==================== design 1
Fig. 1: design 1, cell classes on the final placement
The bar under the picture is 100 um long.
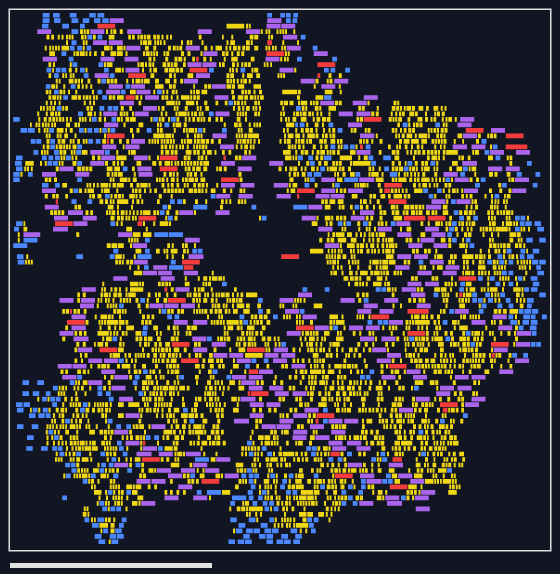

==> src/rtl/act_pkg.sv <==
// Shared activation-unit definitions: mode encodings, PLAN segments and breakpoint helpers.
package act_pkg;

  typedef enum logic [1:0] {
    ACT_SIGM = 2'd0,
    ACT_RELU = 2'd1,
    ACT_HSIG = 2'd2,
    ACT_RSVD = 2'd3
  } act_mode_e;

  typedef enum logic [1:0] {
    SEG_LO  = 2'd0,
    SEG_MID = 2'd1,
    SEG_HI  = 2'd2,
    SEG_SAT = 2'd3
  } act_seg_e;

  // 1.0 in Q.f
  function automatic int unsigned act_one(input int unsigned f);
    return 32'd1 << f;
  endfunction

  // 5.0: sigmoid is flat at ONE from here on
  function automatic int unsigned act_bp_sat(input int unsigned f);
    return 32'd5 << f;
  endfunction

  // 2.375 = 19/8
  function automatic int unsigned act_bp_hi(input int unsigned f);
    return 32'd19 << (f - 32'd3);
  endfunction

  // 0.84375 = 27/32
  function automatic int unsigned act_off_hi(input int unsigned f);
    return 32'd27 << (f - 32'd5);
  endfunction

  // 0.625 = 5/8
  function automatic int unsigned act_off_mid(input int unsigned f);
    return 32'd5 << (f - 32'd3);
  endfunction

  // 0.5
  function automatic int unsigned act_off_lo(input int unsigned f);
    return 32'd1 << (f - 32'd1);
  endfunction

  // Round-half-up addend for a right shift by sh (none when sh is 0)
  function automatic int unsigned act_rnd(input int unsigned sh);
    return (sh == 32'd0) ? 32'd0 : (32'd1 << (sh - 32'd1));
  endfunction

  // Reserved encoding behaves as sigmoid
  function automatic act_mode_e act_decode(input logic [1:0] m);
    case (m)
      2'd1:    return ACT_RELU;
      2'd2:    return ACT_HSIG;
      default: return ACT_SIGM;
    endcase
  endfunction

endpackage

==> src/rtl/sigm_act_lane.sv <==
// One activation lane: S1 abs/sign/segment, S2 shift-add, S3 reflect/round/saturate.
module sigm_act_lane
  import act_pkg::*;
#(
  parameter int unsigned IN_W       = 22,
  parameter int unsigned FRAC_W     = 8,
  parameter int unsigned OUT_W      = 8,
  parameter int unsigned RELU_SHIFT = 4
) (
  input  logic              clk,
  input  logic              rst,
  input  logic              en1_i,
  input  logic              en2_i,
  input  logic              en3_i,
  input  act_mode_e         mode1_i,
  input  act_mode_e         mode2_i,
  input  logic [IN_W-1:0]   x_i,
  output logic [OUT_W-1:0]  y_o
);

  localparam int unsigned A_W     = IN_W - 1;
  localparam int unsigned V_W     = IN_W;
  localparam int unsigned H_W     = IN_W + 1;
  localparam int unsigned R_W     = V_W + 1;
  localparam int unsigned SH      = FRAC_W - OUT_W;
  localparam int unsigned ONE     = act_one(FRAC_W);
  localparam int unsigned BP_SAT  = act_bp_sat(FRAC_W);
  localparam int unsigned BP_HI   = act_bp_hi(FRAC_W);
  localparam int unsigned OFF_HI  = act_off_hi(FRAC_W);
  localparam int unsigned OFF_MID = act_off_mid(FRAC_W);
  localparam int unsigned OFF_LO  = act_off_lo(FRAC_W);
  localparam int unsigned RND     = act_rnd(SH);
  localparam int unsigned OMAX    = (32'd1 << OUT_W) - 32'd1;

  logic [IN_W-1:0]  x1_q;
  logic [A_W-1:0]   a1_q, a1_d;
  act_seg_e         seg1_q, seg1_d;
  logic             neg1_q;
  logic [V_W-1:0]   v2_q, v2_d;
  logic             neg2_q;
  logic signed [H_W-1:0] hs;
  logic [V_W-1:0]   y3;
  logic [R_W-1:0]   r3;
  logic [OUT_W-1:0] y3_q, y3_d;

  // S1: saturated magnitude and PLAN segment select
  always_comb begin
    a1_d   = '0;
    seg1_d = SEG_LO;
    if (x_i[IN_W-1]) begin
      if (x_i[A_W-1:0] == '0) a1_d = '1;
      else                    a1_d = A_W'(-x_i);
    end else begin
      a1_d = x_i[A_W-1:0];
    end
    if (a1_d >= A_W'(BP_SAT))     seg1_d = SEG_SAT;
    else if (a1_d >= A_W'(BP_HI)) seg1_d = SEG_HI;
    else if (a1_d >= A_W'(ONE))   seg1_d = SEG_MID;
  end

  // S1 registers
  always_ff @(posedge clk) begin
    if (rst) begin
      x1_q   <= '0;
      a1_q   <= '0;
      seg1_q <= SEG_LO;
      neg1_q <= 1'b0;
    end else if (en1_i) begin
      x1_q   <= x_i;
      a1_q   <= a1_d;
      seg1_q <= seg1_d;
      neg1_q <= x_i[IN_W-1];
    end
  end

  // S2: per-mode shift-add, result is an unsigned magnitude
  always_comb begin
    v2_d = '0;
    hs   = '0;
    case (mode1_i)
      ACT_RELU: v2_d = x1_q[IN_W-1] ? '0 : V_W'(x1_q >> RELU_SHIFT);
      ACT_HSIG: begin
        hs = ($signed({x1_q[IN_W-1], x1_q}) >>> 2) + $signed(H_W'(OFF_LO));
        if (hs[H_W-1])                        v2_d = '0;
        else if (hs > $signed(H_W'(ONE)))     v2_d = V_W'(ONE);
        else                                  v2_d = V_W'(hs);
      end
      default: begin
        case (seg1_q)
          SEG_SAT: v2_d = V_W'(ONE);
          SEG_HI:  v2_d = V_W'(a1_q >> 5) + V_W'(OFF_HI);
          SEG_MID: v2_d = V_W'(a1_q >> 3) + V_W'(OFF_MID);
          default: v2_d = V_W'(a1_q >> 2) + V_W'(OFF_LO);
        endcase
      end
    endcase
  end

  // S2 registers
  always_ff @(posedge clk) begin
    if (rst) begin
      v2_q   <= '0;
      neg2_q <= 1'b0;
    end else if (en2_i) begin
      v2_q   <= v2_d;
      neg2_q <= neg1_q;
    end
  end

  // S3: reflect negative sigmoid, rescale with round-half-up, saturate
  always_comb begin
    y3 = v2_q;
    if (mode2_i == ACT_SIGM && neg2_q) y3 = V_W'(ONE) - v2_q;
    if (mode2_i == ACT_RELU) r3 = {1'b0, y3};
    else                     r3 = ({1'b0, y3} + R_W'(RND)) >> SH;
    y3_d = (r3 > R_W'(OMAX)) ? OUT_W'(OMAX) : r3[OUT_W-1:0];
  end

  // S3 registers drive the lane output
  always_ff @(posedge clk) begin
    if (rst)        y3_q <= '0;
    else if (en3_i) y3_q <= y3_d;
  end

  assign y_o = y3_q;

endmodule

==> src/rtl/sigm_act_pipe.sv <==
// Multi-lane pipelined activation unit with valid/ready handshake and global stall.
module sigm_act_pipe
  import act_pkg::*;
#(
  parameter int unsigned NCH        = 4,
  parameter int unsigned IN_W       = 22,
  parameter int unsigned FRAC_W     = 8,
  parameter int unsigned OUT_W      = 8,
  parameter int unsigned RELU_SHIFT = 4
) (
  input  logic                  clk,
  input  logic                  rst,
  input  logic                  in_valid,
  output logic                  in_ready,
  input  logic [1:0]            in_mode,
  input  logic [NCH*IN_W-1:0]   in_data,
  output logic                  out_valid,
  input  logic                  out_ready,
  output logic [NCH*OUT_W-1:0]  out_data,
  output logic                  busy
);

  logic      v1_q, v2_q, v3_q;
  act_mode_e m1_q, m2_q;
  logic      stall;
  logic      en1, en2, en3;

  // Whole pipe freezes only when the output beat is refused
  assign stall    = v3_q && !out_ready;
  assign in_ready = !stall;
  assign en1      = !stall && in_valid;
  assign en2      = !stall && v1_q;
  assign en3      = !stall && v2_q;

  // Stage valid flags and mode sideband travel with the beat
  always_ff @(posedge clk) begin
    if (rst) begin
      v1_q <= 1'b0;
      v2_q <= 1'b0;
      v3_q <= 1'b0;
      m1_q <= ACT_SIGM;
      m2_q <= ACT_SIGM;
    end else if (!stall) begin
      v1_q <= in_valid;
      v2_q <= v1_q;
      v3_q <= v2_q;
      if (in_valid) m1_q <= act_decode(in_mode);
      if (v1_q)     m2_q <= m1_q;
    end
  end

  assign out_valid = v3_q;
  assign busy      = v1_q | v2_q | v3_q;

  // Per-lane datapaths share the stage enables
  for (genvar k = 0; k < NCH; k++) begin : g_lane
    sigm_act_lane #(
      .IN_W       (IN_W),
      .FRAC_W     (FRAC_W),
      .OUT_W      (OUT_W),
      .RELU_SHIFT (RELU_SHIFT)
    ) u_lane (
      .clk     (clk),
      .rst     (rst),
      .en1_i   (en1),
      .en2_i   (en2),
      .en3_i   (en3),
      .mode1_i (m1_q),
      .mode2_i (m2_q),
      .x_i     (in_data[k*IN_W +: IN_W]),
      .y_o     (out_data[k*OUT_W +: OUT_W])
    );
  end

endmodule

==> config.mk <==
export PLATFORM = sky130hd
export DESIGN_NAME = sigm_act_pipe
export DESIGN_NICKNAME = d
export VERILOG_FILES = /design/src/rtl/act_pkg.sv /design/src/rtl/sigm_act_lane.sv /design/src/rtl/sigm_act_pipe.sv
export SDC_FILE = /design/constraint.sdc
export NUM_CORES = 1
export LEC_CHECK = 0
export ABC_AREA = 1
export CORE_MARGIN = 1
export CORE_UTILIZATION = 32
export DETAILED_ROUTE_END_ITERATION = 6
export GPL_ROUTABILITY_DRIVEN = 0
export MAX_ROUTING_LAYER = met4
export SLEW_MARGIN = 20
export SYNTH_ARGS = -nofsm -noshare
export SYNTH_HDL_FRONTEND = slang
export SYNTH_HIERARCHICAL = 1
export SYNTH_SLANG_ARGS = --single-unit
==> constraint.sdc <==
create_clock -name clk -period 2.2 [get_ports clk]
set_clock_uncertainty 0.05 [all_clocks]
set_input_delay 0.33 -clock clk [delete_from_list [all_inputs] [get_ports clk]]
set_output_delay 0.33 -clock clk [all_outputs]
set_load 0.1 [all_outputs]
==================== design 2
--- src/rtl/cpu_pkg.sv ---
// Purpose: shared register-file widths and the write-back entry layout.
// Latency: n/a (types and constants only).
// Backpressure: n/a.
package cpu_pkg;

    localparam int REG_AW = 5;
    localparam int REG_DW = 16;

    typedef struct packed {
        logic [REG_AW-1:0] addr;
        logic [REG_DW-1:0] data;
    } wb_entry_t;

endpackage

--- src/rtl/fifo.sv ---
// Purpose: generic circular FIFO (head/tail/count) that also exposes its storage for lookups.
// Latency: a push at edge N is visible at pop_dat from cycle N+1.
// Backpressure: push_rdy drops when full; pop only when pop_vld && pop_rdy.
module fifo #(
    parameter int DEPTH = 4,
    parameter int WIDTH = 8
) (
    input  logic                             clk,
    input  logic                             reset,
    input  logic                             push_vld,
    input  logic [WIDTH-1:0]                 push_dat,
    output logic                             push_rdy,
    output logic                             pop_vld,
    input  logic                             pop_rdy,
    output logic [WIDTH-1:0]                 pop_dat,
    output logic [$clog2(DEPTH):0]           count,
    output logic [$clog2(DEPTH)-1:0]         head,
    output logic [DEPTH-1:0][WIDTH-1:0]      entries
);

    localparam int PW = $clog2(DEPTH);
    localparam int CW = PW + 1;

    logic [DEPTH-1:0][WIDTH-1:0] mem_q, mem_d;
    logic [PW-1:0]               head_q, head_d;
    logic [PW-1:0]               tail_q, tail_d;
    logic [CW-1:0]               count_q, count_d;
    logic                        push_fire;
    logic                        pop_fire;

    assign push_rdy  = (count_q != CW'(DEPTH));
    assign pop_vld   = (count_q != '0);
    assign push_fire = push_vld && push_rdy;
    assign pop_fire  = pop_vld && pop_rdy;

    always_comb begin
        mem_d   = mem_q;
        head_d  = head_q;
        tail_d  = tail_q;
        count_d = count_q;
        if (push_fire) begin
            mem_d[tail_q] = push_dat;
            tail_d        = tail_q + PW'(1);
        end
        if (pop_fire) begin
            head_d = head_q + PW'(1);
        end
        case ({push_fire, pop_fire})
            2'b10:   count_d = count_q + CW'(1);
            2'b01:   count_d = count_q - CW'(1);
            default: count_d = count_q;
        endcase
    end

    // Storage is not reset: unoccupied slots are never observed.
    always_ff @(posedge clk) begin
        mem_q <= mem_d;
        if (reset) begin
            head_q  <= '0;
            tail_q  <= '0;
            count_q <= '0;
        end else begin
            head_q  <= head_d;
            tail_q  <= tail_d;
            count_q <= count_d;
        end
    end

    assign pop_dat = pop_vld ? mem_q[head_q] : '0;
    assign count   = count_q;
    assign head    = head_q;
    assign entries = mem_q;

endmodule

--- src/rtl/wb_match.sv ---
// Purpose: youngest-match search of queued write-backs for one read port; data forwarding only with WB_QUEUE_FWD_EN.
// Latency: combinational.
// Backpressure: none (pure lookup over stored entries).
module wb_match #(
    parameter int DEPTH = 4,
    parameter int AW    = 5,
    parameter int DW    = 16
) (
    input  logic [DEPTH-1:0][AW+DW-1:0] entries,
    input  logic [$clog2(DEPTH)-1:0]    head,
    input  logic [$clog2(DEPTH):0]      count,
    input  logic [AW-1:0]               rd_addr,
    output logic                        pend,
    output logic [DW-1:0]               fwd
);

    localparam int PW = $clog2(DEPTH);
    localparam int CW = PW + 1;
    localparam int EW = AW + DW;

    // Walk oldest to youngest so the last hit is the youngest entry.
    always_comb begin
        logic [PW-1:0] idx;
        pend = 1'b0;
        idx  = head;
`ifdef WB_QUEUE_FWD_EN
        fwd  = '0;
`endif
        for (int i = 0; i < DEPTH; i++) begin
            idx = head + PW'(i);
            if ((CW'(i) < count) && (rd_addr != '0) && (entries[idx][EW-1:DW] == rd_addr)) begin
                pend = 1'b1;
`ifdef WB_QUEUE_FWD_EN
                fwd  = entries[idx][DW-1:0];
`endif
            end
        end
    end

`ifndef WB_QUEUE_FWD_EN
    logic unused_data;
    assign fwd         = '0;
    assign unused_data = ^entries;
`endif

endmodule

--- src/rtl/wb_queue.sv ---
// Purpose: write-back queue between producers and the register file, with pending/forward lookup (WB_QUEUE_FWD_EN).
// Latency: push at edge N drives write_enable in cycle N+1.
// Backpressure: in_ready low only when full; rf_stall holds the head in place.
module wb_queue
    import cpu_pkg::*;
#(
    parameter int DEPTH = 4,
    parameter int AW    = REG_AW,
    parameter int DW    = REG_DW
) (
    input  logic                     clk,
    input  logic                     reset,
    input  logic                     in_valid,
    output logic                     in_ready,
    input  logic [AW-1:0]            in_addr,
    input  logic [DW-1:0]            in_data,
    input  logic                     rf_stall,
    output logic                     write_enable,
    output logic [AW-1:0]            write_address,
    output logic [DW:0]              write_data,
    input  logic [AW-1:0]            read_address_one,
    input  logic [AW-1:0]            read_address_two,
    output logic                     pend_one,
    output logic                     pend_two,
    output logic [DW-1:0]            fwd_one,
    output logic [DW-1:0]            fwd_two,
    output logic [$clog2(DEPTH):0]   count
);

    localparam int PW = $clog2(DEPTH);
    localparam int EW = AW + DW;

    logic                        push_vld;
    logic [EW-1:0]               push_dat;
    logic                        head_vld;
    logic                        head_rdy;
    logic [EW-1:0]               head_dat;
    logic [PW-1:0]               head;
    logic [DEPTH-1:0][EW-1:0]    entries;

    // r0 writes complete the handshake but never occupy a slot.
    assign push_vld = in_valid && (in_addr != '0);
    assign push_dat = {in_addr, in_data};
    assign head_rdy = !rf_stall;

    fifo #(
        .DEPTH (DEPTH),
        .WIDTH (EW)
    ) u_fifo (
        .clk      (clk),
        .reset    (reset),
        .push_vld (push_vld),
        .push_dat (push_dat),
        .push_rdy (in_ready),
        .pop_vld  (head_vld),
        .pop_rdy  (head_rdy),
        .pop_dat  (head_dat),
        .count    (count),
        .head     (head),
        .entries  (entries)
    );

    assign write_enable  = head_vld && head_rdy;
    assign write_address = head_dat[EW-1:DW];
    assign write_data    = {1'b0, head_dat[DW-1:0]};

    wb_match #(
        .DEPTH (DEPTH),
        .AW    (AW),
        .DW    (DW)
    ) u_match_one (
        .entries (entries),
        .head    (head),
        .count   (count),
        .rd_addr (read_address_one),
        .pend    (pend_one),
        .fwd     (fwd_one)
    );

    wb_match #(
        .DEPTH (DEPTH),
        .AW    (AW),
        .DW    (DW)
    ) u_match_two (
        .entries (entries),
        .head    (head),
        .count   (count),
        .rd_addr (read_address_two),
        .pend    (pend_two),
        .fwd     (fwd_two)
    );

endmodule

--- config.mk ---
export PLATFORM = sky130hd
export DESIGN_NAME = wb_queue
export DESIGN_NICKNAME = d
export VERILOG_FILES = /design/src/rtl/cpu_pkg.sv /design/src/rtl/fifo.sv /design/src/rtl/wb_match.sv /design/src/rtl/wb_queue.sv
export SDC_FILE = /design/constraint.sdc
export NUM_CORES = 1
export LEC_CHECK = 0
export CAP_MARGIN = 0
export CORE_MARGIN = 2
export CORE_UTILIZATION = 47
export CTS_CLUSTER_DIAMETER = 50
export DETAILED_ROUTE_END_ITERATION = 8
export PLACE_DENSITY = 0.76
export SYNTH_ARGS = -nofsm -noshare
export SYNTH_HDL_FRONTEND = slang
export SYNTH_SLANG_ARGS = --single-unit
export TNS_END_PERCENT = 20
--- constraint.sdc ---
create_clock -name clk -period 2.19 [get_ports clk]
set_clock_uncertainty 0.1 [all_clocks]
set_input_delay 0.438 -clock clk [delete_from_list [all_inputs] [get_ports clk]]
set_output_delay 0.438 -clock clk [all_outputs]
set_load 0.005 [all_outputs]
==================== design 3
--- config.mk ---
export PLATFORM = sky130hd
export DESIGN_NAME = wb_slave_arbiter
export DESIGN_NICKNAME = d
export VERILOG_FILES = /design/src/rtl/wb_slave_arbiter.sv
export SDC_FILE = /design/constraint.sdc
export NUM_CORES = 1
export LEC_CHECK = 0
export ABC_AREA = 1
export CAP_MARGIN = 20
export CELL_PAD_IN_SITES_DETAIL_PLACEMENT = 2
export CELL_PAD_IN_SITES_GLOBAL_PLACEMENT = 2
export CORE_ASPECT_RATIO = 1.25
export CORE_MARGIN = 3
export CORE_UTILIZATION = 10
export CTS_BUF_LIST = sky130_fd_sc_hd__clkbuf_8 sky130_fd_sc_hd__clkbuf_16
export DETAILED_ROUTE_END_ITERATION = 7
export HOLD_SLACK_MARGIN = 0.05
export PLACE_DENSITY = 0.95
export SLEW_MARGIN = 10
export SYNTH_ARGS = -nofsm -noshare
export SYNTH_HDL_FRONTEND = slang
export SYNTH_SLANG_ARGS = --single-unit
--- constraint.sdc ---
create_clock -name wb_clk_i -period 2 [get_ports wb_clk_i]
set_clock_uncertainty 0.15 [all_clocks]
set_input_delay 0.4 -clock wb_clk_i [delete_from_list [all_inputs] [get_ports wb_clk_i]]
set_output_delay 0.4 -clock wb_clk_i [all_outputs]
set_load 0.02 [all_outputs]
--- src/rtl/wb_slave_arbiter.sv ---
// Two-master Wishbone arbiter in front of a single slave port.
// Master 0 is the management SoC bus and master 1 is an auxiliary test master.
// Contention is settled round-robin. Each grant covers exactly one transfer.
// A watchdog ends a transfer with err if the slave never acks.
module wb_slave_arbiter #(
   parameter int unsigned TIMEOUT_CYC = 255,
   parameter int unsigned CNT_W       = 8
) (
   input  logic        wb_clk_i,
   input  logic        wb_rst_ni,
   // master 0
   input  logic        m0_cyc_i,
   input  logic        m0_stb_i,
   input  logic        m0_we_i,
   input  logic [31:0] m0_adr_i,
   input  logic [31:0] m0_dat_i,
   input  logic [3:0]  m0_sel_i,
   output logic        m0_ack_o,
   output logic        m0_err_o,
   output logic [31:0] m0_dat_o,
   // master 1
   input  logic        m1_cyc_i,
   input  logic        m1_stb_i,
   input  logic        m1_we_i,
   input  logic [31:0] m1_adr_i,
   input  logic [31:0] m1_dat_i,
   input  logic [3:0]  m1_sel_i,
   output logic        m1_ack_o,
   output logic        m1_err_o,
   output logic [31:0] m1_dat_o,
   // slave
   output logic        s_cyc_o,
   output logic        s_stb_o,
   output logic        s_we_o,
   output logic [31:0] s_adr_o,
   output logic [31:0] s_dat_o,
   output logic [3:0]  s_sel_o,
   input  logic        s_ack_i,
   input  logic [31:0] s_dat_i,
   // debug
   output logic [1:0]  gnt_o
);

   typedef enum logic [1:0] {ST_IDLE, ST_BUSY, ST_ERR} state_t;

   // Counter value seen in the last BUSY cycle before the watchdog fires.
   localparam logic [CNT_W-1:0] LAST_CNT = CNT_W'(TIMEOUT_CYC - 1);

   state_t           state;
   logic             owner;       // 0 = master 0, 1 = master 1
   logic             last_grant;  // master that finished most recently
   logic [CNT_W-1:0] count;

   logic             m0_req;
   logic             m1_req;
   logic             next_owner;
   logic             busy;
   logic             in_err;

   logic             own_cyc;
   logic             own_stb;
   logic             own_we;
   logic [31:0]      own_adr;
   logic [31:0]      own_dat;
   logic [3:0]       own_sel;

   assign m0_req = m0_cyc_i & m0_stb_i;
   assign m1_req = m1_cyc_i & m1_stb_i;
   assign busy   = (state == ST_BUSY);
   assign in_err = (state == ST_ERR);

   // A lone requester wins. A tie goes to the master that did not finish last.
   assign next_owner = (m0_req && m1_req) ? ~last_grant : m1_req;

   // Select the current owner's request signals.
   always_comb begin
      // NOTE: every output gets a default first so no path leaves it unassigned, which would infer a latch.
      own_cyc = m0_cyc_i;
      own_stb = m0_stb_i;
      own_we  = m0_we_i;
      own_adr = m0_adr_i;
      own_dat = m0_dat_i;
      own_sel = m0_sel_i;
      if (owner) begin
         own_cyc = m1_cyc_i;
         own_stb = m1_stb_i;
         own_we  = m1_we_i;
         own_adr = m1_adr_i;
         own_dat = m1_dat_i;
         own_sel = m1_sel_i;
      end
   end

   // The slave port is driven only while a grant is in BUSY.
   // An owner dropping cyc takes the slave strobe down in the same cycle.
   assign s_cyc_o = busy & own_cyc & own_stb;
   assign s_stb_o = busy & own_cyc & own_stb;
   assign s_we_o  = busy & own_we;
   assign s_adr_o = busy ? own_adr : '0;
   assign s_dat_o = busy ? own_dat : '0;
   assign s_sel_o = busy ? own_sel : '0;

   // Route slave responses back to the owner only. The non-owner always sees zeros.
   assign m0_ack_o = busy & ~owner & s_ack_i;
   assign m1_ack_o = busy &  owner & s_ack_i;
   assign m0_dat_o = (busy & ~owner) ? s_dat_i : '0;
   assign m1_dat_o = (busy &  owner) ? s_dat_i : '0;
   assign m0_err_o = in_err & ~owner;
   assign m1_err_o = in_err &  owner;

   // Arbitration FSM: grant, wait for ack / abort / timeout, then return to IDLE.
   always_ff @(posedge wb_clk_i or negedge wb_rst_ni) begin
      if (!wb_rst_ni) begin
         // NOTE: sequential state uses non-blocking assignments so every register samples pre-edge values.
         state      <= ST_IDLE;
         owner      <= 1'b0;
         last_grant <= 1'b1;
         count      <= '0;
         gnt_o      <= 2'b00;
      end else begin
         case (state)
            ST_IDLE: begin
               if (m0_req || m1_req) begin
                  state <= ST_BUSY;
                  owner <= next_owner;
                  count <= '0;
                  gnt_o <= next_owner ? 2'b10 : 2'b01;
               end
            end
            ST_BUSY: begin
               // An ack on the watchdog's last cycle still counts as a normal completion.
               if (s_ack_i || !own_cyc) begin
                  state      <= ST_IDLE;
                  last_grant <= owner;
                  gnt_o      <= 2'b00;
               end else if (count == LAST_CNT) begin
                  state <= ST_ERR;
               end else begin
                  count <= count + 1'b1;
               end
            end
            ST_ERR: begin
               state      <= ST_IDLE;
               last_grant <= owner;
               gnt_o      <= 2'b00;
            end
            default: begin
               state <= ST_IDLE;
               gnt_o <= 2'b00;
            end
         endcase
      end
   end

endmodule


## Gallery

Metal layers overlaid.
Two of the layers only.
Plate I
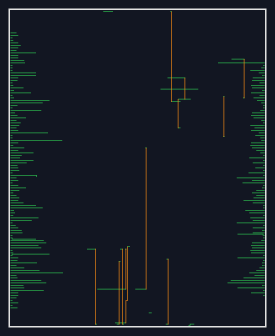
Plate II
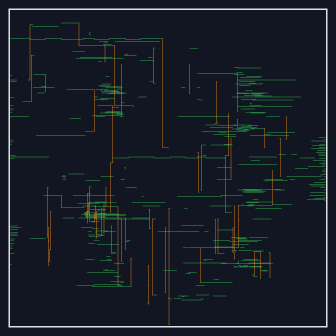
Plate III
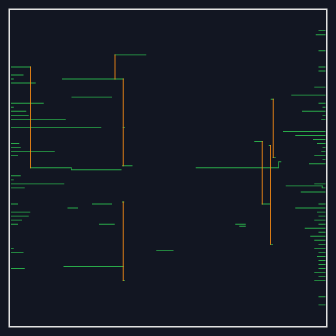
The one with the most wire is Plate II.
Plate II comes from design 1.
Plate I comes from design 3.
Plate III comes from design 2.

Key to Plate I:
- green: M3 (wire length 1350 um)
- orange: M4 (wire length 411 um)

Fig. 2: design 3, cell classes on the final placement
The bar under the picture is 50 um long.
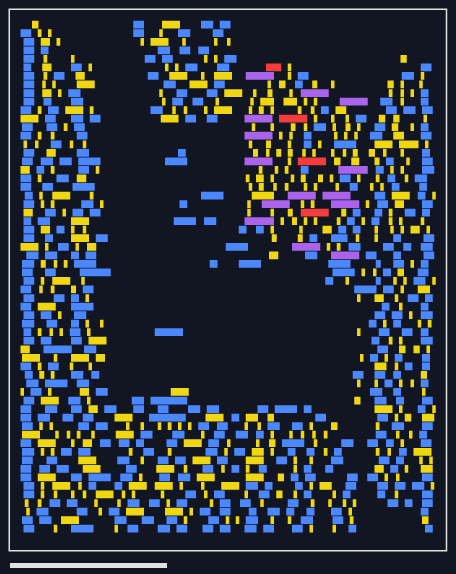
- red: clock drivers and dummy loads (cells 4)
- purple: sequential cells (cells 14)
- yellow: remaining logic cells (cells 415)
- blue: remaining buffers and delay cells (cells 380)

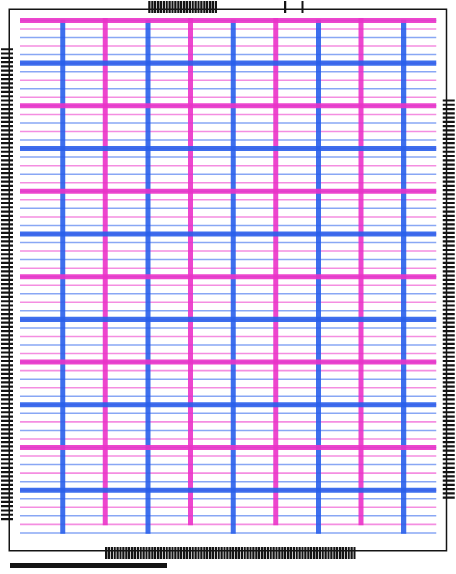
Fig. 3. Power grid (design 3).
The bar under the picture is 50 um long. Pins as bars on the die edge.
- magenta: VDD
- blue: VSS
- met5 straps: 12
- rows: 60
- signal pins: 318

==> flow_metrics.py, design 3 <==
# Auto-generated metrics
metrics = {
    "synth": {
        "async_flop_share": 1.00,
        "synth_area_um2": 2200,
        "aoi_share": 0.182,
        "yosys-top-cells-count": "187 x nand2_1, 85 x nor2_1, 72 x a21oi_1",
        "ys_sh_mux": 0,
        "synth_area_per_cell_um2": 4.78,
        "ys_types": 19,
        "yosys.area.top_type": "nand2_1",
        "yosysSeqAreaShare": 0.160,
    },
    "setup_path": {
        "critPathTopFamily": "buffers and inverters",
        "critical_path.endpoint": "s_adr_o[30]",
        "r2r-end": "count[6]$_DFFE_PN0P_",
        "cp_slowest_cell": "dfrtp_1",
        "arrival_ns": 1.65,
        "path_common_cell": "buf_12",
        "start_kind": "register",
        "cp_max_fo": 7,
    },
    "floorplan": {
        "ios": 318,
        "fp_util": 0.102,
        "die_w_um": 139,
        "design.core.area_um2": 21600,
    },
    "global_routing": {
        "grt_max_degree": 34,
        "grt_usage": 0.146,
        "grt_pass1_vias": 4986,
    },
    "power": {
        "p_comb_mw": 4.74,
        "pwr-share-seq": 0.070,
        "pg_seq_mw": 0.389,
    },
    "finish": {
        "final_util": 0.332,
        "antenna_cells": 0,
        "syn_to_final_growth_pct": 226,
        "logic_area_um2": 2290,
        "stdcell_area_um2": 7180,
        "n_fill_cell": 2494,
    },
    "final_timing": {
        "fin_hold_ws_ns": 0.273,
        "hold_viol": 0,
        "finalSetupViolations": 126,
        "fin_ws_ns": -0.199,
    },
    "routing": {
        "wl_met3_um": 1350,
        "firstDrtPassIters": 4,
        "top_layer_used": "met4",
    },
    "outcome": {
        "violations": "negative setup slack",
        "outcome": "complete, but fails checks",
    },
    "clock_network": {
        "cts_buffer_depth": 2,
        "clk_pin_slew_ns": 0.05,
    },
    "placement": {
        "place_congestion": 0.811,
        "dpl.cell_count": 1069,
    },
}
[design 3: area by class of cell]
cell class | count | share of cell area
Clock buffer | 4 | 0.0124
Inverter | 44 | 0.0244
Multi-Input combinational cell | 371 | 0.319
Sequential cell | 14 | 0.0492
Tap cell | 279 | 0.0486
Timing Repair Buffer | 380 | 0.547
[design 3: worst reg2reg max path, cell delays in order (launching register included)]
cell	delay (ns)
dfrtp_1	0.39
inv_1	0.09
nor2_1	0.05
buf_4	0.15
buf_4	0.14
buf_8	0.12
buf_4	0.15
buf_4	0.14
nand3_2	0.08
buf_6	0.15
nand2_8	0.08
nand2_1	0.08
nand2_1	0.06
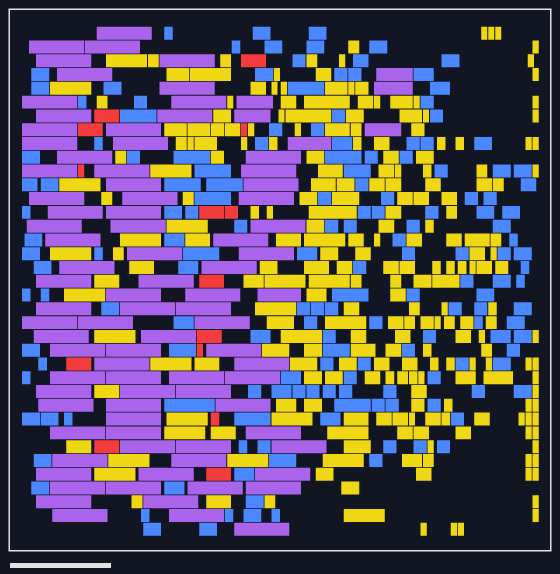
Fig. 4. Cell classes on the final placement (design 2).
The bar under the picture is 20 um long.
- purple: sequential cells (cells 91)
- red: clock drivers and dummy loads (cells 14)
- yellow: remaining logic cells (cells 238)
- blue: remaining buffers and delay cells (cells 161)

==> flow_metrics.py, design 2 <==
# Auto-generated metrics
metrics = {
    "setup_path": {
        "worstSetupStartpoint": "u_fifo.head[1]$_SDFFE_PP0P_",
        "critPathKind": "reg2out",
        "rr_worst_depth": 10,
    },
    "routing": {
        "drc": 0,
        "wl_met3_um": 501,
    },
    "synth": {
        "ys_types": 39,
        "yosys.area.top_type": "edfxtp_1",
    },
    "final_timing": {
        "finalSetupViolations": 23,
        "fin_ws_ns": -0.705,
    },
    "global_routing": {
        "grt_overflow": 0,
        "grt_usage": 0.199,
        "antenna_found_initial": 0,
    },
    "finish": {
        "buf_share": 0.225,
        "flop_area_um2": 2670,
        "seq_area_frac": 0.396,
    },
    "outcome": {
        "violations": "negative setup slack",
        "outcome": "complete, but fails checks",
    },
    "hold_path": {
        "min_from": "u_fifo.tail_q[0]$_SDFFE_PP0P_",
    },
}
[design 2: synthesized netlist by cell type (2+ instances only)]
cell type  instances
or4_1              3
inv_1              6
mux2_2             9
o21ai_0            4
mux4_2            20
nand4_1            5
nor2_1            14
nand2_1            9
and2_1             5
nand3_1            4
mux2i_4            2
xnor2_1           18
xor2_1            27
a21oi_1            5
nor2b_1           21
edfxtp_1          84
nor3_1             6
buf_4             35
buf_6              2
nor4_1             2
ha_1               9
buf_2              6
mux2i_1           25
dfxtp_1            7
clkbuf_1          10
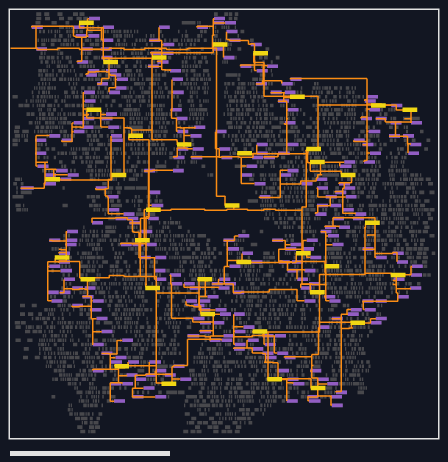
Fig. 5. Clock network drawn from the DEF (design 1).
The bar under the picture is 100 um long.
- orange: clock wires (length 4620 um)
- yellow: clock-net drivers (count 37)
- purple: flip-flops (count 287)
- flops lie: all over the die
- routed clock nets: 38

About Fig. 1:
- red: clock drivers and dummy loads (cells 65)
- blue: remaining buffers and delay cells (cells 494)
- yellow: remaining logic cells (cells 3336)
- purple: sequential cells (cells 287)

==> flow_metrics.py, design 1 <==
# Auto-generated metrics
metrics = {
    "finish": {
        "antenna_cells": 0,
        "final_cells": 5122,
        "n_clock_buffer": 51,
        "comb_share": 0.500,
        "flop_area_um2": 5770,
        "seq_area_frac": 0.200,
        "dominant_cells": "logic gates",
        "logic_area_um2": 14400,
    },
    "final_timing": {
        "finalWorstPathRequiredPeriod_ns": 2.13,
        "tns_ns": 0,
        "slew_violations": 0,
    },
    "setup_path": {
        "r2r_start": "g_lane[2].u_lane/v2_q[0]$_SDFFE_PP0P_",
        "cp_max_fo": 4,
        "critPathTopFamily": "simple AND/OR/NAND/NOR gates",
        "r2r_slack_ns": 0.07,
        "endpoint_kind": "register",
    },
    "floorplan": {
        "die_w_um": 268,
        "fp_util": 0.323,
    },
    "power": {
        "pg_clk_mw": 6.18,
        "switching_share": 0.349,
        "power.share.clock": 0.357,
        "intPower_mw": 11.3,
    },
    "hold_path": {
        "min_path_type": "reg2reg",
        "min_to": "g_lane[1].u_lane/v2_q[1]$_SDFFE_PP0P_",
    },
    "clock_network": {
        "cts-resized-gates": 6,
        "clk_latency_ns": 0.55,
        "cts_hold_buf": 1,
    },
    "outcome": {
        "outcome": "complete, no violations",
    },
    "routing": {
        "drt-initial-drc-count": 2083,
        "firstDrtPassIters": 6,
    },
    "placement": {
        "numPortBuffers": 128,
    },
    "synth": {
        "most_common_cell": "nand2_1",
        "yosys.area.top_type": "dfxtp_1",
    },
}
design 1: per-layer routing:
metal / track usage / vias up / share of wire
li1: - / 13241 / -
met2: 0.331 / 703 / 0.44
met3: 0.0276 / 133 / 0.055
met1: 0.286 / 11450 / 0.48
met5: - / - / 0
met4: 0.0627 / 0 / 0.025
design 1: logic make-up (layout without fill, tap and decap cells):
group | Yosys count | after routing | synth area share
simple gates | 1863 | 1863 | 0.376
compound gates | 792 | 792 | 0.199
buf+inv | 704 | 1126 | 0.119
flops | 287 | 287 | 0.254
xor+xnor | 74 | 74 | 0.0300
fa+ha+maj | 40 | 40 | 0.0221

==================== design 4
Fig. 6: design 4, clock network drawn from the DEF
The bar under the picture is 20 um long.
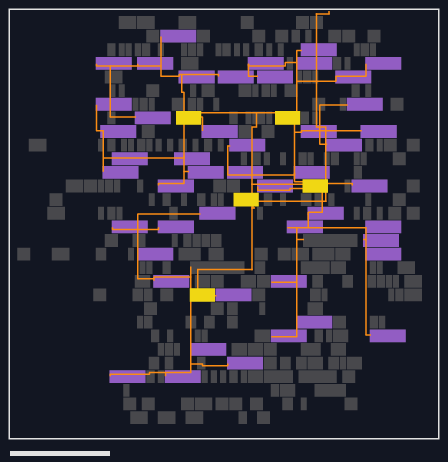

File: config.mk
export PLATFORM = sky130hd
export DESIGN_NAME = imem_loader
export DESIGN_NICKNAME = d
export VERILOG_FILES = /design/src/rtl/imem_loader.sv
export SDC_FILE = /design/constraint.sdc
export NUM_CORES = 1
export LEC_CHECK = 0
export ABC_AREA = 0
export CAP_MARGIN = 30
export CORE_UTILIZATION = 30
export CTS_CLUSTER_DIAMETER = 50
export DETAILED_ROUTE_END_ITERATION = 6
export SYNTH_ARGS = -nofsm -noshare
export SYNTH_HDL_FRONTEND = slang
export SYNTH_SLANG_ARGS = --single-unit
File: constraint.sdc
create_clock -name clk -period 2.7 [get_ports clk]
set_input_delay 0.405 -clock clk [delete_from_list [all_inputs] [get_ports clk]]
set_output_delay 0.405 -clock clk [all_outputs]
set_load 0.1 [all_outputs]
File: src/rtl/imem_loader.sv
// Instruction-memory loader: assembles a big-endian byte stream into 32-bit words
// and writes them to consecutive addresses while holding the CPU.
module imem_loader #(
  parameter int DEPTH  = 32,
  parameter int ADDR_W = 5
) (
  input  logic              clk,
  input  logic              reset,
  input  logic              start,
  input  logic [ADDR_W:0]   word_count,
  input  logic [7:0]        byte_in,
  input  logic              byte_valid,
  output logic              byte_ready,
  output logic              we,
  output logic [ADDR_W-1:0] waddr,
  output logic [31:0]       wdata,
  output logic              cpu_hold,
  output logic              done,
  output logic              error
);

  typedef enum logic [1:0] {IDLE, LOAD, WRITE, FINISH} state_t;

  localparam logic [ADDR_W:0]   DEPTH_W   = (ADDR_W+1)'(DEPTH);
  localparam logic [ADDR_W:0]   CNT_ONE   = (ADDR_W+1)'(1);
  localparam logic [ADDR_W-1:0] IDX_ONE   = ADDR_W'(1);

  state_t            state_q, state_d;
  logic [ADDR_W:0]   count_q;
  logic [ADDR_W-1:0] idx_q;
  logic [1:0]        bcnt_q;
  logic [31:0]       word_q;
  logic              error_q;
  logic              accept;
  logic              last_word;
  logic              start_ok;

  assign accept    = (state_q == LOAD) && byte_valid;
  assign last_word = ({1'b0, idx_q} + CNT_ONE) == count_q;
  assign start_ok  = (state_q == IDLE) && start && (word_count <= DEPTH_W);

  // NOTE: every output of this block gets a default first, so no path leaves a latch.
  always_comb begin
    state_d = state_q;
    unique case (state_q)
      IDLE: begin
        if (start_ok) state_d = (word_count == '0) ? FINISH : LOAD;
      end
      LOAD: begin
        if (accept && bcnt_q == 2'd3) state_d = WRITE;
      end
      WRITE:   state_d = last_word ? FINISH : LOAD;
      FINISH:  state_d = IDLE;
      default: state_d = IDLE;
    endcase
  end

  // NOTE: sequential state uses non-blocking assignments so every register samples pre-edge values.
  always_ff @(posedge clk) begin
    if (reset) begin
      state_q <= IDLE;
      count_q <= '0;
      idx_q   <= '0;
      bcnt_q  <= '0;
      word_q  <= '0;
      error_q <= 1'b0;
    end else begin
      state_q <= state_d;
      if (state_q == IDLE && start) begin
        if (start_ok) begin
          error_q <= 1'b0;
          count_q <= word_count;
          idx_q   <= '0;
          bcnt_q  <= '0;
        end else begin
          error_q <= 1'b1;
        end
      end
      // Shifting left leaves the first byte of each group in [31:24].
      if (accept) begin
        word_q <= {word_q[23:0], byte_in};
        bcnt_q <= bcnt_q + 2'd1;
      end
      if (state_q == WRITE && !last_word) idx_q <= idx_q + IDX_ONE;
    end
  end

  assign byte_ready = (state_q == LOAD);
  assign we         = (state_q == WRITE);
  assign done       = (state_q == FINISH);
  assign cpu_hold   = (state_q != IDLE);
  assign waddr      = idx_q;
  assign wdata      = word_q;
  assign error      = error_q;

endmodule

==================== design 5
## config.mk

```make
export PLATFORM = sky130hd
export DESIGN_NAME = mem_arbiter
export DESIGN_NICKNAME = d
export VERILOG_FILES = /design/src/rtl/mem_arb_pkg.sv /design/src/rtl/mem_arb_select.sv /design/src/rtl/mem_arbiter.sv
export SDC_FILE = /design/constraint.sdc
export NUM_CORES = 1
export LEC_CHECK = 0
export ABC_AREA = 1
export CAP_MARGIN = 25
export CORE_MARGIN = 2
export CORE_UTILIZATION = 37
export CTS_CLUSTER_SIZE = 28
export DETAILED_ROUTE_END_ITERATION = 6
export PLACE_DENSITY = 0.77
export SYNTH_ARGS = -nofsm -noshare
export SYNTH_HDL_FRONTEND = slang
export SYNTH_HIERARCHICAL = 1
export SYNTH_SLANG_ARGS = --single-unit
```

## constraint.sdc

```tcl
create_clock -name clk -period 4.6 [get_ports clk]
set_input_delay 0.69 -clock clk [delete_from_list [all_inputs] [get_ports clk]]
set_output_delay 0.69 -clock clk [all_outputs]
set_load 0.02 [all_outputs]
```

## src/rtl/mem_arb_pkg.sv

```systemverilog
// Shared types and defaults for the two-requester memory arbiter.
package mem_arb_pkg;

  localparam int WIDTH_DEF = 32;

  typedef enum logic [1:0] {
    IDLE    = 2'd0,
    GRANT_I = 2'd1,
    GRANT_D = 2'd2
  } state_e;

  typedef enum logic {
    GNT_I = 1'b0,
    GNT_D = 1'b1
  } grant_e;

endpackage

```

## src/rtl/mem_arb_select.sv

```systemverilog
// Grant choice between the instruction and data requesters (combinational).
// With MEM_ARB_RR_EN defined, simultaneous requests go to the requester that
// was not granted last; otherwise data always wins a tie.
module mem_arb_select
  import mem_arb_pkg::*;
(
  input  logic   instr_req,
  input  logic   data_req,
`ifdef MEM_ARB_RR_EN
  input  grant_e last_gnt,
`endif
  output logic   any_req,
  output grant_e gnt
);

  // Pick the winner among the currently asserted requests.
  always_comb begin
    any_req = instr_req | data_req;
    gnt     = GNT_D;
    if (instr_req && !data_req) begin
      gnt = GNT_I;
    end else if (instr_req && data_req) begin
`ifdef MEM_ARB_RR_EN
      gnt = (last_gnt == GNT_D) ? GNT_I : GNT_D;
`else
      gnt = GNT_D;
`endif
    end else begin
      gnt = GNT_D;
    end
  end

endmodule

```

## src/rtl/mem_arbiter.sv

```systemverilog
// Arbiter sharing one memory port between an instruction-fetch requester and
// a data load/store requester. Optional macro MEM_ARB_RR_EN replaces the fixed
// data-first tie-break with alternation based on a last-grant flag.
module mem_arbiter
  import mem_arb_pkg::*;
#(
  parameter int WIDTH = WIDTH_DEF
) (
  input  logic             clk,
  input  logic             reset,
  input  logic             instr_req,
  input  logic [WIDTH-1:0] instr_address,
  output logic [WIDTH-1:0] instr_readdata,
  output logic             instr_valid,
  input  logic             data_read,
  input  logic             data_write,
  input  logic [WIDTH-1:0] data_address,
  input  logic [WIDTH-1:0] data_writedata,
  input  logic [3:0]       data_byteenable,
  output logic [WIDTH-1:0] data_readdata,
  output logic             data_valid,
  output logic [WIDTH-1:0] mem_address,
  output logic             mem_read,
  output logic             mem_write,
  output logic [WIDTH-1:0] mem_writedata,
  output logic [3:0]       mem_byteenable,
  input  logic [WIDTH-1:0] mem_readdata,
  input  logic             mem_waitrequest,
  output logic             busy
);

  state_e           state_q, state_d;
  logic [WIDTH-1:0] addr_q, addr_d;
  logic [WIDTH-1:0] wdata_q, wdata_d;
  logic [3:0]       be_q, be_d;
  logic             mem_read_q, mem_read_d;
  logic             mem_write_q, mem_write_d;
  logic [WIDTH-1:0] instr_rdata_q, instr_rdata_d;
  logic [WIDTH-1:0] data_rdata_q, data_rdata_d;
  logic             instr_valid_q, instr_valid_d;
  logic             data_valid_q, data_valid_d;
  logic             busy_q, busy_d;
`ifdef MEM_ARB_RR_EN
  grant_e           last_gnt_q, last_gnt_d;
`endif

  logic             data_req_s;
  logic             any_req_s;
  grant_e           gnt_s;

  // A store wins over a simultaneous load, so either strobe means a data request.
  assign data_req_s = data_read | data_write;

  mem_arb_select u_select (
    .instr_req (instr_req),
    .data_req  (data_req_s),
`ifdef MEM_ARB_RR_EN
    .last_gnt  (last_gnt_q),
`endif
    .any_req   (any_req_s),
    .gnt       (gnt_s)
  );

  // Next-state and operand-latch logic for the IDLE/GRANT_I/GRANT_D machine.
  always_comb begin
    state_d       = state_q;
    addr_d        = addr_q;
    wdata_d       = wdata_q;
    be_d          = be_q;
    mem_read_d    = mem_read_q;
    mem_write_d   = mem_write_q;
    instr_rdata_d = instr_rdata_q;
    data_rdata_d  = data_rdata_q;
    instr_valid_d = 1'b0;
    data_valid_d  = 1'b0;
`ifdef MEM_ARB_RR_EN
    last_gnt_d    = last_gnt_q;
`endif
    case (state_q)
      IDLE: begin
        if (any_req_s) begin
          if (gnt_s == GNT_D) begin
            addr_d      = data_address;
            wdata_d     = data_writedata;
            be_d        = data_byteenable;
            mem_write_d = data_write;
            mem_read_d  = ~data_write;
            state_d     = GRANT_D;
          end else begin
            addr_d      = instr_address;
            wdata_d     = {WIDTH{1'b0}};
            be_d        = 4'hF;
            mem_write_d = 1'b0;
            mem_read_d  = 1'b1;
            state_d     = GRANT_I;
          end
`ifdef MEM_ARB_RR_EN
          last_gnt_d = gnt_s;
`endif
        end else begin
          mem_read_d  = 1'b0;
          mem_write_d = 1'b0;
        end
      end
      GRANT_I: begin
        if (!mem_waitrequest) begin
          instr_rdata_d = mem_readdata;
          instr_valid_d = 1'b1;
          mem_read_d    = 1'b0;
          mem_write_d   = 1'b0;
          state_d       = IDLE;
        end else begin
          state_d = GRANT_I;
        end
      end
      GRANT_D: begin
        if (!mem_waitrequest) begin
          if (!mem_write_q) begin
            data_rdata_d = mem_readdata;
          end else begin
            data_rdata_d = data_rdata_q;
          end
          data_valid_d = 1'b1;
          mem_read_d   = 1'b0;
          mem_write_d  = 1'b0;
          state_d      = IDLE;
        end else begin
          state_d = GRANT_D;
        end
      end
      default: begin
        mem_read_d  = 1'b0;
        mem_write_d = 1'b0;
        state_d     = IDLE;
      end
    endcase
    busy_d = (state_d != IDLE);
  end

  // State, latched operands and all outputs; reset aborts any transaction.
  always_ff @(posedge clk or posedge reset) begin
    if (reset) begin
      state_q       <= IDLE;
      addr_q        <= {WIDTH{1'b0}};
      wdata_q       <= {WIDTH{1'b0}};
      be_q          <= 4'h0;
      mem_read_q    <= 1'b0;
      mem_write_q   <= 1'b0;
      instr_rdata_q <= {WIDTH{1'b0}};
      data_rdata_q  <= {WIDTH{1'b0}};
      instr_valid_q <= 1'b0;
      data_valid_q  <= 1'b0;
      busy_q        <= 1'b0;
`ifdef MEM_ARB_RR_EN
      last_gnt_q    <= GNT_I;
`endif
    end else begin
      state_q       <= state_d;
      addr_q        <= addr_d;
      wdata_q       <= wdata_d;
      be_q          <= be_d;
      mem_read_q    <= mem_read_d;
      mem_write_q   <= mem_write_d;
      instr_rdata_q <= instr_rdata_d;
      data_rdata_q  <= data_rdata_d;
      instr_valid_q <= instr_valid_d;
      data_valid_q  <= data_valid_d;
      busy_q        <= busy_d;
`ifdef MEM_ARB_RR_EN
      last_gnt_q    <= last_gnt_d;
`endif
    end
  end

  assign mem_address    = addr_q;
  assign mem_writedata  = wdata_q;
  assign mem_byteenable = be_q;
  assign mem_read       = mem_read_q;
  assign mem_write      = mem_write_q;
  assign instr_readdata = instr_rdata_q;
  assign data_readdata  = data_rdata_q;
  assign instr_valid    = instr_valid_q;
  assign data_valid     = data_valid_q;
  assign busy           = busy_q;

endmodule
```

==================== design 6
### src/rtl/add_chk_pkg.sv
// Shared types and default sizes for the adder result checker.
package add_chk_pkg;

  localparam int ADD_CHK_WIDTH = 16;
  localparam int ADD_CHK_CNT_W = 16;

  typedef enum logic [1:0] {
    ST_IDLE,
    ST_RUN,
    ST_DRAIN,
    ST_DONE
  } chk_state_t;

endpackage

### src/rtl/add_chk_pipe.sv
// Two-stage recompute/compare pipe: S1 registers the triple and the reference sum,
// S2 registers the compare result alongside the triple.
module add_chk_pipe
  import add_chk_pkg::*;
#(
  parameter int WIDTH = ADD_CHK_WIDTH
) (
  input  logic             clk,
  input  logic             rst,
  input  logic             in_valid,
  input  logic [WIDTH-1:0] a,
  input  logic [WIDTH-1:0] b,
  input  logic [WIDTH:0]   sum,
  output logic             s1_valid,
  output logic             cmp_valid,
  output logic             cmp_fail,
  output logic [WIDTH-1:0] cmp_a,
  output logic [WIDTH-1:0] cmp_b,
  output logic [WIDTH:0]   cmp_sum
);

  logic [WIDTH-1:0] s1_a;
  logic [WIDTH-1:0] s1_b;
  logic [WIDTH:0]   s1_sum;
  logic [WIDTH:0]   s1_exp;

  always_ff @(posedge clk or posedge rst) begin
    if (rst) begin
      s1_valid  <= 1'b0;
      s1_a      <= '0;
      s1_b      <= '0;
      s1_sum    <= '0;
      s1_exp    <= '0;
      cmp_valid <= 1'b0;
      cmp_fail  <= 1'b0;
      cmp_a     <= '0;
      cmp_b     <= '0;
      cmp_sum   <= '0;
    end else begin
      s1_valid  <= in_valid;
      s1_a      <= a;
      s1_b      <= b;
      s1_sum    <= sum;
      // Carry kept in the reference so a dropped carry-out is caught.
      s1_exp    <= {1'b0, a} + {1'b0, b};
      cmp_valid <= s1_valid;
      cmp_fail  <= s1_valid && (s1_sum != s1_exp);
      cmp_a     <= s1_a;
      cmp_b     <= s1_b;
      cmp_sum   <= s1_sum;
    end
  end

endmodule

### config.mk
export PLATFORM = sky130hd
export DESIGN_NAME = add_chk_pipe
export DESIGN_NICKNAME = d
export VERILOG_FILES = /design/src/rtl/add_chk_pkg.sv /design/src/rtl/add_chk_pipe.sv
export SDC_FILE = /design/constraint.sdc
export NUM_CORES = 1
export LEC_CHECK = 0
export CORE_MARGIN = 8
export CORE_UTILIZATION = 47
export CTS_CLUSTER_DIAMETER = 150
export DETAILED_ROUTE_END_ITERATION = 7
export PLACE_DENSITY_LB_ADDON = 0.12
export SYNTH_ARGS = -nofsm -noshare
export SYNTH_HDL_FRONTEND = slang
export SYNTH_SLANG_ARGS = --single-unit
### constraint.sdc
create_clock -name clk -period 4.3 [get_ports clk]
set_input_delay 0.86 -clock clk [delete_from_list [all_inputs] [get_ports clk]]
set_output_delay 0.86 -clock clk [all_outputs]
set_load 0.05 [all_outputs]
Fig. 7: design 6, power grid
The bar under the picture is 20 um long. Pins as bars on the die edge.
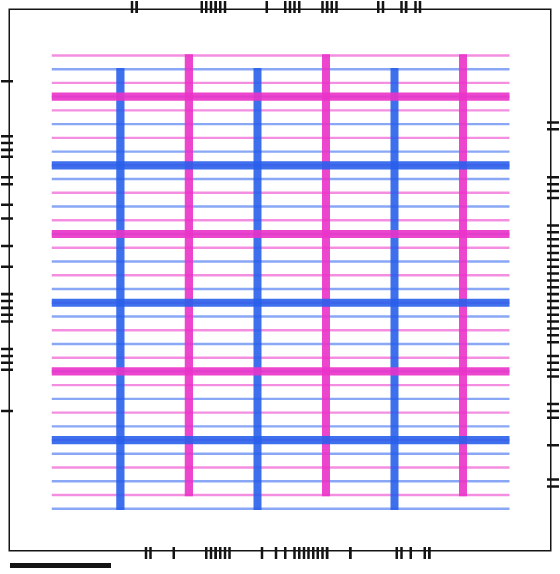
- magenta: VDD
- blue: VSS
- met4 straps: 6
- met1 rails: 34
- rows: 33
- met5 straps: 6
- signal pins: 104

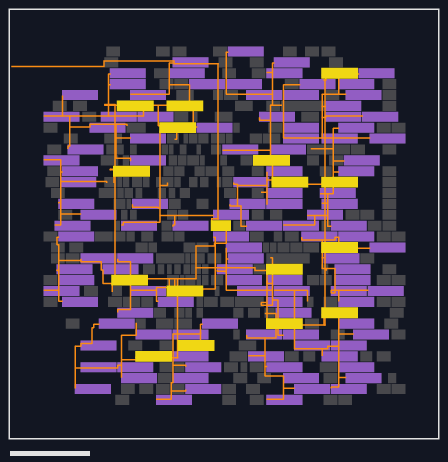
Fig. 8. Clock network drawn from the DEF (design 6).
The bar under the picture is 20 um long.
- orange: clock wires (length 1320 um)
- purple: flip-flops (count 118)
- yellow: clock-net drivers (count 17)
- routed clock nets: 18

==> flow_metrics.py, design 6 <==
# Auto-generated metrics
metrics = {
    "outcome": {
        "outcome": "complete, no violations",
    },
    "finish": {
        "n_fill_cell": 536,
        "logic_area_um2": 915,
        "layout-drive-gt1-share": 0.0926,
        "final_util": 0.696,
        "nFlopsAndLatches": 118,
        "antenna_cells": 0,
        "flop_area_um2": 2950,
    },
    "placement": {
        "dpl.cell_count": 451,
        "place_ws_ns": 1.16,
    },
    "setup_path": {
        "worstSetupStartpoint": "a[0]",
        "r2r_start": "s1_sum[7]$_DFF_PP0_",
        "r2r-end": "cmp_fail$_DFF_PP0_",
        "cp_slowest_cell": "clkdlybuf4s50_1",
    },
    "synth": {
        "yosysSeqAreaShare": 0.760,
        "yosys.area.top_type": "dfrtp_1",
        "ys_chip_area_um2": 3880,
        "synth_stat.cells": 244,
        "ys_ff": 118,
        "ys_warn_count": 0,
    },
    "hold_path": {
        "min_from": "s1_a[8]$_DFF_PP0_",
        "hold_depth": 0,
    },
    "clock_network": {
        "cts_root_buf": "clkbuf_8",
        "postCtsSetupRepairBufs": 0,
    },
    "global_routing": {
        "grt_use_met1": 0.184,
        "grt_max_degree": 61,
        "grt_util_met2": 0.253,
        "grt_usage": 0.160,
    },
    "power": {
        "totalPowerFinal_mw": 3.00,
    },
    "floorplan": {
        "num_tap_cells": 105,
        "fp_util": 0.478,
        "dieHeight_um": 107,
        "design.core.area_um2": 8130,
    },
    "final_timing": {
        "fin_hold_ws_ns": 0.342,
    },
}
## design 6: where the power goes
| part | leakage [nW] | internal (mW) | total [mW] | switching (mW) |
|---|---|---|---|---|
| clock network | 0.284 | 0.901 | 1.40 | 0.496 |
| logic | 0.823 | 0.155 | 0.376 | 0.221 |
| registers | 1.38 | 1.19 | 1.23 | 0.0334 |
## design 6: worst max-delay path, delay by kind of cell
family	cells	cell delay, ns
AOI/OAI and AO/OA	4	1.00
xor gates and xnor gates	1	0.13
adders and majority gates	2	0.65
buffers and inverters	1	0.43
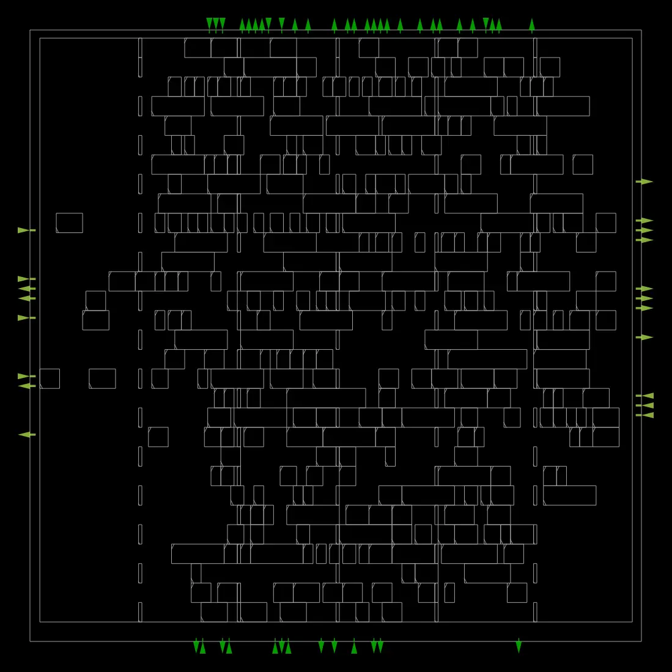
Fig. 9. Cell outlines without signal wires (design 4).
registers: 48
Seq/total area: 0.351

## Picture notes: Fig. 6
- yellow: clock-net drivers (count 5)
- purple: flip-flops (count 48)
- orange: clock wires (length 574 um)
- routed clock nets: 6
P_clk: 0.597 mW
Clk network pwr share: 0.396
Late-Pin Clk Latency: 0.30 ns
skew final: 0.00606 ns

==> flow_metrics.py, design 4 <==
# Auto-generated metrics
metrics = {
    "global_routing": {
        "grt_overflow": 0,
        "grt_max_degree": 35,
        "antenna_found_initial": 0,
        "grt_util_met2": 0.200,
        "grt_pass1_vias": 1577,
    },
    "finish": {
        "buf_share": 0.184,
        "buffers": 62,
        "logic_gate_count": 191,
        "antenna_cells": 0,
        "n_clock_buffer": 5,
        "syn_to_final_growth_pct": 31.0,
        "dominant_cells": "logic gates",
        "layout_top_cell": "nand2_1",
        "comb_share": 0.377,
        "nets": 331,
    },
    "final_timing": {
        "finalSetupViolations": 0,
        "fin_ws_ns": 0.647,
        "tns_ns": 0,
        "min_period_over_period": 0.760,
        "hold_viol": 0,
    },
    "synth": {
        "fa_ha_area_frac": 0.0120,
        "xor_share": 0.0287,
        "synth-main-ff-cell": "dfxtp_1",
        "ys_sh_mux": 0.00479,
        "synth_area_per_cell_um2": 8.10,
        "netlist_instances": 258,
        "yosys.area.top_type": "dfxtp_1",
    },
    "clock_network": {
        "numClockSinks": 48,
        "cts_root_buf": "clkbuf_8",
        "cts_max_level": 2,
        "cts_hold_buf": 0,
        "cts-resized-gates": 0,
        "cts_tree": "yes",
    },
    "routing": {
        "firstDrtPassIters": 4,
        "wl_met2_um": 2260,
    },
    "power": {
        "switching_share": 0.245,
        "p_comb_mw": 0.182,
        "totalPowerFinal_mw": 1.51,
    },
    "setup_path": {
        "cp_max_fo": 8,
        "crit_chain": "ha_1 -> nand3_1 -> nor2_1 -> o21ai_2 -> or4_1 -> o311ai_1",
        "crit_required_ns": 2.90,
        "critPathKind": "reg2reg",
        "worst-path-buf-inv": 0,
    },
    "floorplan": {
        "ios": 60,
    },
    "outcome": {
        "outcome": "complete, no violations",
    },
    "hold_path": {
        "min_path_type": "reg2reg",
    },
    "placement": {
        "place_congestion": 0.744,
    },
    "run": {
        "tool_warnings": 26,
    },
}
-- design 4: final timing paths --
check / startpoint / end / cells past startpoint
max: waddr[0]$_SDFFE_PP0P_ / waddr[4]$_SDFFE_PP0P_ / 6
min: wdata[29]$_SDFFE_PP0P_ / wdata[29]$_SDFFE_PP0P_ / 2
max reg2reg: waddr[0]$_SDFFE_PP0P_ / waddr[4]$_SDFFE_PP0P_ / 6
min reg2reg: wdata[29]$_SDFFE_PP0P_ / wdata[29]$_SDFFE_PP0P_ / 2
-- design 4: state kept, by name (all words and copies together) (netlist names) --
register,cells
wdata,32
count_q,6
waddr,5
bcnt_q,2
state_q,2
error,1
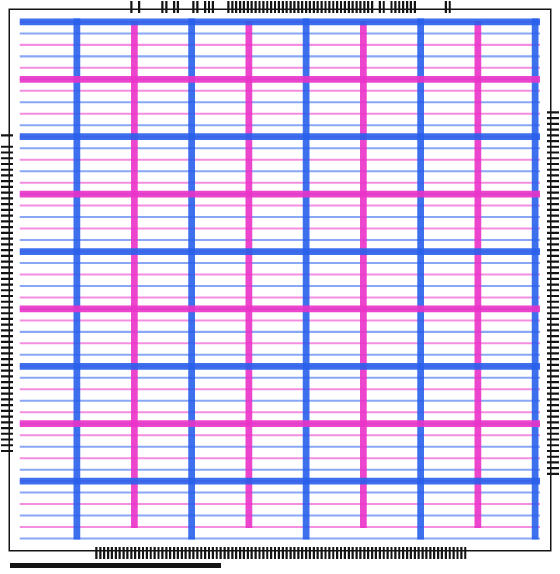
Fig. 10. Power grid (design 5).
The bar under the picture is 50 um long. Pins as bars on the die edge.
- magenta: VDD
- blue: VSS
- met1 rails: 46
- rows: 45
- met4 straps: 9
- met5 straps: 9
Die W: 128 um
Peak VDD IR: 0.312 mV
chip height: 128 um
Core Region: 15100 um2

==> flow_metrics.py, design 5 <==
# Auto-generated metrics
metrics = {
    "outcome": {
        "outcome": "complete, no violations",
    },
    "finish": {
        "n_clock_buffer": 23,
        "nets": 1013,
        "most-common-layout-cells": "274 x clkdlybuf4s50_1, 203 x nand2_1, 139 x dfrtp_1",
        "nFlopsAndLatches": 139,
        "buffers": 280,
        "clock_area_frac": 0.0777,
        "logic_area_um2": 1780,
        "logic_gate_count": 385,
        "comb_share": 0.194,
    },
    "synth": {
        "synth_area_um2": 5680,
        "simple_gate_share": 0.169,
        "synth_area_per_cell_um2": 9.40,
        "async_flop_share": 1.00,
        "synthesis.nets": 747,
        "yosysSeqAreaShare": 0.612,
        "netlist_instances": 605,
        "ys_chip_area_um2": 5680,
        "yosys.area.top_type": "dfrtp_1",
        "topCellsByArea": "dfrtp_1 61%, nand2_1 13%, o21ai_0 4.8%",
        "synth-main-ff-cell": "dfrtp_1",
    },
    "clock_network": {
        "cts_root_buf": "clkbuf_16",
        "cts_max_level": 4,
        "clk_pin_slew_ns": 0.06,
        "numClockSinks": 139,
        "cts-resized-gates": 0,
        "cts_tree": "yes",
    },
    "final_timing": {
        "min_period_over_period": 0.477,
        "finalWorstPathRequiredPeriod_ns": 2.19,
        "tns_ns": 0,
        "fin_ws_ns": 2.41,
        "rsz0062_at_grt": "no",
        "worst_slew_pin_slew_ns": 0.882,
    },
    "routing": {
        "drc": 0,
        "wl_met2_um": 8190,
        "wl_um": 16500,
        "wl_met1_um": 6940,
        "drt-initial-drc-count": 226,
        "wl_met3_um": 1040,
    },
    "power": {
        "pg_seq_mw": 2.15,
        "power.switching_mw": 2.55,
        "intPower_mw": 4.34,
        "power_density_nw_per_um2": 751,
    },
    "global_routing": {
        "grt_max_degree": 100,
        "grt_use_met1": 0.245,
        "antenna_found_initial": 0,
        "grt_usage": 0.203,
        "grt_overflow": 0,
    },
    "setup_path": {
        "endpoint_kind": "register",
        "cpPeakStageDelay_ns": 0.58,
        "crit_required_ns": 4.94,
        "path_depth": 5,
        "cp_max_fo": 36,
        "arrival_ns": 2.53,
    },
    "floorplan": {
        "ios": 275,
        "dieArea_um2": 16400,
    },
    "hold_path": {
        "min_to": "mem_writedata[31]$_DFFE_PP0P_",
    },
    "run": {
        "tool_warnings": 29,
    },
}
design 5: cell families after synthesis:
family          after synthesis
simple gates                248
flops                       139
compound gates              133
buf+inv                      81
fa+ha+maj                     4
design 5: metrics by stage:
stage | area (um2) | util | cells
CTS | 9180 | 0.608 | 1072
global route | 9180 | 0.608 | 1072
global placement | 8470 | 0.561 | 1040
floorplan | 5680 | - | 605
finish | 9180 | 0.608 | 1072
detailed placement | 8470 | 0.561 | 1040

==================== design 7
Fig. 11: design 7, cell classes on the final placement
The bar under the picture is 10 um long.
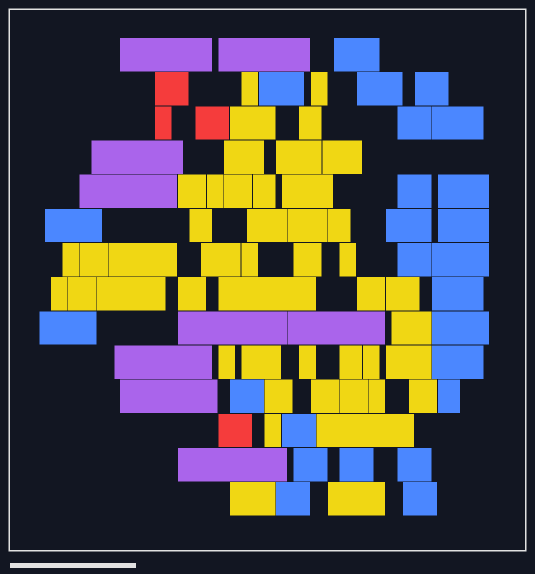

`src/rtl/fetch_stepper.sv`:
```
// fetch_stepper: instruction-cycle sequencer for the 8-bit processor.
// Walks IDLE -> F1 -> F2 -> F3 -> E1..En and emits Moore register strobes for the
// IAR/MAR/IR/ACC datapath, then hands execute steps to the decoder.
// Optional feature macro: FETCH_STEPPER_RETIRE_CNT_EN adds an 8-bit retire counter.
// EXEC_STEPS must be in 1..3.

module fetch_stepper #(
    parameter int unsigned EXEC_STEPS = 3
) (
    input  logic       clk,
    input  logic       reset,
    input  logic       run,
    input  logic       halt_req,
    input  logic       exec_last,
    output logic       OIAR,
    output logic       IIAR,
    output logic       IMAR,
    output logic       BUS1,
    output logic       IACC,
    output logic       OACC,
    output logic       ORAM,
    output logic       IIR,
    output logic [2:0] exec_step,
    output logic       busy,
    output logic       halted
`ifdef FETCH_STEPPER_RETIRE_CNT_EN
    ,
    output logic [7:0] retire_cnt
`endif
);

    // One-hot state encoding; outputs decode straight from the register.
    typedef enum logic [7:0] {
        StIdle = 8'b0000_0001,
        StF1   = 8'b0000_0010,
        StF2   = 8'b0000_0100,
        StF3   = 8'b0000_1000,
        StE1   = 8'b0001_0000,
        StE2   = 8'b0010_0000,
        StE3   = 8'b0100_0000,
        StHalt = 8'b1000_0000
    } state_e;

    state_e state_q, state_d;
    logic   halt_q, halt_d;
    logic   halt_now;
    logic   retire;

    // Request seen this cycle counts as pending immediately.
    assign halt_now = halt_q | halt_req;
    assign halt_d   = halt_now;

    // State and sticky halt flag registers.
    always_ff @(posedge clk) begin
        if (reset) begin
            state_q <= StIdle;
            halt_q  <= 1'b0;
        end else begin
            state_q <= state_d;
            halt_q  <= halt_d;
        end
    end

    // Next-state logic; retire picks HALT over F1 over IDLE.
    always_comb begin
        state_d = state_q;
        retire  = 1'b0;
        unique case (state_q)
            StIdle: begin
                if (halt_now) begin
                    state_d = StHalt;
                end else if (run) begin
                    state_d = StF1;
                end
            end
            StF1: state_d = StF2;
            StF2: state_d = StF3;
            StF3: state_d = StE1;
            StE1: begin
                if (exec_last || (EXEC_STEPS == 1)) begin
                    retire = 1'b1;
                end else begin
                    state_d = StE2;
                end
            end
            StE2: begin
                if (exec_last || (EXEC_STEPS == 2)) begin
                    retire = 1'b1;
                end else begin
                    state_d = StE3;
                end
            end
            StE3:   retire  = 1'b1;
            StHalt: state_d = StHalt;
            // Illegal encodings recover to IDLE.
            default: state_d = StIdle;
        endcase
        if (retire) begin
            if (halt_now) begin
                state_d = StHalt;
            end else if (run) begin
                state_d = StF1;
            end else begin
                state_d = StIdle;
            end
        end
    end

    // Moore strobe decode; each state enables at most one bus driver.
    always_comb begin
        OIAR      = 1'b0;
        IIAR      = 1'b0;
        IMAR      = 1'b0;
        BUS1      = 1'b0;
        IACC      = 1'b0;
        OACC      = 1'b0;
        ORAM      = 1'b0;
        IIR       = 1'b0;
        exec_step = 3'b000;
        busy      = 1'b0;
        halted    = 1'b0;
        unique case (state_q)
            StF1: begin
                OIAR = 1'b1;
                IMAR = 1'b1;
                BUS1 = 1'b1;
                IACC = 1'b1;
                busy = 1'b1;
            end
            StF2: begin
                ORAM = 1'b1;
                IIR  = 1'b1;
                busy = 1'b1;
            end
            StF3: begin
                OACC = 1'b1;
                IIAR = 1'b1;
                busy = 1'b1;
            end
            StE1: begin
                exec_step = 3'b001;
                busy      = 1'b1;
            end
            StE2: begin
                exec_step = 3'b010;
                busy      = 1'b1;
            end
            StE3: begin
                exec_step = 3'b100;
                busy      = 1'b1;
            end
            // HALT reports halted but not busy.
            StHalt: halted = 1'b1;
            default: ;
        endcase
    end

`ifdef FETCH_STEPPER_RETIRE_CNT_EN
    // Retired-instruction counter; no retire occurs in HALT so it freezes there.
    always_ff @(posedge clk) begin
        if (reset) begin
            retire_cnt <= 8'd0;
        end else if (retire) begin
            retire_cnt <= retire_cnt + 8'd1;
        end
    end
`endif

endmodule

```
`config.mk`:
```
export PLATFORM = sky130hd
export DESIGN_NAME = fetch_stepper
export DESIGN_NICKNAME = d
export VERILOG_FILES = /design/src/rtl/fetch_stepper.sv
export SDC_FILE = /design/constraint.sdc
export NUM_CORES = 1
export LEC_CHECK = 0
export CAP_MARGIN = 25
export CORE_AREA = 2 2 39 41
export DETAILED_ROUTE_END_ITERATION = 8
export DIE_AREA = 0 0 41 43
export GPL_TIMING_DRIVEN = 0
export PLACE_DENSITY = 0.72
export SKIP_CTS_REPAIR_TIMING = 1
export SYNTH_ARGS = -nofsm -noshare
export SYNTH_HDL_FRONTEND = slang
export SYNTH_SLANG_ARGS = --single-unit
export TNS_END_PERCENT = 30
```
`constraint.sdc`:
```
create_clock -name clk -period 2 [get_ports clk]
set_input_delay 0.4 -clock clk [delete_from_list [all_inputs] [get_ports clk]]
set_output_delay 0.4 -clock clk [all_outputs]
set_load 0.02 [all_outputs]
```
==================== design 8
<file path="config.mk">
export PLATFORM = sky130hd
export DESIGN_NAME = xbus_arbiter
export DESIGN_NICKNAME = d
export VERILOG_FILES = /design/src/rtl/xbus_arbiter.sv
export SDC_FILE = /design/constraint.sdc
export NUM_CORES = 1
export LEC_CHECK = 0
export CORE_ASPECT_RATIO = 0.5
export CORE_MARGIN = 2
export CORE_UTILIZATION = 51
export DETAILED_ROUTE_END_ITERATION = 7
export GPL_TIMING_DRIVEN = 0
export PLACE_DENSITY = 0.74
export SLEW_MARGIN = 15
export SYNTH_ARGS = -nofsm -noshare
export SYNTH_HDL_FRONTEND = slang
export SYNTH_SLANG_ARGS = --single-unit
</file>
<file path="constraint.sdc">
create_clock -name sig_clock -period 9.6 [get_ports sig_clock]
set_clock_uncertainty 0.2 [all_clocks]
set_input_delay 1.92 -clock sig_clock [delete_from_list [all_inputs] [get_ports sig_clock]]
set_output_delay 1.92 -clock sig_clock [all_outputs]
set_load 0.05 [all_outputs]
</file>
<file path="src/rtl/xbus_arbiter.sv">
// Round-robin XBUS arbiter (POST_RST/ARB/ADDR/DATA); optional data-phase watchdog via XBUS_ARB_TIMEOUT_EN.
// Grant one clock after a request is sampled in ARB; no backpressure, DATA held until slave terminates.
module xbus_arbiter #(
    parameter int NUM_MASTERS    = 16,
    parameter int TIMEOUT_CYCLES = 256
) (
    input  logic        sig_clock,
    input  logic        sig_reset_n,
    input  logic [15:0] sig_request,
    input  logic        sig_read,
    input  logic        sig_write,
    input  logic        sig_bip,
    input  logic        sig_wait,
    input  logic        sig_error,
    output logic        sig_start,
    output logic [15:0] sig_grant,
    output logic [3:0]  sig_grant_id,
    output logic        sig_timeout
);

    typedef enum logic [1:0] {POST_RST, ARB, ADDR, DATA} state_t;

    state_t      state_q, state_d;
    logic [15:0] grant_q, grant_d;
    logic [3:0]  gid_q, gid_d;
    logic [3:0]  rr_q, rr_d;
    logic [15:0] req_m;
    logic        found;
    logic [3:0]  win;
    logic [4:0]  idx;
    logic        data_done;
    logic        wd_fire;

    always_comb begin
        req_m = '0;
        for (int i = 0; i < 16; i++) begin
            if (i < NUM_MASTERS) req_m[i] = sig_request[i];
        end
    end

    // Scan upward from rr_q, wrapping at NUM_MASTERS; first hit wins.
    always_comb begin
        found = 1'b0;
        win   = '0;
        idx   = '0;
        for (int k = 0; k < 16; k++) begin
            idx = {1'b0, rr_q} + 5'(k);
            if (idx >= 5'(NUM_MASTERS)) idx = idx - 5'(NUM_MASTERS);
            if (!found && (k < NUM_MASTERS) && req_m[idx[3:0]]) begin
                found = 1'b1;
                win   = idx[3:0];
            end
        end
    end

    assign data_done = sig_error || (!sig_wait && !sig_bip);

`ifdef XBUS_ARB_TIMEOUT_EN
    logic [15:0] wd_q, wd_d;
    logic        tmo_q;

    assign wd_fire = (state_q == DATA) && (wd_q == 16'(TIMEOUT_CYCLES - 1)) && !data_done;

    always_comb begin
        wd_d = wd_q;
        if (state_q == ADDR)      wd_d = '0;
        else if (state_q == DATA) wd_d = wd_q + 16'd1;
    end

    always_ff @(posedge sig_clock or negedge sig_reset_n) begin
        if (!sig_reset_n) begin
            wd_q  <= '0;
            tmo_q <= 1'b0;
        end else begin
            wd_q  <= wd_d;
            tmo_q <= wd_fire;
        end
    end

    assign sig_timeout = tmo_q;
`else
    assign wd_fire     = 1'b0;
    assign sig_timeout = 1'b0;
`endif

    always_comb begin
        state_d = state_q;
        grant_d = grant_q;
        gid_d   = gid_q;
        rr_d    = rr_q;
        case (state_q)
            POST_RST: state_d = ARB;
            ARB: begin
                if (found) begin
                    state_d = ADDR;
                    grant_d = 16'd1 << win;
                    gid_d   = win;
                    rr_d    = (win == 4'(NUM_MASTERS - 1)) ? 4'd0 : win + 4'd1;
                end
            end
            ADDR: begin
                if (sig_read || sig_write) begin
                    state_d = DATA;
                end else begin
                    state_d = ARB;
                    grant_d = '0;
                    gid_d   = '0;
                end
            end
            DATA: begin
                if (data_done || wd_fire) begin
                    state_d = ARB;
                    grant_d = '0;
                    gid_d   = '0;
                end
            end
            default: state_d = POST_RST;
        endcase
    end

    always_ff @(posedge sig_clock or negedge sig_reset_n) begin
        if (!sig_reset_n) begin
            state_q <= POST_RST;
            grant_q <= '0;
            gid_q   <= '0;
            rr_q    <= '0;
        end else begin
            state_q <= state_d;
            grant_q <= grant_d;
            gid_q   <= gid_d;
            rr_q    <= rr_d;
        end
    end

    assign sig_start    = (state_q == ARB);
    assign sig_grant    = grant_q;
    assign sig_grant_id = gid_q;

endmodule

</file>

==> gallery <==
Metal layers overlaid.
Two of the layers only.
shot_01.png
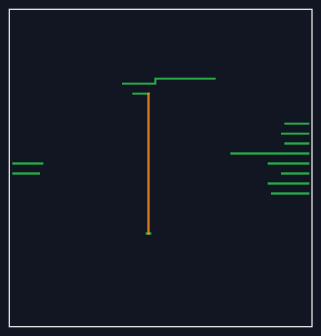
shot_02.png
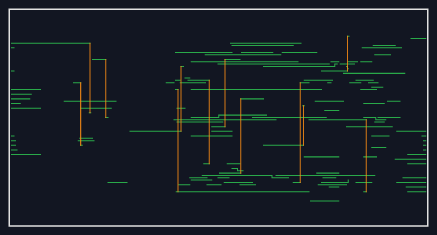
shot_01.png: design 7
shot_02.png: design 8
Of these, most wire: shot_02.png

Key to shot_02.png:
- green: M3 (wire length 939 um)
- orange: M4 (wire length 243 um)

Fig. 12: design 8, cell classes on the final placement
The bar under the picture is 20 um long.
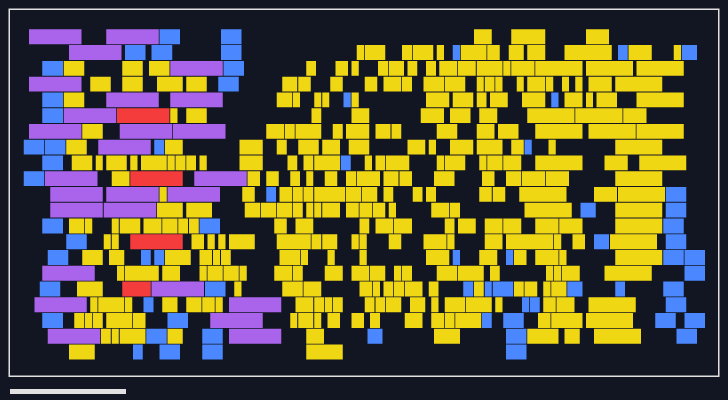
- blue: remaining buffers and delay cells (cells 67)
- yellow: remaining logic cells (cells 323)
- purple: sequential cells (cells 26)
- red: clock drivers and dummy loads (cells 4)
Final Instance Area: 4190 um2
Core Region: 6730 um2

==> flow_metrics.py, design 8 <==
# Auto-generated metrics
metrics = {
    "outcome": {
        "outcome": "complete, no violations",
    },
    "placement": {
        "dpl.cell_count": 508,
        "place_ws_ns": 3.31,
    },
    "setup_path": {
        "rr_worst_depth": 19,
        "path_depth": 19,
    },
    "finish": {
        "final_util": 0.624,
        "layout_top_cell": "clkdlybuf4s50_1",
    },
    "global_routing": {
        "busiest_layer": "met2",
        "antenna_found_initial": 0,
        "grt_pass1_wl_um": 18100,
    },
    "hold_path": {
        "hold_depth": 2,
    },
    "final_timing": {
        "fmax_ghz": 0.157,
        "maxSlewHeadroom": 0.560,
    },
    "routing": {
        "drc": 0,
        "firstDrtPassIters": 6,
    },
    "clock_network": {
        "numClockSinks": 26,
    },
}
## design 8: cell type report
type	count	area, um2
Tap cell	92	115
Timing Repair Buffer	43	425
Fill cell	583	2530
Multi-Input combinational cell	311	2750
Inverter	12	45.0
Buffer	24	123
Sequential cell	26	651
Clock buffer	4	88.8
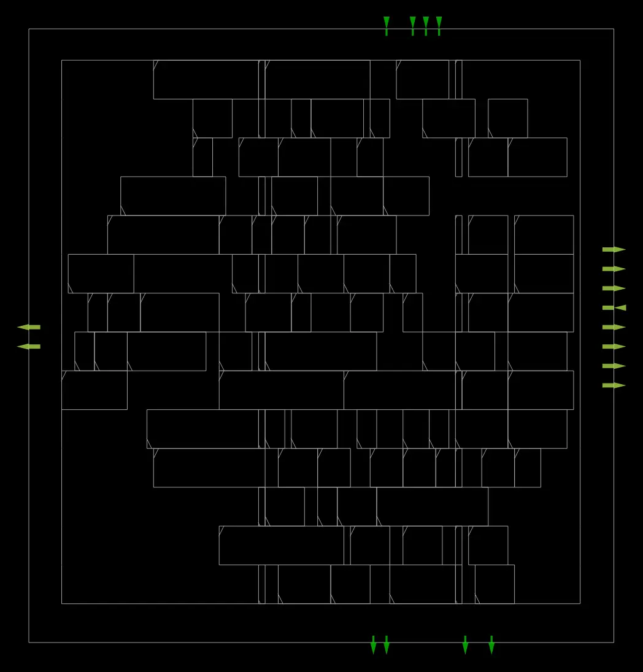
Fig. 13. Cell outlines without signal wires (design 7).
registers: 9
row cnt: 14

About Fig. 11:
- purple: sequential cells (cells 9)
- blue: remaining buffers and delay cells (cells 25)
- yellow: remaining logic cells (cells 46)
- red: clock drivers and dummy loads (cells 4)
fin util: 0.590
Core Region: 1380 um2
Final Instance Area: 817 um2

==> flow_metrics.py, design 7 <==
# Auto-generated metrics
metrics = {
    "outcome": {
        "outcome": "complete, but fails checks",
        "violations": "negative setup slack",
    },
    "clock_network": {
        "cts_buffer_depth": 2,
        "cts_tree": "yes",
        "numClockSinks": 9,
        "cts_root_buf": "clkbuf_4",
        "cts_max_level": 1,
    },
    "global_routing": {
        "grt_max_degree": 8,
        "antenna_found_initial": 0,
        "grt_overflow": 0,
    },
    "synth": {
        "ys_sh_mux": 0,
        "ys_types": 27,
        "top_cell_area_share": 0.337,
        "yosysSeqAreaShare": 0.337,
        "ys_top_logic_family": "simple AND/OR/NAND/NOR gates",
        "aoi_share": 0.138,
    },
    "final_timing": {
        "fin_ws_ns": -0.162,
        "hold_viol": 0,
        "finalSetupViolations": 6,
        "fmax_ghz": 0.463,
        "tns_ns": -0.672,
        "rsz0062_at_grt": "yes",
        "maxSlewHeadroom": 0.477,
    },
    "setup_path": {
        "r2r-end": "state_q[5]$_SDFFE_PP0P_",
        "arrival_ns": 1.76,
        "crit_chain": "nor4_4 -> buf_4 -> nand4b_1 -> inv_2 -> or4_1 -> buf_6",
        "cp_max_fo": 7,
        "start_kind": "register",
        "rr_worst_depth": 6,
        "worstSetupStartpoint": "state_q[2]$_SDFFE_PP0P_",
        "worst-path-buf-inv": 3,
    },
    "finish": {
        "layout-drive-gt1-share": 0.429,
        "most-common-layout-cells": "11 x buf_4, 9 x nor2_1, 5 x buf_6",
        "antenna_cells": 0,
        "logic_gate_count": 43,
        "inverters": 3,
        "flop_area_um2": 193,
        "syn_to_final_growth_pct": 52.9,
        "layout_top_cell": "buf_4",
    },
    "routing": {
        "firstDrtPassIters": 4,
        "drt-initial-drc-count": 11,
        "routedWlPerCell_um": 11.9,
        "via_per_inst": 5.19,
        "num_vias": 519,
    },
    "floorplan": {
        "fp_util": 0.386,
        "dieArea_um2": 1760,
        "dieHeight_um": 43,
    },
    "placement": {
        "place_ws_ns": -0.495,
        "dpl.hpwl_um": 874,
    },
    "run": {
        "tool_warnings": 28,
    },
    "hold_path": {
        "hold_depth": 1,
        "min_to": "state_q[3]$_SDFFE_PP0P_",
    },
}
## design 7: state kept, by name, indices dropped and copies added, names as in the netlist
register / flops
state_q: 8
halt_q: 1
## design 7: worst reg2reg max path, stage by stage (launching register included)
cell       delay (ns)
dfxtp_4          0.39
nor4_4           0.07
buf_4            0.14
nand4b_1         0.13
inv_2            0.08
nor4_1           0.70
a2111oi_2        0.16
## design 7: metal layers
layer / vias to the layer above / GRT usage / routed length [um]
li1: 266 / - / -
met1: 237 / 0.205 / 567
met2: 14 / 0.206 / 543
met3: 2 / 0.0471 / 62
met4: 0 / 0.100 / 19
met5: - / 0 / 0

==================== design 9
==> config.mk <==
export PLATFORM = sky130hd
export DESIGN_NAME = round_sequencer
export DESIGN_NICKNAME = d
export VERILOG_FILES = /design/src/rtl/round_sequencer.sv
export SDC_FILE = /design/constraint.sdc
export NUM_CORES = 1
export LEC_CHECK = 0
export ABC_AREA = 0
export CORE_AREA = 2 2 65 67
export CTS_BUF_LIST = sky130_fd_sc_hd__clkbuf_16
export DETAILED_ROUTE_END_ITERATION = 7
export DIE_AREA = 0 0 67 69
export GPL_ROUTABILITY_DRIVEN = 0
export PLACE_DENSITY = 0.9
export SYNTH_ARGS = -nofsm -noshare
export SYNTH_HDL_FRONTEND = slang
export SYNTH_SLANG_ARGS = --single-unit
==> constraint.sdc <==
create_clock -name clock -period 6.2 [get_ports clock]
set_input_delay 1.24 -clock clock [delete_from_list [all_inputs] [get_ports clock]]
set_output_delay 1.24 -clock clock [all_outputs]
set_load 0.005 [all_outputs]
==> src/rtl/round_sequencer.sv <==
// Sequencer for one round of 21: deal, player hit/stand, automatic dealer play
// and scoring, with every card fetched from an external source over req/valid.
module round_sequencer #(
    parameter logic [5:0] LIMIT        = 6'd21,
    parameter logic [5:0] DEALER_STAND = 6'd17,
    parameter logic [5:0] FACE_VALUE   = 6'd10
) (
    input  logic       clock,
    input  logic       reset,
    input  logic       new_round,
    input  logic       hit,
    input  logic       stand,
    input  logic       card_valid,
    input  logic [3:0] card_value,
    output logic       card_req,
    output logic [5:0] player_score,
    output logic [5:0] dealer_score,
    output logic [3:0] last_card,
    output logic [2:0] phase,
    output logic [1:0] outcome
);

    typedef enum logic [3:0] {
        S_IDLE        = 4'd0,
        S_DEAL_P1     = 4'd1,
        S_DEAL_D1     = 4'd2,
        S_DEAL_P2     = 4'd3,
        S_PLAYER_WAIT = 4'd4,
        S_PLAYER_REQ  = 4'd5,
        S_DEALER_REQ  = 4'd6,
        S_DEALER_EVAL = 4'd7,
        S_RESULT      = 4'd8
    } state_t;

    // Raw 0 counts as an ace; 11..15 all count as a face card.
    function automatic logic [5:0] card_points(input logic [3:0] v);
        logic [5:0] p;
        if (v == 4'd0) begin
            p = 6'd1;
        end else if (v <= 4'd10) begin
            p = {2'b00, v};
        end else begin
            p = FACE_VALUE;
        end
        return p;
    endfunction

    function automatic logic [5:0] sat_add(input logic [5:0] a, input logic [5:0] b);
        logic [6:0] s;
        s = {1'b0, a} + {1'b0, b};
        return s[6] ? 6'd63 : s[5:0];
    endfunction

    function automatic logic [2:0] phase_of(input state_t s);
        logic [2:0] p;
        case (s)
            S_IDLE:                               p = 3'd0;
            S_DEAL_P1, S_DEAL_D1, S_DEAL_P2:      p = 3'd1;
            S_PLAYER_WAIT, S_PLAYER_REQ:          p = 3'd2;
            S_DEALER_REQ, S_DEALER_EVAL:          p = 3'd3;
            S_RESULT:                             p = 3'd4;
            default:                              p = 3'd0;
        endcase
        return p;
    endfunction

    state_t     state_q, state_d;
    logic       req_q, req_d;
    logic [5:0] player_q, player_d, dealer_q, dealer_d;
    logic [3:0] last_q, last_d;
    logic [1:0] res_q, res_d, outcome_q, outcome_d;
    logic [2:0] phase_q, phase_d;
    logic [2:0] keys_sync_q, keys_sync_d, keys_prev_q, keys_prev_d;

    logic       nr_edge_s, hit_edge_s, stand_edge_s, accept_s;
    logic [5:0] add_player_s, add_dealer_s;

    assign {nr_edge_s, hit_edge_s, stand_edge_s} = keys_sync_q & ~keys_prev_q;
    assign accept_s     = req_q & card_valid;
    assign add_player_s = sat_add(player_q, card_points(card_value));
    assign add_dealer_s = sat_add(dealer_q, card_points(card_value));

    // Next-state, handshake and score update logic.
    always_comb begin
        state_d     = state_q;
        req_d       = req_q;
        player_d    = player_q;
        dealer_d    = dealer_q;
        last_d      = last_q;
        res_d       = res_q;
        keys_sync_d = {new_round, hit, stand};
        keys_prev_d = keys_sync_q;
        phase_d     = phase_of(state_q);
        outcome_d   = (state_q == S_RESULT) ? res_q : 2'b00;

        case (state_q)
            S_IDLE, S_RESULT: begin
                if (nr_edge_s) begin
                    state_d  = S_DEAL_P1;
                    player_d = 6'd0;
                    dealer_d = 6'd0;
                    res_d    = 2'b00;
                end else begin
                    state_d = state_q;
                end
            end
            S_DEAL_P1, S_DEAL_P2: begin
                if (accept_s) begin
                    req_d    = 1'b0;
                    last_d   = card_value;
                    player_d = add_player_s;
                    state_d  = (state_q == S_DEAL_P1) ? S_DEAL_D1 : S_PLAYER_WAIT;
                end else begin
                    req_d = 1'b1;
                end
            end
            S_DEAL_D1: begin
                if (accept_s) begin
                    req_d    = 1'b0;
                    last_d   = card_value;
                    dealer_d = add_dealer_s;
                    state_d  = S_DEAL_P2;
                end else begin
                    req_d = 1'b1;
                end
            end
            // A player already sitting on the limit stands automatically.
            S_PLAYER_WAIT: begin
                if (stand_edge_s || (player_q == LIMIT)) begin
                    state_d = S_DEALER_REQ;
                end else if (hit_edge_s) begin
                    state_d = S_PLAYER_REQ;
                end else begin
                    state_d = S_PLAYER_WAIT;
                end
            end
            S_PLAYER_REQ: begin
                if (accept_s) begin
                    req_d    = 1'b0;
                    last_d   = card_value;
                    player_d = add_player_s;
                    if (add_player_s > LIMIT) begin
                        state_d = S_RESULT;
                        res_d   = 2'b10;
                    end else begin
                        state_d = S_PLAYER_WAIT;
                    end
                end else begin
                    req_d = 1'b1;
                end
            end
            // Re-evaluated with req low after each card so the new total is seen.
            S_DEALER_REQ: begin
                if (accept_s) begin
                    req_d    = 1'b0;
                    last_d   = card_value;
                    dealer_d = add_dealer_s;
                end else if (!req_q) begin
                    if (dealer_q < DEALER_STAND) begin
                        req_d = 1'b1;
                    end else begin
                        state_d = S_DEALER_EVAL;
                    end
                end else begin
                    req_d = 1'b1;
                end
            end
            S_DEALER_EVAL: begin
                state_d = S_RESULT;
                if (dealer_q > LIMIT) begin
                    res_d = 2'b01;
                end else if (player_q > dealer_q) begin
                    res_d = 2'b01;
                end else if (dealer_q > player_q) begin
                    res_d = 2'b10;
                end else begin
                    res_d = 2'b11;
                end
            end
            default: begin
                state_d = S_IDLE;
                req_d   = 1'b0;
            end
        endcase
    end

    // State and output registers with asynchronous clear.
    always_ff @(posedge clock or negedge reset) begin
        if (!reset) begin
            state_q     <= S_IDLE;
            req_q       <= 1'b0;
            player_q    <= 6'd0;
            dealer_q    <= 6'd0;
            last_q      <= 4'd0;
            res_q       <= 2'b00;
            outcome_q   <= 2'b00;
            phase_q     <= 3'd0;
            keys_sync_q <= 3'b000;
            keys_prev_q <= 3'b000;
        end else begin
            state_q     <= state_d;
            req_q       <= req_d;
            player_q    <= player_d;
            dealer_q    <= dealer_d;
            last_q      <= last_d;
            res_q       <= res_d;
            outcome_q   <= outcome_d;
            phase_q     <= phase_d;
            keys_sync_q <= keys_sync_d;
            keys_prev_q <= keys_prev_d;
        end
    end

    assign card_req     = req_q;
    assign player_score = player_q;
    assign dealer_score = dealer_q;
    assign last_card    = last_q;
    assign phase        = phase_q;
    assign outcome      = outcome_q;

endmodule
==================== design 10
File: src/rtl/seg7_pkg.sv
// Shared types and constants for the multiplexed seven-segment scan controller.
// Segment codes are active low, ordered {g,f,e,d,c,b,a}.
package seg7_pkg;

    typedef logic [6:0] seg_t;

    localparam int   PWM_STEPS = 16;
    localparam seg_t SEG_BLANK = 7'h7F;

    localparam seg_t SEG_TABLE [16] = '{
        7'h40, 7'h79, 7'h24, 7'h30,   // 0 1 2 3
        7'h19, 7'h12, 7'h02, 7'h78,   // 4 5 6 7
        7'h00, 7'h10, 7'h08, 7'h03,   // 8 9 A b
        7'h46, 7'h21, 7'h06, 7'h0E    // C d E F
    };

    function automatic seg_t hex_to_seg(input logic [3:0] nibble);
        return SEG_TABLE[nibble];
    endfunction

endpackage

File: src/rtl/seg7_hex_decoder.sv
// Combinational hex nibble to active-low segment pattern lookup.
module seg7_hex_decoder
    import seg7_pkg::*;
(
    input  logic [3:0] nibble,
    output seg_t       seg
);

    assign seg = hex_to_seg(nibble);

endmodule

File: src/rtl/seg7_scan_ctrl.sv
// Multiplexed NDIG-digit common-anode display scanner with frame-synchronous
// input latching, leading-zero blanking, brightness PWM and dead time.
module seg7_scan_ctrl
    import seg7_pkg::*;
#(
    parameter int NDIG    = 4,
    parameter int SUB_DIV = 3125
) (
    input  logic              clk,
    input  logic              reset_n,
    input  logic [4*NDIG-1:0] dat,
    input  logic [NDIG-1:0]   dp,
    input  logic              blank_lz,
    input  logic [3:0]        bright,
    output logic [NDIG-1:0]   an,
    output logic [6:0]        seg,
    output logic              seg_p,
    output logic              ce1ms
);

    localparam int PRE_W = (SUB_DIV > 1) ? $clog2(SUB_DIV) : 1;
    localparam int IDX_W = (NDIG > 1) ? $clog2(NDIG) : 1;
    localparam int SUB_W = $clog2(PWM_STEPS);

    localparam logic [PRE_W-1:0] PRE_LAST = PRE_W'(SUB_DIV - 1);
    localparam logic [IDX_W-1:0] IDX_LAST = IDX_W'(NDIG - 1);
    localparam logic [SUB_W-1:0] SUB_LAST = SUB_W'(PWM_STEPS - 1);

    logic [PRE_W-1:0]  pre;
    logic [SUB_W-1:0]  sub;
    logic [IDX_W-1:0]  idx;
    logic              sub_tick;
    logic              slot_end;
    logic              frame_end;
    logic              slot_start;

    logic [4*NDIG-1:0] dat_sh;
    logic [NDIG-1:0]   dp_sh;
    logic              blank_lz_sh;

    logic [NDIG-1:0]   blank_vec;
    logic              zero_above;
    logic [3:0]        nibble_sel;
    seg_t              dec_seg;

    logic [NDIG-1:0]   an_d;
    seg_t              seg_d;
    logic              seg_p_d;

    assign sub_tick  = (pre == PRE_LAST);
    assign slot_end  = sub_tick && (sub == SUB_LAST);
    assign frame_end = slot_end && (idx == IDX_LAST);

    // NOTE: every register below uses non-blocking assignment so all state
    // updates see the pre-edge values of their neighbours.
    always_ff @(posedge clk or negedge reset_n) begin
        if (!reset_n) begin
            pre <= '0;
            sub <= '0;
            idx <= '0;
        end else begin
            pre <= sub_tick ? '0 : pre + 1'b1;
            if (sub_tick)
                sub <= sub + 1'b1;
            if (slot_end)
                idx <= (idx == IDX_LAST) ? '0 : idx + 1'b1;
        end
    end

    // NOTE: the shadows are plain flops, not a memory, and are reset so the
    // first frame after reset shows a defined "0" pattern.
    always_ff @(posedge clk or negedge reset_n) begin
        if (!reset_n) begin
            dat_sh      <= '0;
            dp_sh       <= '0;
            blank_lz_sh <= 1'b0;
        end else if (frame_end) begin
            dat_sh      <= dat;
            dp_sh       <= dp;
            blank_lz_sh <= blank_lz;
        end
    end

    // A digit is blank only while every more-significant nibble is also zero.
    // NOTE: zero_above and blank_vec are fully assigned on every pass, so no
    // latch can be inferred from this loop.
    always_comb begin
        zero_above = 1'b1;
        blank_vec  = '0;
        for (int i = NDIG - 1; i >= 0; i--) begin
            zero_above   = zero_above && (dat_sh[4*i +: 4] == 4'h0);
            blank_vec[i] = blank_lz_sh && zero_above && (i != 0);
        end
    end

    assign nibble_sel = dat_sh[{idx, 2'b00} +: 4];

    seg7_hex_decoder u_dec (
        .nibble (nibble_sel),
        .seg    (dec_seg)
    );

    // Sub-tick 0 is dead time for every digit; bright is used live.
    always_comb begin
        an_d = '1;
        if ((sub != '0) && (sub <= bright))
            an_d[idx] = 1'b0;
        seg_d   = blank_vec[idx] ? SEG_BLANK : dec_seg;
        seg_p_d = ~dp_sh[idx];
    end

    // slot_start delays the strobe so it lines up with the registered outputs.
    always_ff @(posedge clk or negedge reset_n) begin
        if (!reset_n) begin
            an         <= '1;
            seg        <= SEG_BLANK;
            seg_p      <= 1'b1;
            slot_start <= 1'b0;
            ce1ms      <= 1'b0;
        end else begin
            an         <= an_d;
            seg        <= seg_d;
            seg_p      <= seg_p_d;
            slot_start <= slot_end;
            ce1ms      <= slot_start;
        end
    end

endmodule

File: config.mk
export PLATFORM = sky130hd
export DESIGN_NAME = seg7_scan_ctrl
export DESIGN_NICKNAME = d
export VERILOG_FILES = /design/src/rtl/seg7_pkg.sv /design/src/rtl/seg7_hex_decoder.sv /design/src/rtl/seg7_scan_ctrl.sv
export SDC_FILE = /design/constraint.sdc
export NUM_CORES = 1
export LEC_CHECK = 0
export CORE_ASPECT_RATIO = 2
export CORE_MARGIN = 1
export CORE_UTILIZATION = 30
export CTS_CLUSTER_SIZE = 20
export DETAILED_ROUTE_END_ITERATION = 10
export SYNTH_ARGS = -nofsm -noshare
export SYNTH_HDL_FRONTEND = slang
export SYNTH_SLANG_ARGS = --single-unit
export TNS_END_PERCENT = 30
File: constraint.sdc
create_clock -name clk -period 2.45 [get_ports clk]
set_clock_uncertainty 0.2 [all_clocks]
set_input_delay 0.49 -clock clk [delete_from_list [all_inputs] [get_ports clk]]
set_output_delay 0.49 -clock clk [all_outputs]
set_load 0.01 [all_outputs]
==================== design 11
File: config.mk
export PLATFORM = sky130hd
export DESIGN_NAME = tlb_translate_unit
export DESIGN_NICKNAME = d
export VERILOG_FILES = /design/src/rtl/tlb_translate_unit.sv
export SDC_FILE = /design/constraint.sdc
export NUM_CORES = 1
export LEC_CHECK = 0
export CORE_ASPECT_RATIO = 0.75
export CORE_MARGIN = 2
export CORE_UTILIZATION = 45
export CTS_CLUSTER_DIAMETER = 50
export CTS_CLUSTER_SIZE = 24
export DETAILED_ROUTE_END_ITERATION = 12
export MAX_ROUTING_LAYER = met4
export PLACE_DENSITY = 0.8
export SETUP_SLACK_MARGIN = 0.4
export SYNTH_ARGS = -nofsm -noshare
export SYNTH_HDL_FRONTEND = slang
export SYNTH_SLANG_ARGS = --single-unit
File: constraint.sdc
create_clock -name clk -period 3.4 [get_ports clk]
set_clock_uncertainty 0.2 [all_clocks]
set_input_delay 0.68 -clock clk [delete_from_list [all_inputs] [get_ports clk]]
set_output_delay 0.68 -clock clk [all_outputs]
set_load 0.005 [all_outputs]
File: src/rtl/tlb_translate_unit.sv
// Four-entry fully associative TLB with a blocking page-table walker.
// Misses stall the lookup stage, walk memory for a PTE, fill a round-robin victim and replay.
module tlb_translate_unit (
    input  logic        clk,
    input  logic        reset,
    input  logic        lookup_valid,
    input  logic [15:0] lookup_vaddr,
    input  logic [15:0] ptbr,
    input  logic        flush,
    output logic        stall,
    output logic        result_valid,
    output logic [15:0] result_paddr,
    output logic        fault,
    output logic        mem_req,
    output logic [15:0] mem_addr,
    input  logic        mem_ack,
    input  logic [15:0] mem_data
);
    localparam int unsigned ENTRIES = 4;
    localparam int unsigned IDX_W   = 2;
    localparam int unsigned VPN_W   = 8;
    localparam int unsigned PPN_W   = 8;
    localparam int unsigned ADDR_W  = 16;

    localparam logic [1:0] ST_IDLE  = 2'd0;
    localparam logic [1:0] ST_WALK  = 2'd1;
    localparam logic [1:0] ST_FILL  = 2'd2;
    localparam logic [1:0] ST_FAULT = 2'd3;

    logic [1:0]         state;
    logic [1:0]         state_nxt;
    logic [ENTRIES-1:0] tlb_valid;
    logic [VPN_W-1:0]   tlb_vpn [ENTRIES];
    logic [PPN_W-1:0]   tlb_ppn [ENTRIES];
    logic [IDX_W-1:0]   victim;
    logic [VPN_W-1:0]   walk_vpn;
    logic [PPN_W-1:0]   walk_ppn;

    logic [VPN_W-1:0]   lookup_vpn;
    logic               hit;
    logic [IDX_W-1:0]   hit_idx;

    assign lookup_vpn = lookup_vaddr[15:8];

    // Associative match; scanning downward leaves the lowest matching index.
    always_comb begin
        hit     = 1'b0;
        hit_idx = '0;
        for (int i = int'(ENTRIES) - 1; i >= 0; i--) begin
            if (tlb_valid[i] && (tlb_vpn[i] == lookup_vpn)) begin
                hit     = 1'b1;
                hit_idx = IDX_W'(i);
            end
        end
    end

    always_ff @(posedge clk) begin
        if (reset) state <= ST_IDLE;
        else       state <= state_nxt;
    end

    always_comb begin
        state_nxt = state;
        stall     = 1'b0;
        case (state)
            ST_IDLE: begin
                if (lookup_valid && !hit) begin
                    stall     = 1'b1;
                    state_nxt = ST_WALK;
                end
            end
            ST_WALK: begin
                stall = 1'b1;
                if (mem_ack) state_nxt = mem_data[15] ? ST_FILL : ST_FAULT;
            end
            ST_FILL: begin
                stall     = 1'b1;
                state_nxt = ST_IDLE;
            end
            ST_FAULT: state_nxt = ST_IDLE;
            default:  state_nxt = ST_IDLE;
        endcase
    end

    // Datapath: result/walk registers and TLB array updates.
    always_ff @(posedge clk) begin
        if (reset) begin
            tlb_valid    <= '0;
            victim       <= '0;
            walk_vpn     <= '0;
            walk_ppn     <= '0;
            mem_req      <= 1'b0;
            mem_addr     <= '0;
            result_valid <= 1'b0;
            result_paddr <= '0;
            fault        <= 1'b0;
        end else begin
            result_valid <= 1'b0;
            fault        <= 1'b0;
            case (state)
                ST_IDLE: begin
                    if (lookup_valid) begin
                        if (hit) begin
                            result_valid <= 1'b1;
                            result_paddr <= {tlb_ppn[hit_idx], lookup_vaddr[7:0]};
                        end else begin
                            walk_vpn <= lookup_vpn;
                            mem_req  <= 1'b1;
                            mem_addr <= ADDR_W'(ptbr + {8'h00, lookup_vpn});
                        end
                    end
                end
                ST_WALK: begin
                    if (mem_ack) begin
                        mem_req <= 1'b0;
                        if (mem_data[15]) begin
                            walk_ppn <= mem_data[7:0];
                        end else begin
                            result_valid <= 1'b1;
                            fault        <= 1'b1;
                            result_paddr <= '0;
                        end
                    end
                end
                ST_FILL: begin
                    if (!flush) begin
                        tlb_valid[victim] <= 1'b1;
                        tlb_vpn[victim]   <= walk_vpn;
                        tlb_ppn[victim]   <= walk_ppn;
                        victim            <= IDX_W'(victim + 1'b1);
                    end
                end
                default: ;
            endcase
            // Flush overrides any fill in the same cycle.
            if (flush) begin
                tlb_valid <= '0;
                victim    <= '0;
            end
        end
    end
endmodule

Fig. 14: design 9, clock network drawn from the DEF
The bar under the picture is 20 um long.
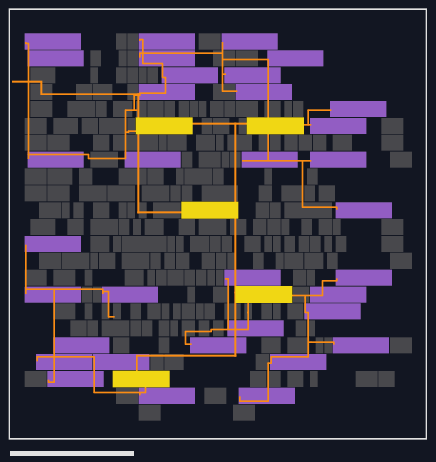
- purple: flip-flops (count 34)
- orange: clock wires (length 439 um)
- yellow: clock-net drivers (count 5)
- flops lie: all over the die

==> flow_metrics.py, design 9 <==
# Auto-generated metrics
metrics = {
    "floorplan": {
        "fp_util": 0.528,
        "num_rows": 23,
        "die_w_um": 67,
    },
    "global_routing": {
        "grt_use_met1": 0.296,
        "grt_max_degree": 35,
        "busiest_layer": "met2",
        "grt_overflow": 0,
    },
    "setup_path": {
        "critPathKind": "in2reg",
        "arrival_ns": 3.90,
        "critPathTopFamily": "AND-OR/OR-AND gates",
        "crit_required_ns": 6.41,
    },
    "finish": {
        "clock_area_frac": 0.0539,
        "n_fill_cell": 317,
        "nFlopsAndLatches": 34,
        "layout-drive-gt1-share": 0.0706,
        "layout_top_cell": "dfrtp_1",
        "logic_area_um2": 1130,
    },
    "clock_network": {
        "cts-resized-gates": 0,
        "postCtsSetupRepairBufs": 0,
        "cts_buffers": 5,
    },
    "synth": {
        "ys_sh_mux": 0.0218,
        "synthesis.nets": 248,
        "ys_chip_area_um2": 2070,
        "yosysSeqAreaShare": 0.411,
        "synth_area_um2": 2070,
        "edf_count": 0,
        "topCellsByArea": "dfrtp_1 41%, ha_1 8.5%, a21oi_1 4.8%",
    },
    "power": {
        "leakage_nw": 1.13,
    },
    "final_timing": {
        "maxSlewHeadroom": 0.485,
        "min_period_over_period": 0.595,
        "clock_skew_ns": 0.00230,
    },
    "routing": {
        "routedWlPerCell_um": 16.0,
        "drt-initial-drc-count": 173,
    },
    "run": {
        "tool_warnings": 26,
    },
    "outcome": {
        "outcome": "complete, no violations",
    },
    "hold_path": {
        "hold_depth": 0,
    },
}
-- design 9: state kept, by name, indices dropped and copies added (netlist names) --
signal,count
state_q,4
dealer_score,6
res_q,2
outcome,2
keys_prev_d,3
phase,3
card_req,1
keys_prev_q,3
last_card,4
player_score,6
-- design 9: stage by stage --
step	setup slack (ns)	cell area [um2]	hold WS, ns	cells
after global routing	2.27	2550	0.385	305
after CTS	2.52	2550	0.372	305
after floorplan	2.93	2070	0.346	222
final	2.51	2550	0.368	305
after detailed placement	2.23	2420	0.360	297
after global placement	2.32	2420	0.352	297
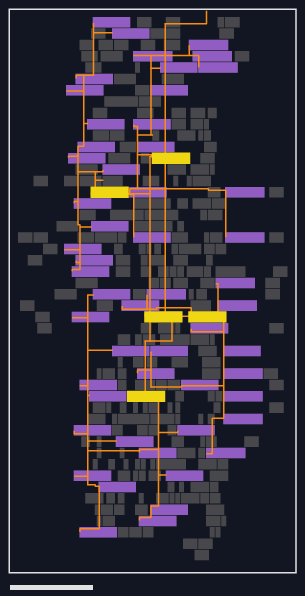
Fig. 15. Clock network drawn from the DEF (design 10).
The bar under the picture is 20 um long.
- purple: flip-flops (count 53)
- orange: clock wires (length 667 um)
- yellow: clock-net drivers (count 5)
- routed clock nets: 6

==> flow_metrics.py, design 10 <==
# Auto-generated metrics
metrics = {
    "outcome": {
        "outcome": "complete, no violations",
    },
    "finish": {
        "final_cells": 380,
        "layout_top_cell": "dfrtp_1",
        "logic_area_um2": 1260,
        "logic_gate_count": 143,
        "inverters": 14,
    },
    "setup_path": {
        "worst-path-buf-inv": 3,
    },
    "routing": {
        "drt-initial-drc-count": 105,
        "drtAntennaViolNets": 0,
        "wl_met1_um": 2080,
    },
    "global_routing": {
        "grt_use_met1": 0.145,
        "grt_pass1_wl_um": 8550,
        "grt_util_met2": 0.212,
        "globalRouteMet3Util": 0.0160,
        "grt_usage": 0.125,
    },
    "placement": {
        "dpl.cell_count": 363,
    },
    "clock_network": {
        "cts-resized-gates": 0,
        "clk_pin_slew_ns": 0.07,
    },
    "power": {
        "pg_seq_mw": 0.876,
        "power.switching_mw": 0.329,
        "p_comb_mw": 0.0699,
    },
    "final_timing": {
        "tns_ns": 0,
        "rsz0062_at_grt": "yes",
    },
    "synth": {
        "yosys-top-cells-count": "41 x dfrtp_1, 21 x mux2_2, 18 x ha_1",
        "synth_area_um2": 2650,
    },
    "floorplan": {
        "die_w_um": 68.4,
        "ios": 40,
        "num_tap_cells": 100,
    },
}
[design 10: final timing paths]
kind	from	end	slack, ns	cells past startpoint
min	reset_n	dat_sh[3]$_DFFE_PN0P_	0.002	1
min reg2reg	slot_start$_DFF_PN0_	ce1ms$_DFF_PN0_	0.15	0
max	pre[7]$_DFF_PN0_	dat_sh[6]$_DFFE_PN0P_	0.03	7
min in group clk	slot_start$_DFF_PN0_	ce1ms$_DFF_PN0_	0.15	0
max reg2reg	pre[7]$_DFF_PN0_	dat_sh[6]$_DFFE_PN0P_	0.03	7
max in group asynchronous	reset_n	an[3]$_DFF_PN1_	1.41	2
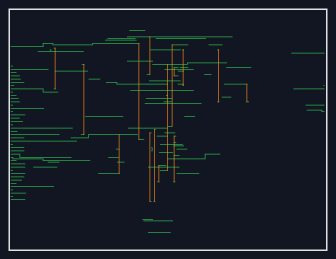
Fig. 16. Metal layers overlaid (design 11).
Two of the layers only.
- green: M3 (wire length 977 um)
- orange: M4 (wire length 328 um)

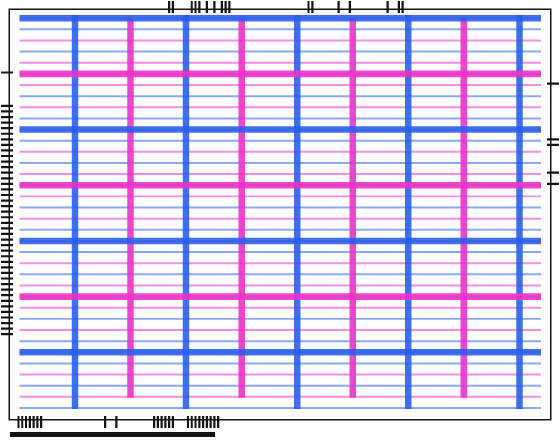
Fig. 17. Power grid (design 11).
The bar under the picture is 50 um long. Pins as bars on the die edge.
- magenta: VDD
- blue: VSS
- met5 straps: 7
- met1 rails: 36
- signal pins: 89

==> flow_metrics.py, design 11 <==
# Auto-generated metrics
metrics = {
    "setup_path": {
        "start_kind": "input pin",
        "worstSetupStartpoint": "lookup_vaddr[13]",
        "endpoint_kind": "primary output",
        "path_depth": 9,
        "cp_max_fo": 5,
        "r2r_start": "tlb_vpn[3][4]$_DFFE_PP_",
        "worst-path-buf-inv": 3,
    },
    "power": {
        "pg_clk_mw": 1.81,
        "leakage_nw": 2.78,
        "pwr-share-seq": 0.405,
        "intPower_mw": 3.11,
    },
    "synth": {
        "netlist_instances": 460,
        "top_cell_area_share": 0.348,
        "xor_share": 0.0861,
        "ys_sh_mux": 0.0471,
        "ys_types": 46,
        "topCellsByArea": "edfxtp_1 35%, dfxtp_1 21%, xnor2_1 6.8%",
        "ys_top_logic_family": "simple AND/OR/NAND/NOR gates",
    },
    "finish": {
        "logic_gate_count": 306,
        "most-common-layout-cells": "70 x clkdlybuf4s50_1, 64 x edfxtp_1, 59 x dfxtp_1",
        "layout-drive-gt1-share": 0.203,
        "antenna_cells": 0,
        "comb_share": 0.310,
        "inverters": 8,
        "final_util": 0.608,
    },
    "global_routing": {
        "grt_max_degree": 34,
    },
    "outcome": {
        "outcome": "complete, no violations",
    },
    "routing": {
        "wl_um": 13700,
        "drtAntennaViolNets": 0,
    },
    "final_timing": {
        "finalSetupViolations": 0,
        "rsz0062_at_grt": "yes",
        "slew_violations": 0,
    },
    "floorplan": {
        "num_rows": 35,
        "ios": 89,
    },
    "clock_network": {
        "clk_pin_slew_ns": 0.06,
        "numClockSinks": 123,
    },
    "placement": {
        "dpl.cell_count": 730,
    },
}
## design 11: how the worst min path moves through the flow
stage	end	depth (start not counted)
after floorplan	tlb_valid[0]$_SDFFE_PP0N_	1
after global placement	tlb_valid[0]$_SDFFE_PP0N_	1
after detailed placement	tlb_valid[0]$_SDFFE_PP0N_	1
after CTS	result_paddr[11]$_SDFFE_PP0P_	2
after global routing	result_paddr[11]$_SDFFE_PP0P_	2
final	result_paddr[11]$_SDFFE_PP0P_	2
## design 11: what timing repair did
action                     4_1_cts  5_1_grt
pin swaps                        7        5
hold buffers                     0        0
setup endpoints to repair        6        3
buffers inserted                 4        0
gates resized                   47        3

==> gallery <==
Cell outlines without signal wires.
image #1
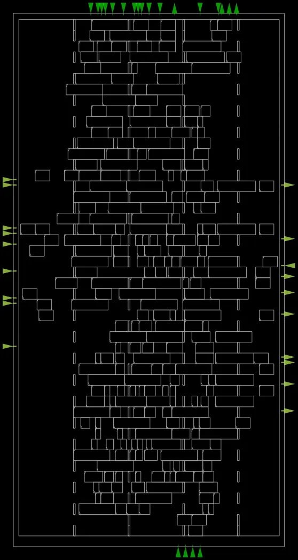
image #2
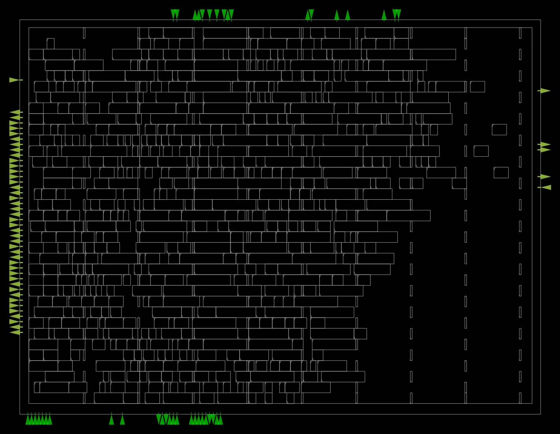
image #3
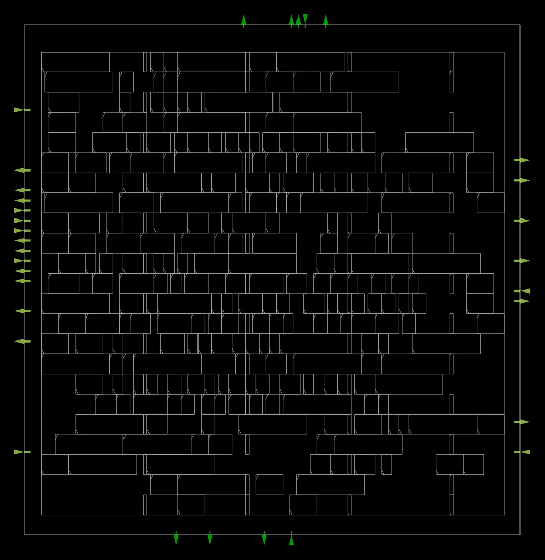
- image #1 = design 10
- image #2 = design 11
- image #3 = design 9


==================== design 12
Fig. 18: design 12, power grid
The bar under the picture is 20 um long. Pins as bars on the die edge.
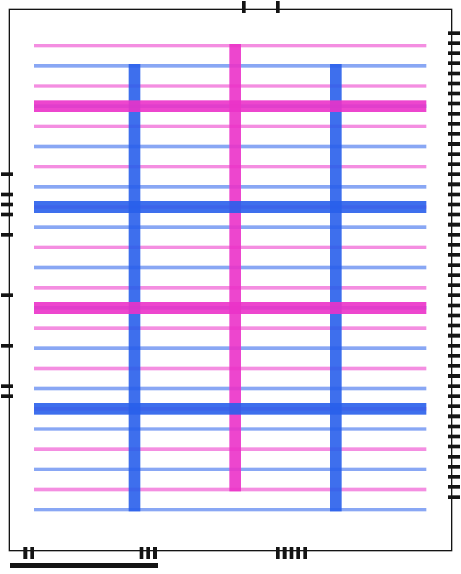
[config.mk]
export PLATFORM = sky130hd
export DESIGN_NAME = region_pantalla_pipe
export DESIGN_NICKNAME = d
export VERILOG_FILES = /design/src/rtl/region_pantalla_pipe.sv
export SDC_FILE = /design/constraint.sdc
export NUM_CORES = 1
export LEC_CHECK = 0
export CORE_ASPECT_RATIO = 1.25
export CORE_MARGIN = 3
export CORE_UTILIZATION = 45
export DETAILED_ROUTE_END_ITERATION = 8
export PLACE_DENSITY = 0.91
export SETUP_SLACK_MARGIN = 0.15
export SLEW_MARGIN = 20
export SYNTH_ARGS = -nofsm -noshare
export SYNTH_HDL_FRONTEND = slang
export SYNTH_SLANG_ARGS = --single-unit
export TNS_END_PERCENT = 100
[constraint.sdc]
create_clock -name clock -period 1.2 [get_ports clock]
set_clock_uncertainty 0.05 [all_clocks]
set_input_delay 0.12 -clock clock [delete_from_list [all_inputs] [get_ports clock]]
set_output_delay 0.12 -clock clock [all_outputs]
set_load 0.02 [all_outputs]
[src/rtl/region_pantalla_pipe.sv]
// Raster position -> framebuffer address -> 24-bit RGB; latency MemLatency+2, 1 pixel/cycle, no backpressure.
// Optional TEST_PATTERN_EN adds a testPattern input that overrides memory data with 8 vertical colour bars.
module region_pantalla_pipe #(
   parameter int          ColorBits   = 3,
   parameter int          ColorMode   = 0,
   parameter int          screenX     = 320,
   parameter int          screenY     = 240,
   parameter int          ScaleShift  = 1,
   parameter int          MemLatency  = 1,
   parameter int          AddrWidth   = 17,
   parameter logic [23:0] BorderColor = 24'hFFFFFF
) (
   input  logic                 clock,
   input  logic                 reset_n,
   input  logic [9:0]           posicionX,
   input  logic [9:0]           posicionY,
   input  logic                 displayEnable,
`ifdef TEST_PATTERN_EN
   input  logic                 testPattern,
`endif
   input  logic [ColorBits-1:0] readValueMemory,
   output logic [AddrWidth-1:0] readAddress,
   output logic [7:0]           red,
   output logic [7:0]           green,
   output logic [7:0]           blue,
   output logic                 pixelValid
);

   localparam logic [10:0] SX_LIM = 11'(screenX);
   localparam logic [10:0] SY_LIM = 11'(screenY);

   logic [9:0]           sx, sy;
   logic                 in_region;
   logic [AddrWidth-1:0] addr_next;

   assign sx        = posicionX >> ScaleShift;
   assign sy        = posicionY >> ScaleShift;
   assign in_region = ({1'b0, sx} < SX_LIM) && ({1'b0, sy} < SY_LIM);
   // Outside the framebuffer the read is parked at address 0 so it never goes out of range.
   assign addr_next = in_region ? (AddrWidth'(sy) * AddrWidth'(screenX) + AddrWidth'(sx))
                                : '0;

   // Index 0 is the stage-A register; index MemLatency lines up with readValueMemory.
   logic [MemLatency:0] in_pipe, en_pipe;

   logic [7:0] r_exp, g_exp, b_exp;

   generate
      if (ColorMode == 0) begin : g_rgb111
         assign r_exp = {8{readValueMemory[0]}};
         assign g_exp = {8{readValueMemory[1]}};
         assign b_exp = {8{readValueMemory[2]}};
      end else if (ColorMode == 1) begin : g_rgb332
         assign r_exp = {readValueMemory[7:5], readValueMemory[7:5], readValueMemory[7:6]};
         assign g_exp = {readValueMemory[4:2], readValueMemory[4:2], readValueMemory[4:3]};
         assign b_exp = {4{readValueMemory[1:0]}};
      end else begin : g_rgb444
         assign r_exp = {2{readValueMemory[11:8]}};
         assign g_exp = {2{readValueMemory[7:4]}};
         assign b_exp = {2{readValueMemory[3:0]}};
      end
   endgenerate

`ifdef TEST_PATTERN_EN
   logic [13:0]         sx_times8;
   logic [2:0]          bar_next;
   logic [2:0]          bar_pipe [MemLatency:0];
   logic [MemLatency:0] tp_pipe;

   assign sx_times8 = {1'b0, sx, 3'b000};
   assign bar_next  = 3'(sx_times8 / 14'(screenX));

   always_ff @(posedge clock or negedge reset_n) begin
      if (!reset_n) begin
         tp_pipe <= '0;
         for (int i = 0; i <= MemLatency; i++) bar_pipe[i] <= '0;
      end else begin
         tp_pipe     <= {tp_pipe[MemLatency-1:0], testPattern};
         bar_pipe[0] <= bar_next;
         for (int i = 1; i <= MemLatency; i++) bar_pipe[i] <= bar_pipe[i-1];
      end
   end
`endif

   always_ff @(posedge clock or negedge reset_n) begin
      if (!reset_n) begin
         readAddress <= '0;
         in_pipe     <= '0;
         en_pipe     <= '0;
         red         <= '0;
         green       <= '0;
         blue        <= '0;
         pixelValid  <= 1'b0;
      end else begin
         readAddress <= addr_next;
         in_pipe     <= {in_pipe[MemLatency-1:0], in_region};
         en_pipe     <= {en_pipe[MemLatency-1:0], displayEnable};
         if (!en_pipe[MemLatency]) begin
            {red, green, blue} <= 24'h000000;
            pixelValid         <= 1'b0;
         end else if (!in_pipe[MemLatency]) begin
            {red, green, blue} <= BorderColor;
            pixelValid         <= 1'b1;
`ifdef TEST_PATTERN_EN
         end else if (tp_pipe[MemLatency]) begin
            red        <= {8{bar_pipe[MemLatency][0]}};
            green      <= {8{bar_pipe[MemLatency][1]}};
            blue       <= {8{bar_pipe[MemLatency][2]}};
            pixelValid <= 1'b1;
`endif
         end else begin
            red        <= r_exp;
            green      <= g_exp;
            blue       <= b_exp;
            pixelValid <= 1'b1;
         end
      end
   end

endmodule

==> flow_metrics.py <==
# Auto-generated metrics
metrics = {
    "routing": {
        "drc": 0,
        "via_per_inst": 5.44,
        "num_vias": 1502,
        "drtAntennaViolNets": 0,
    },
    "power": {
        "power.share.clock": 0.167,
        "power_leader": "combinational logic",
        "pg_seq_mw": 0.937,
        "leakage_nw": 1.27,
        "power.switching_mw": 0.995,
        "intPower_mw": 1.85,
        "ir_drop_mv": 0.936,
    },
    "clock_network": {
        "cts_buffer_depth": 2,
        "cts_tree": "yes",
    },
    "finish": {
        "logic_gate_count": 101,
        "layout_top_cell": "buf_4",
        "stdcell_area_um2": 2790,
        "final_util": 0.844,
    },
    "setup_path": {
        "path_common_cell": "ha_4",
        "arrival_ns": 2.27,
    },
    "final_timing": {
        "fin_hold_ws_ns": 0.154,
        "worst_slew_pin_slew_ns": 0.380,
        "fin_ws_ns": -0.943,
        "rsz0062_at_grt": "yes",
        "finalSetupViolations": 15,
    },
    "floorplan": {
        "num_rows": 23,
        "dieArea_um2": 4330,
    },
    "synth": {
        "simple_gate_share": 0.146,
        "synthesis.nets": 202,
        "ys_sh_mux": 0.00623,
    },
    "outcome": {
        "outcome": "complete, but fails checks",
        "violations": "negative setup slack",
    },
    "hold_path": {
        "min_path_type": "in2async",
    },
    "placement": {
        "dpl.hpwl_um": 3260,
    },
    "global_routing": {
        "grt_max_degree": 26,
        "antenna_found_initial": 0,
    },
}
Notes on Fig. 18 above:
- magenta: VDD
- blue: VSS
- signal pins: 68
- rows: 23
- met4 straps: 3
- met1 rails: 24

-- path summary, 6_finish.rpt --
kind                                              to  slack (ns)  depth (start not counted)
hold / removal              readAddress[8]$_DFF_PN0_        0.15                          2
setup reg to reg                  green[6]$_DFF_PN0_        0.45                          1
min in group clock          readAddress[6]$_DFF_PN0_        0.19                          3
hold reg to reg                 en_pipe[1]$_DFF_PN0_        0.33                          0
max in group asynchronous       en_pipe[1]$_DFF_PN0_        0.71                          2
setup / recovery           readAddress[16]$_DFF_PN0_       -0.94                         10


==> layout pictures side by side <==
Cell outlines without signal wires.
picture 1
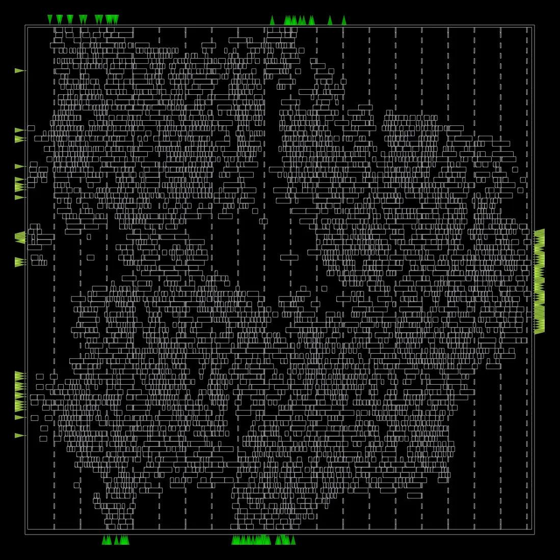
picture 2
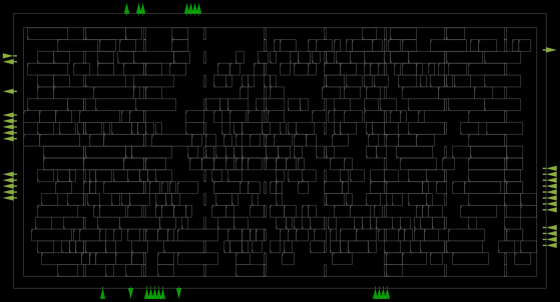
picture 3
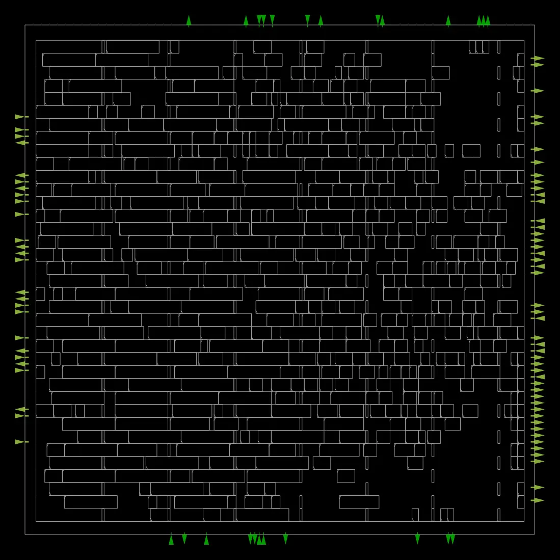
picture 4
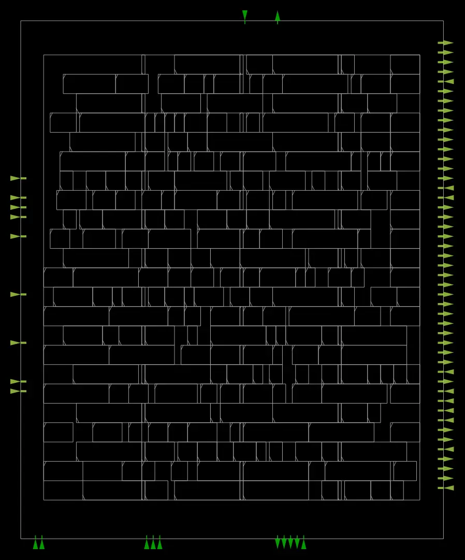
picture 5
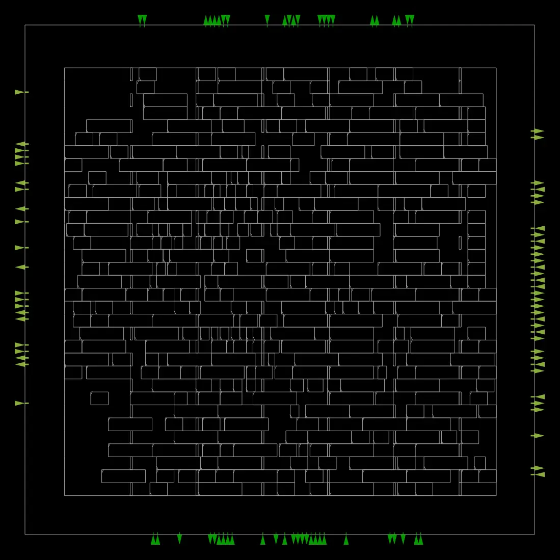
picture 6
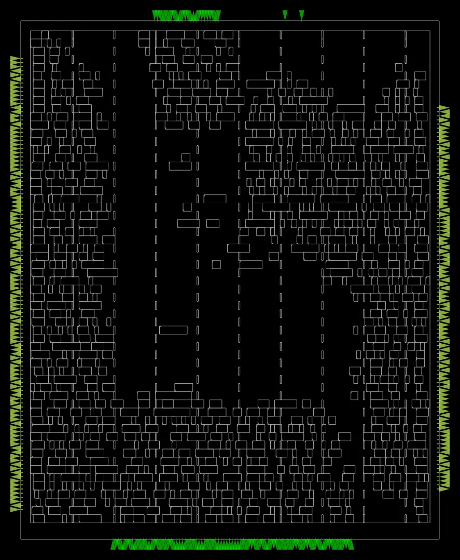
picture 5 -> design 6
picture 2 -> design 8
picture 1 -> design 1
picture 3 -> design 2
picture 4 -> design 12
picture 6 -> design 3
The one with the fewest cells is picture 4.
The one with the highest utilization is picture 4.


## Gallery

Clock network drawn from the DEF.
panel A
The bar under the picture is 20 um long.
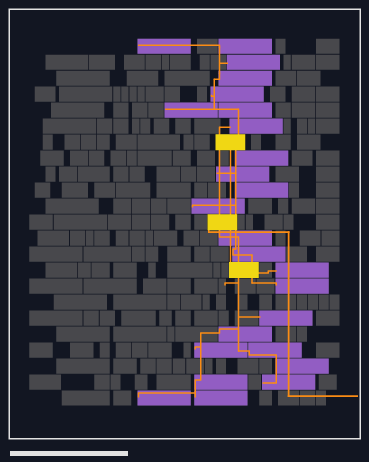
panel B
The bar under the picture is 50 um long.
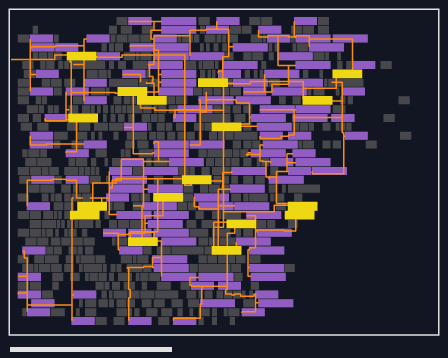
panel C
The bar under the picture is 50 um long.
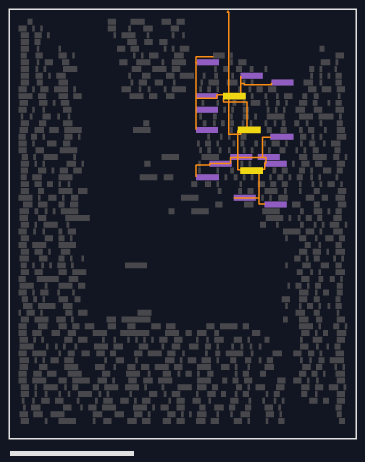
panel D
The bar under the picture is 20 um long.
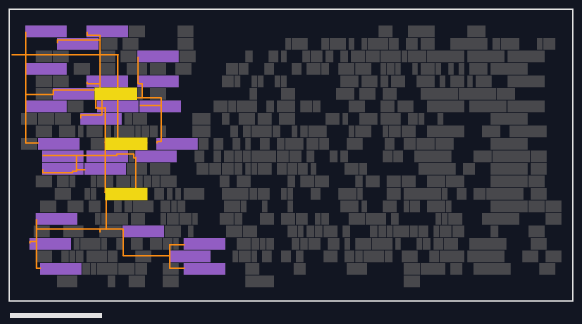
panel E
The bar under the picture is 20 um long.
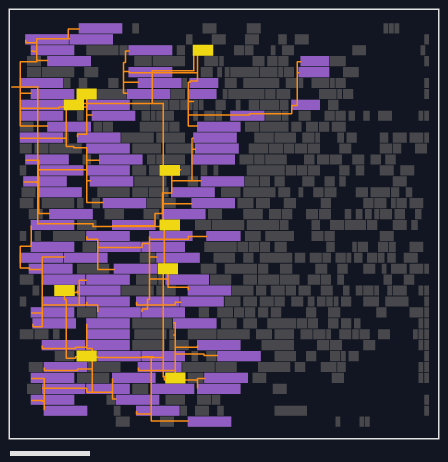
panel F
The bar under the picture is 10 um long.
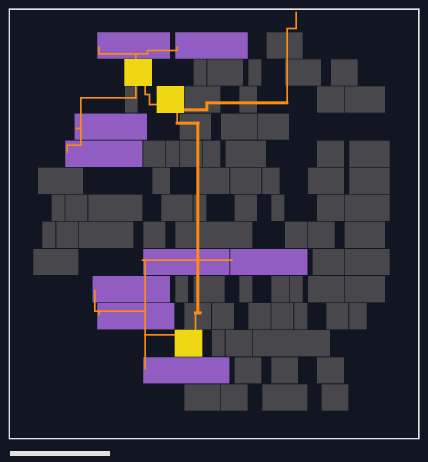
design 3 -> panel C
design 12 -> panel A
design 8 -> panel D
design 11 -> panel B
design 7 -> panel F
design 2 -> panel E
Of these, smallest die: panel F
Of these, fewest sequential cells: panel F

Key to panel F:
- purple: flip-flops (count 9)
- yellow: clock-net drivers (count 3)
- orange: clock wires (length 117 um)
- routed clock nets: 4

Power is estimated from default activity; no workload was simulated.
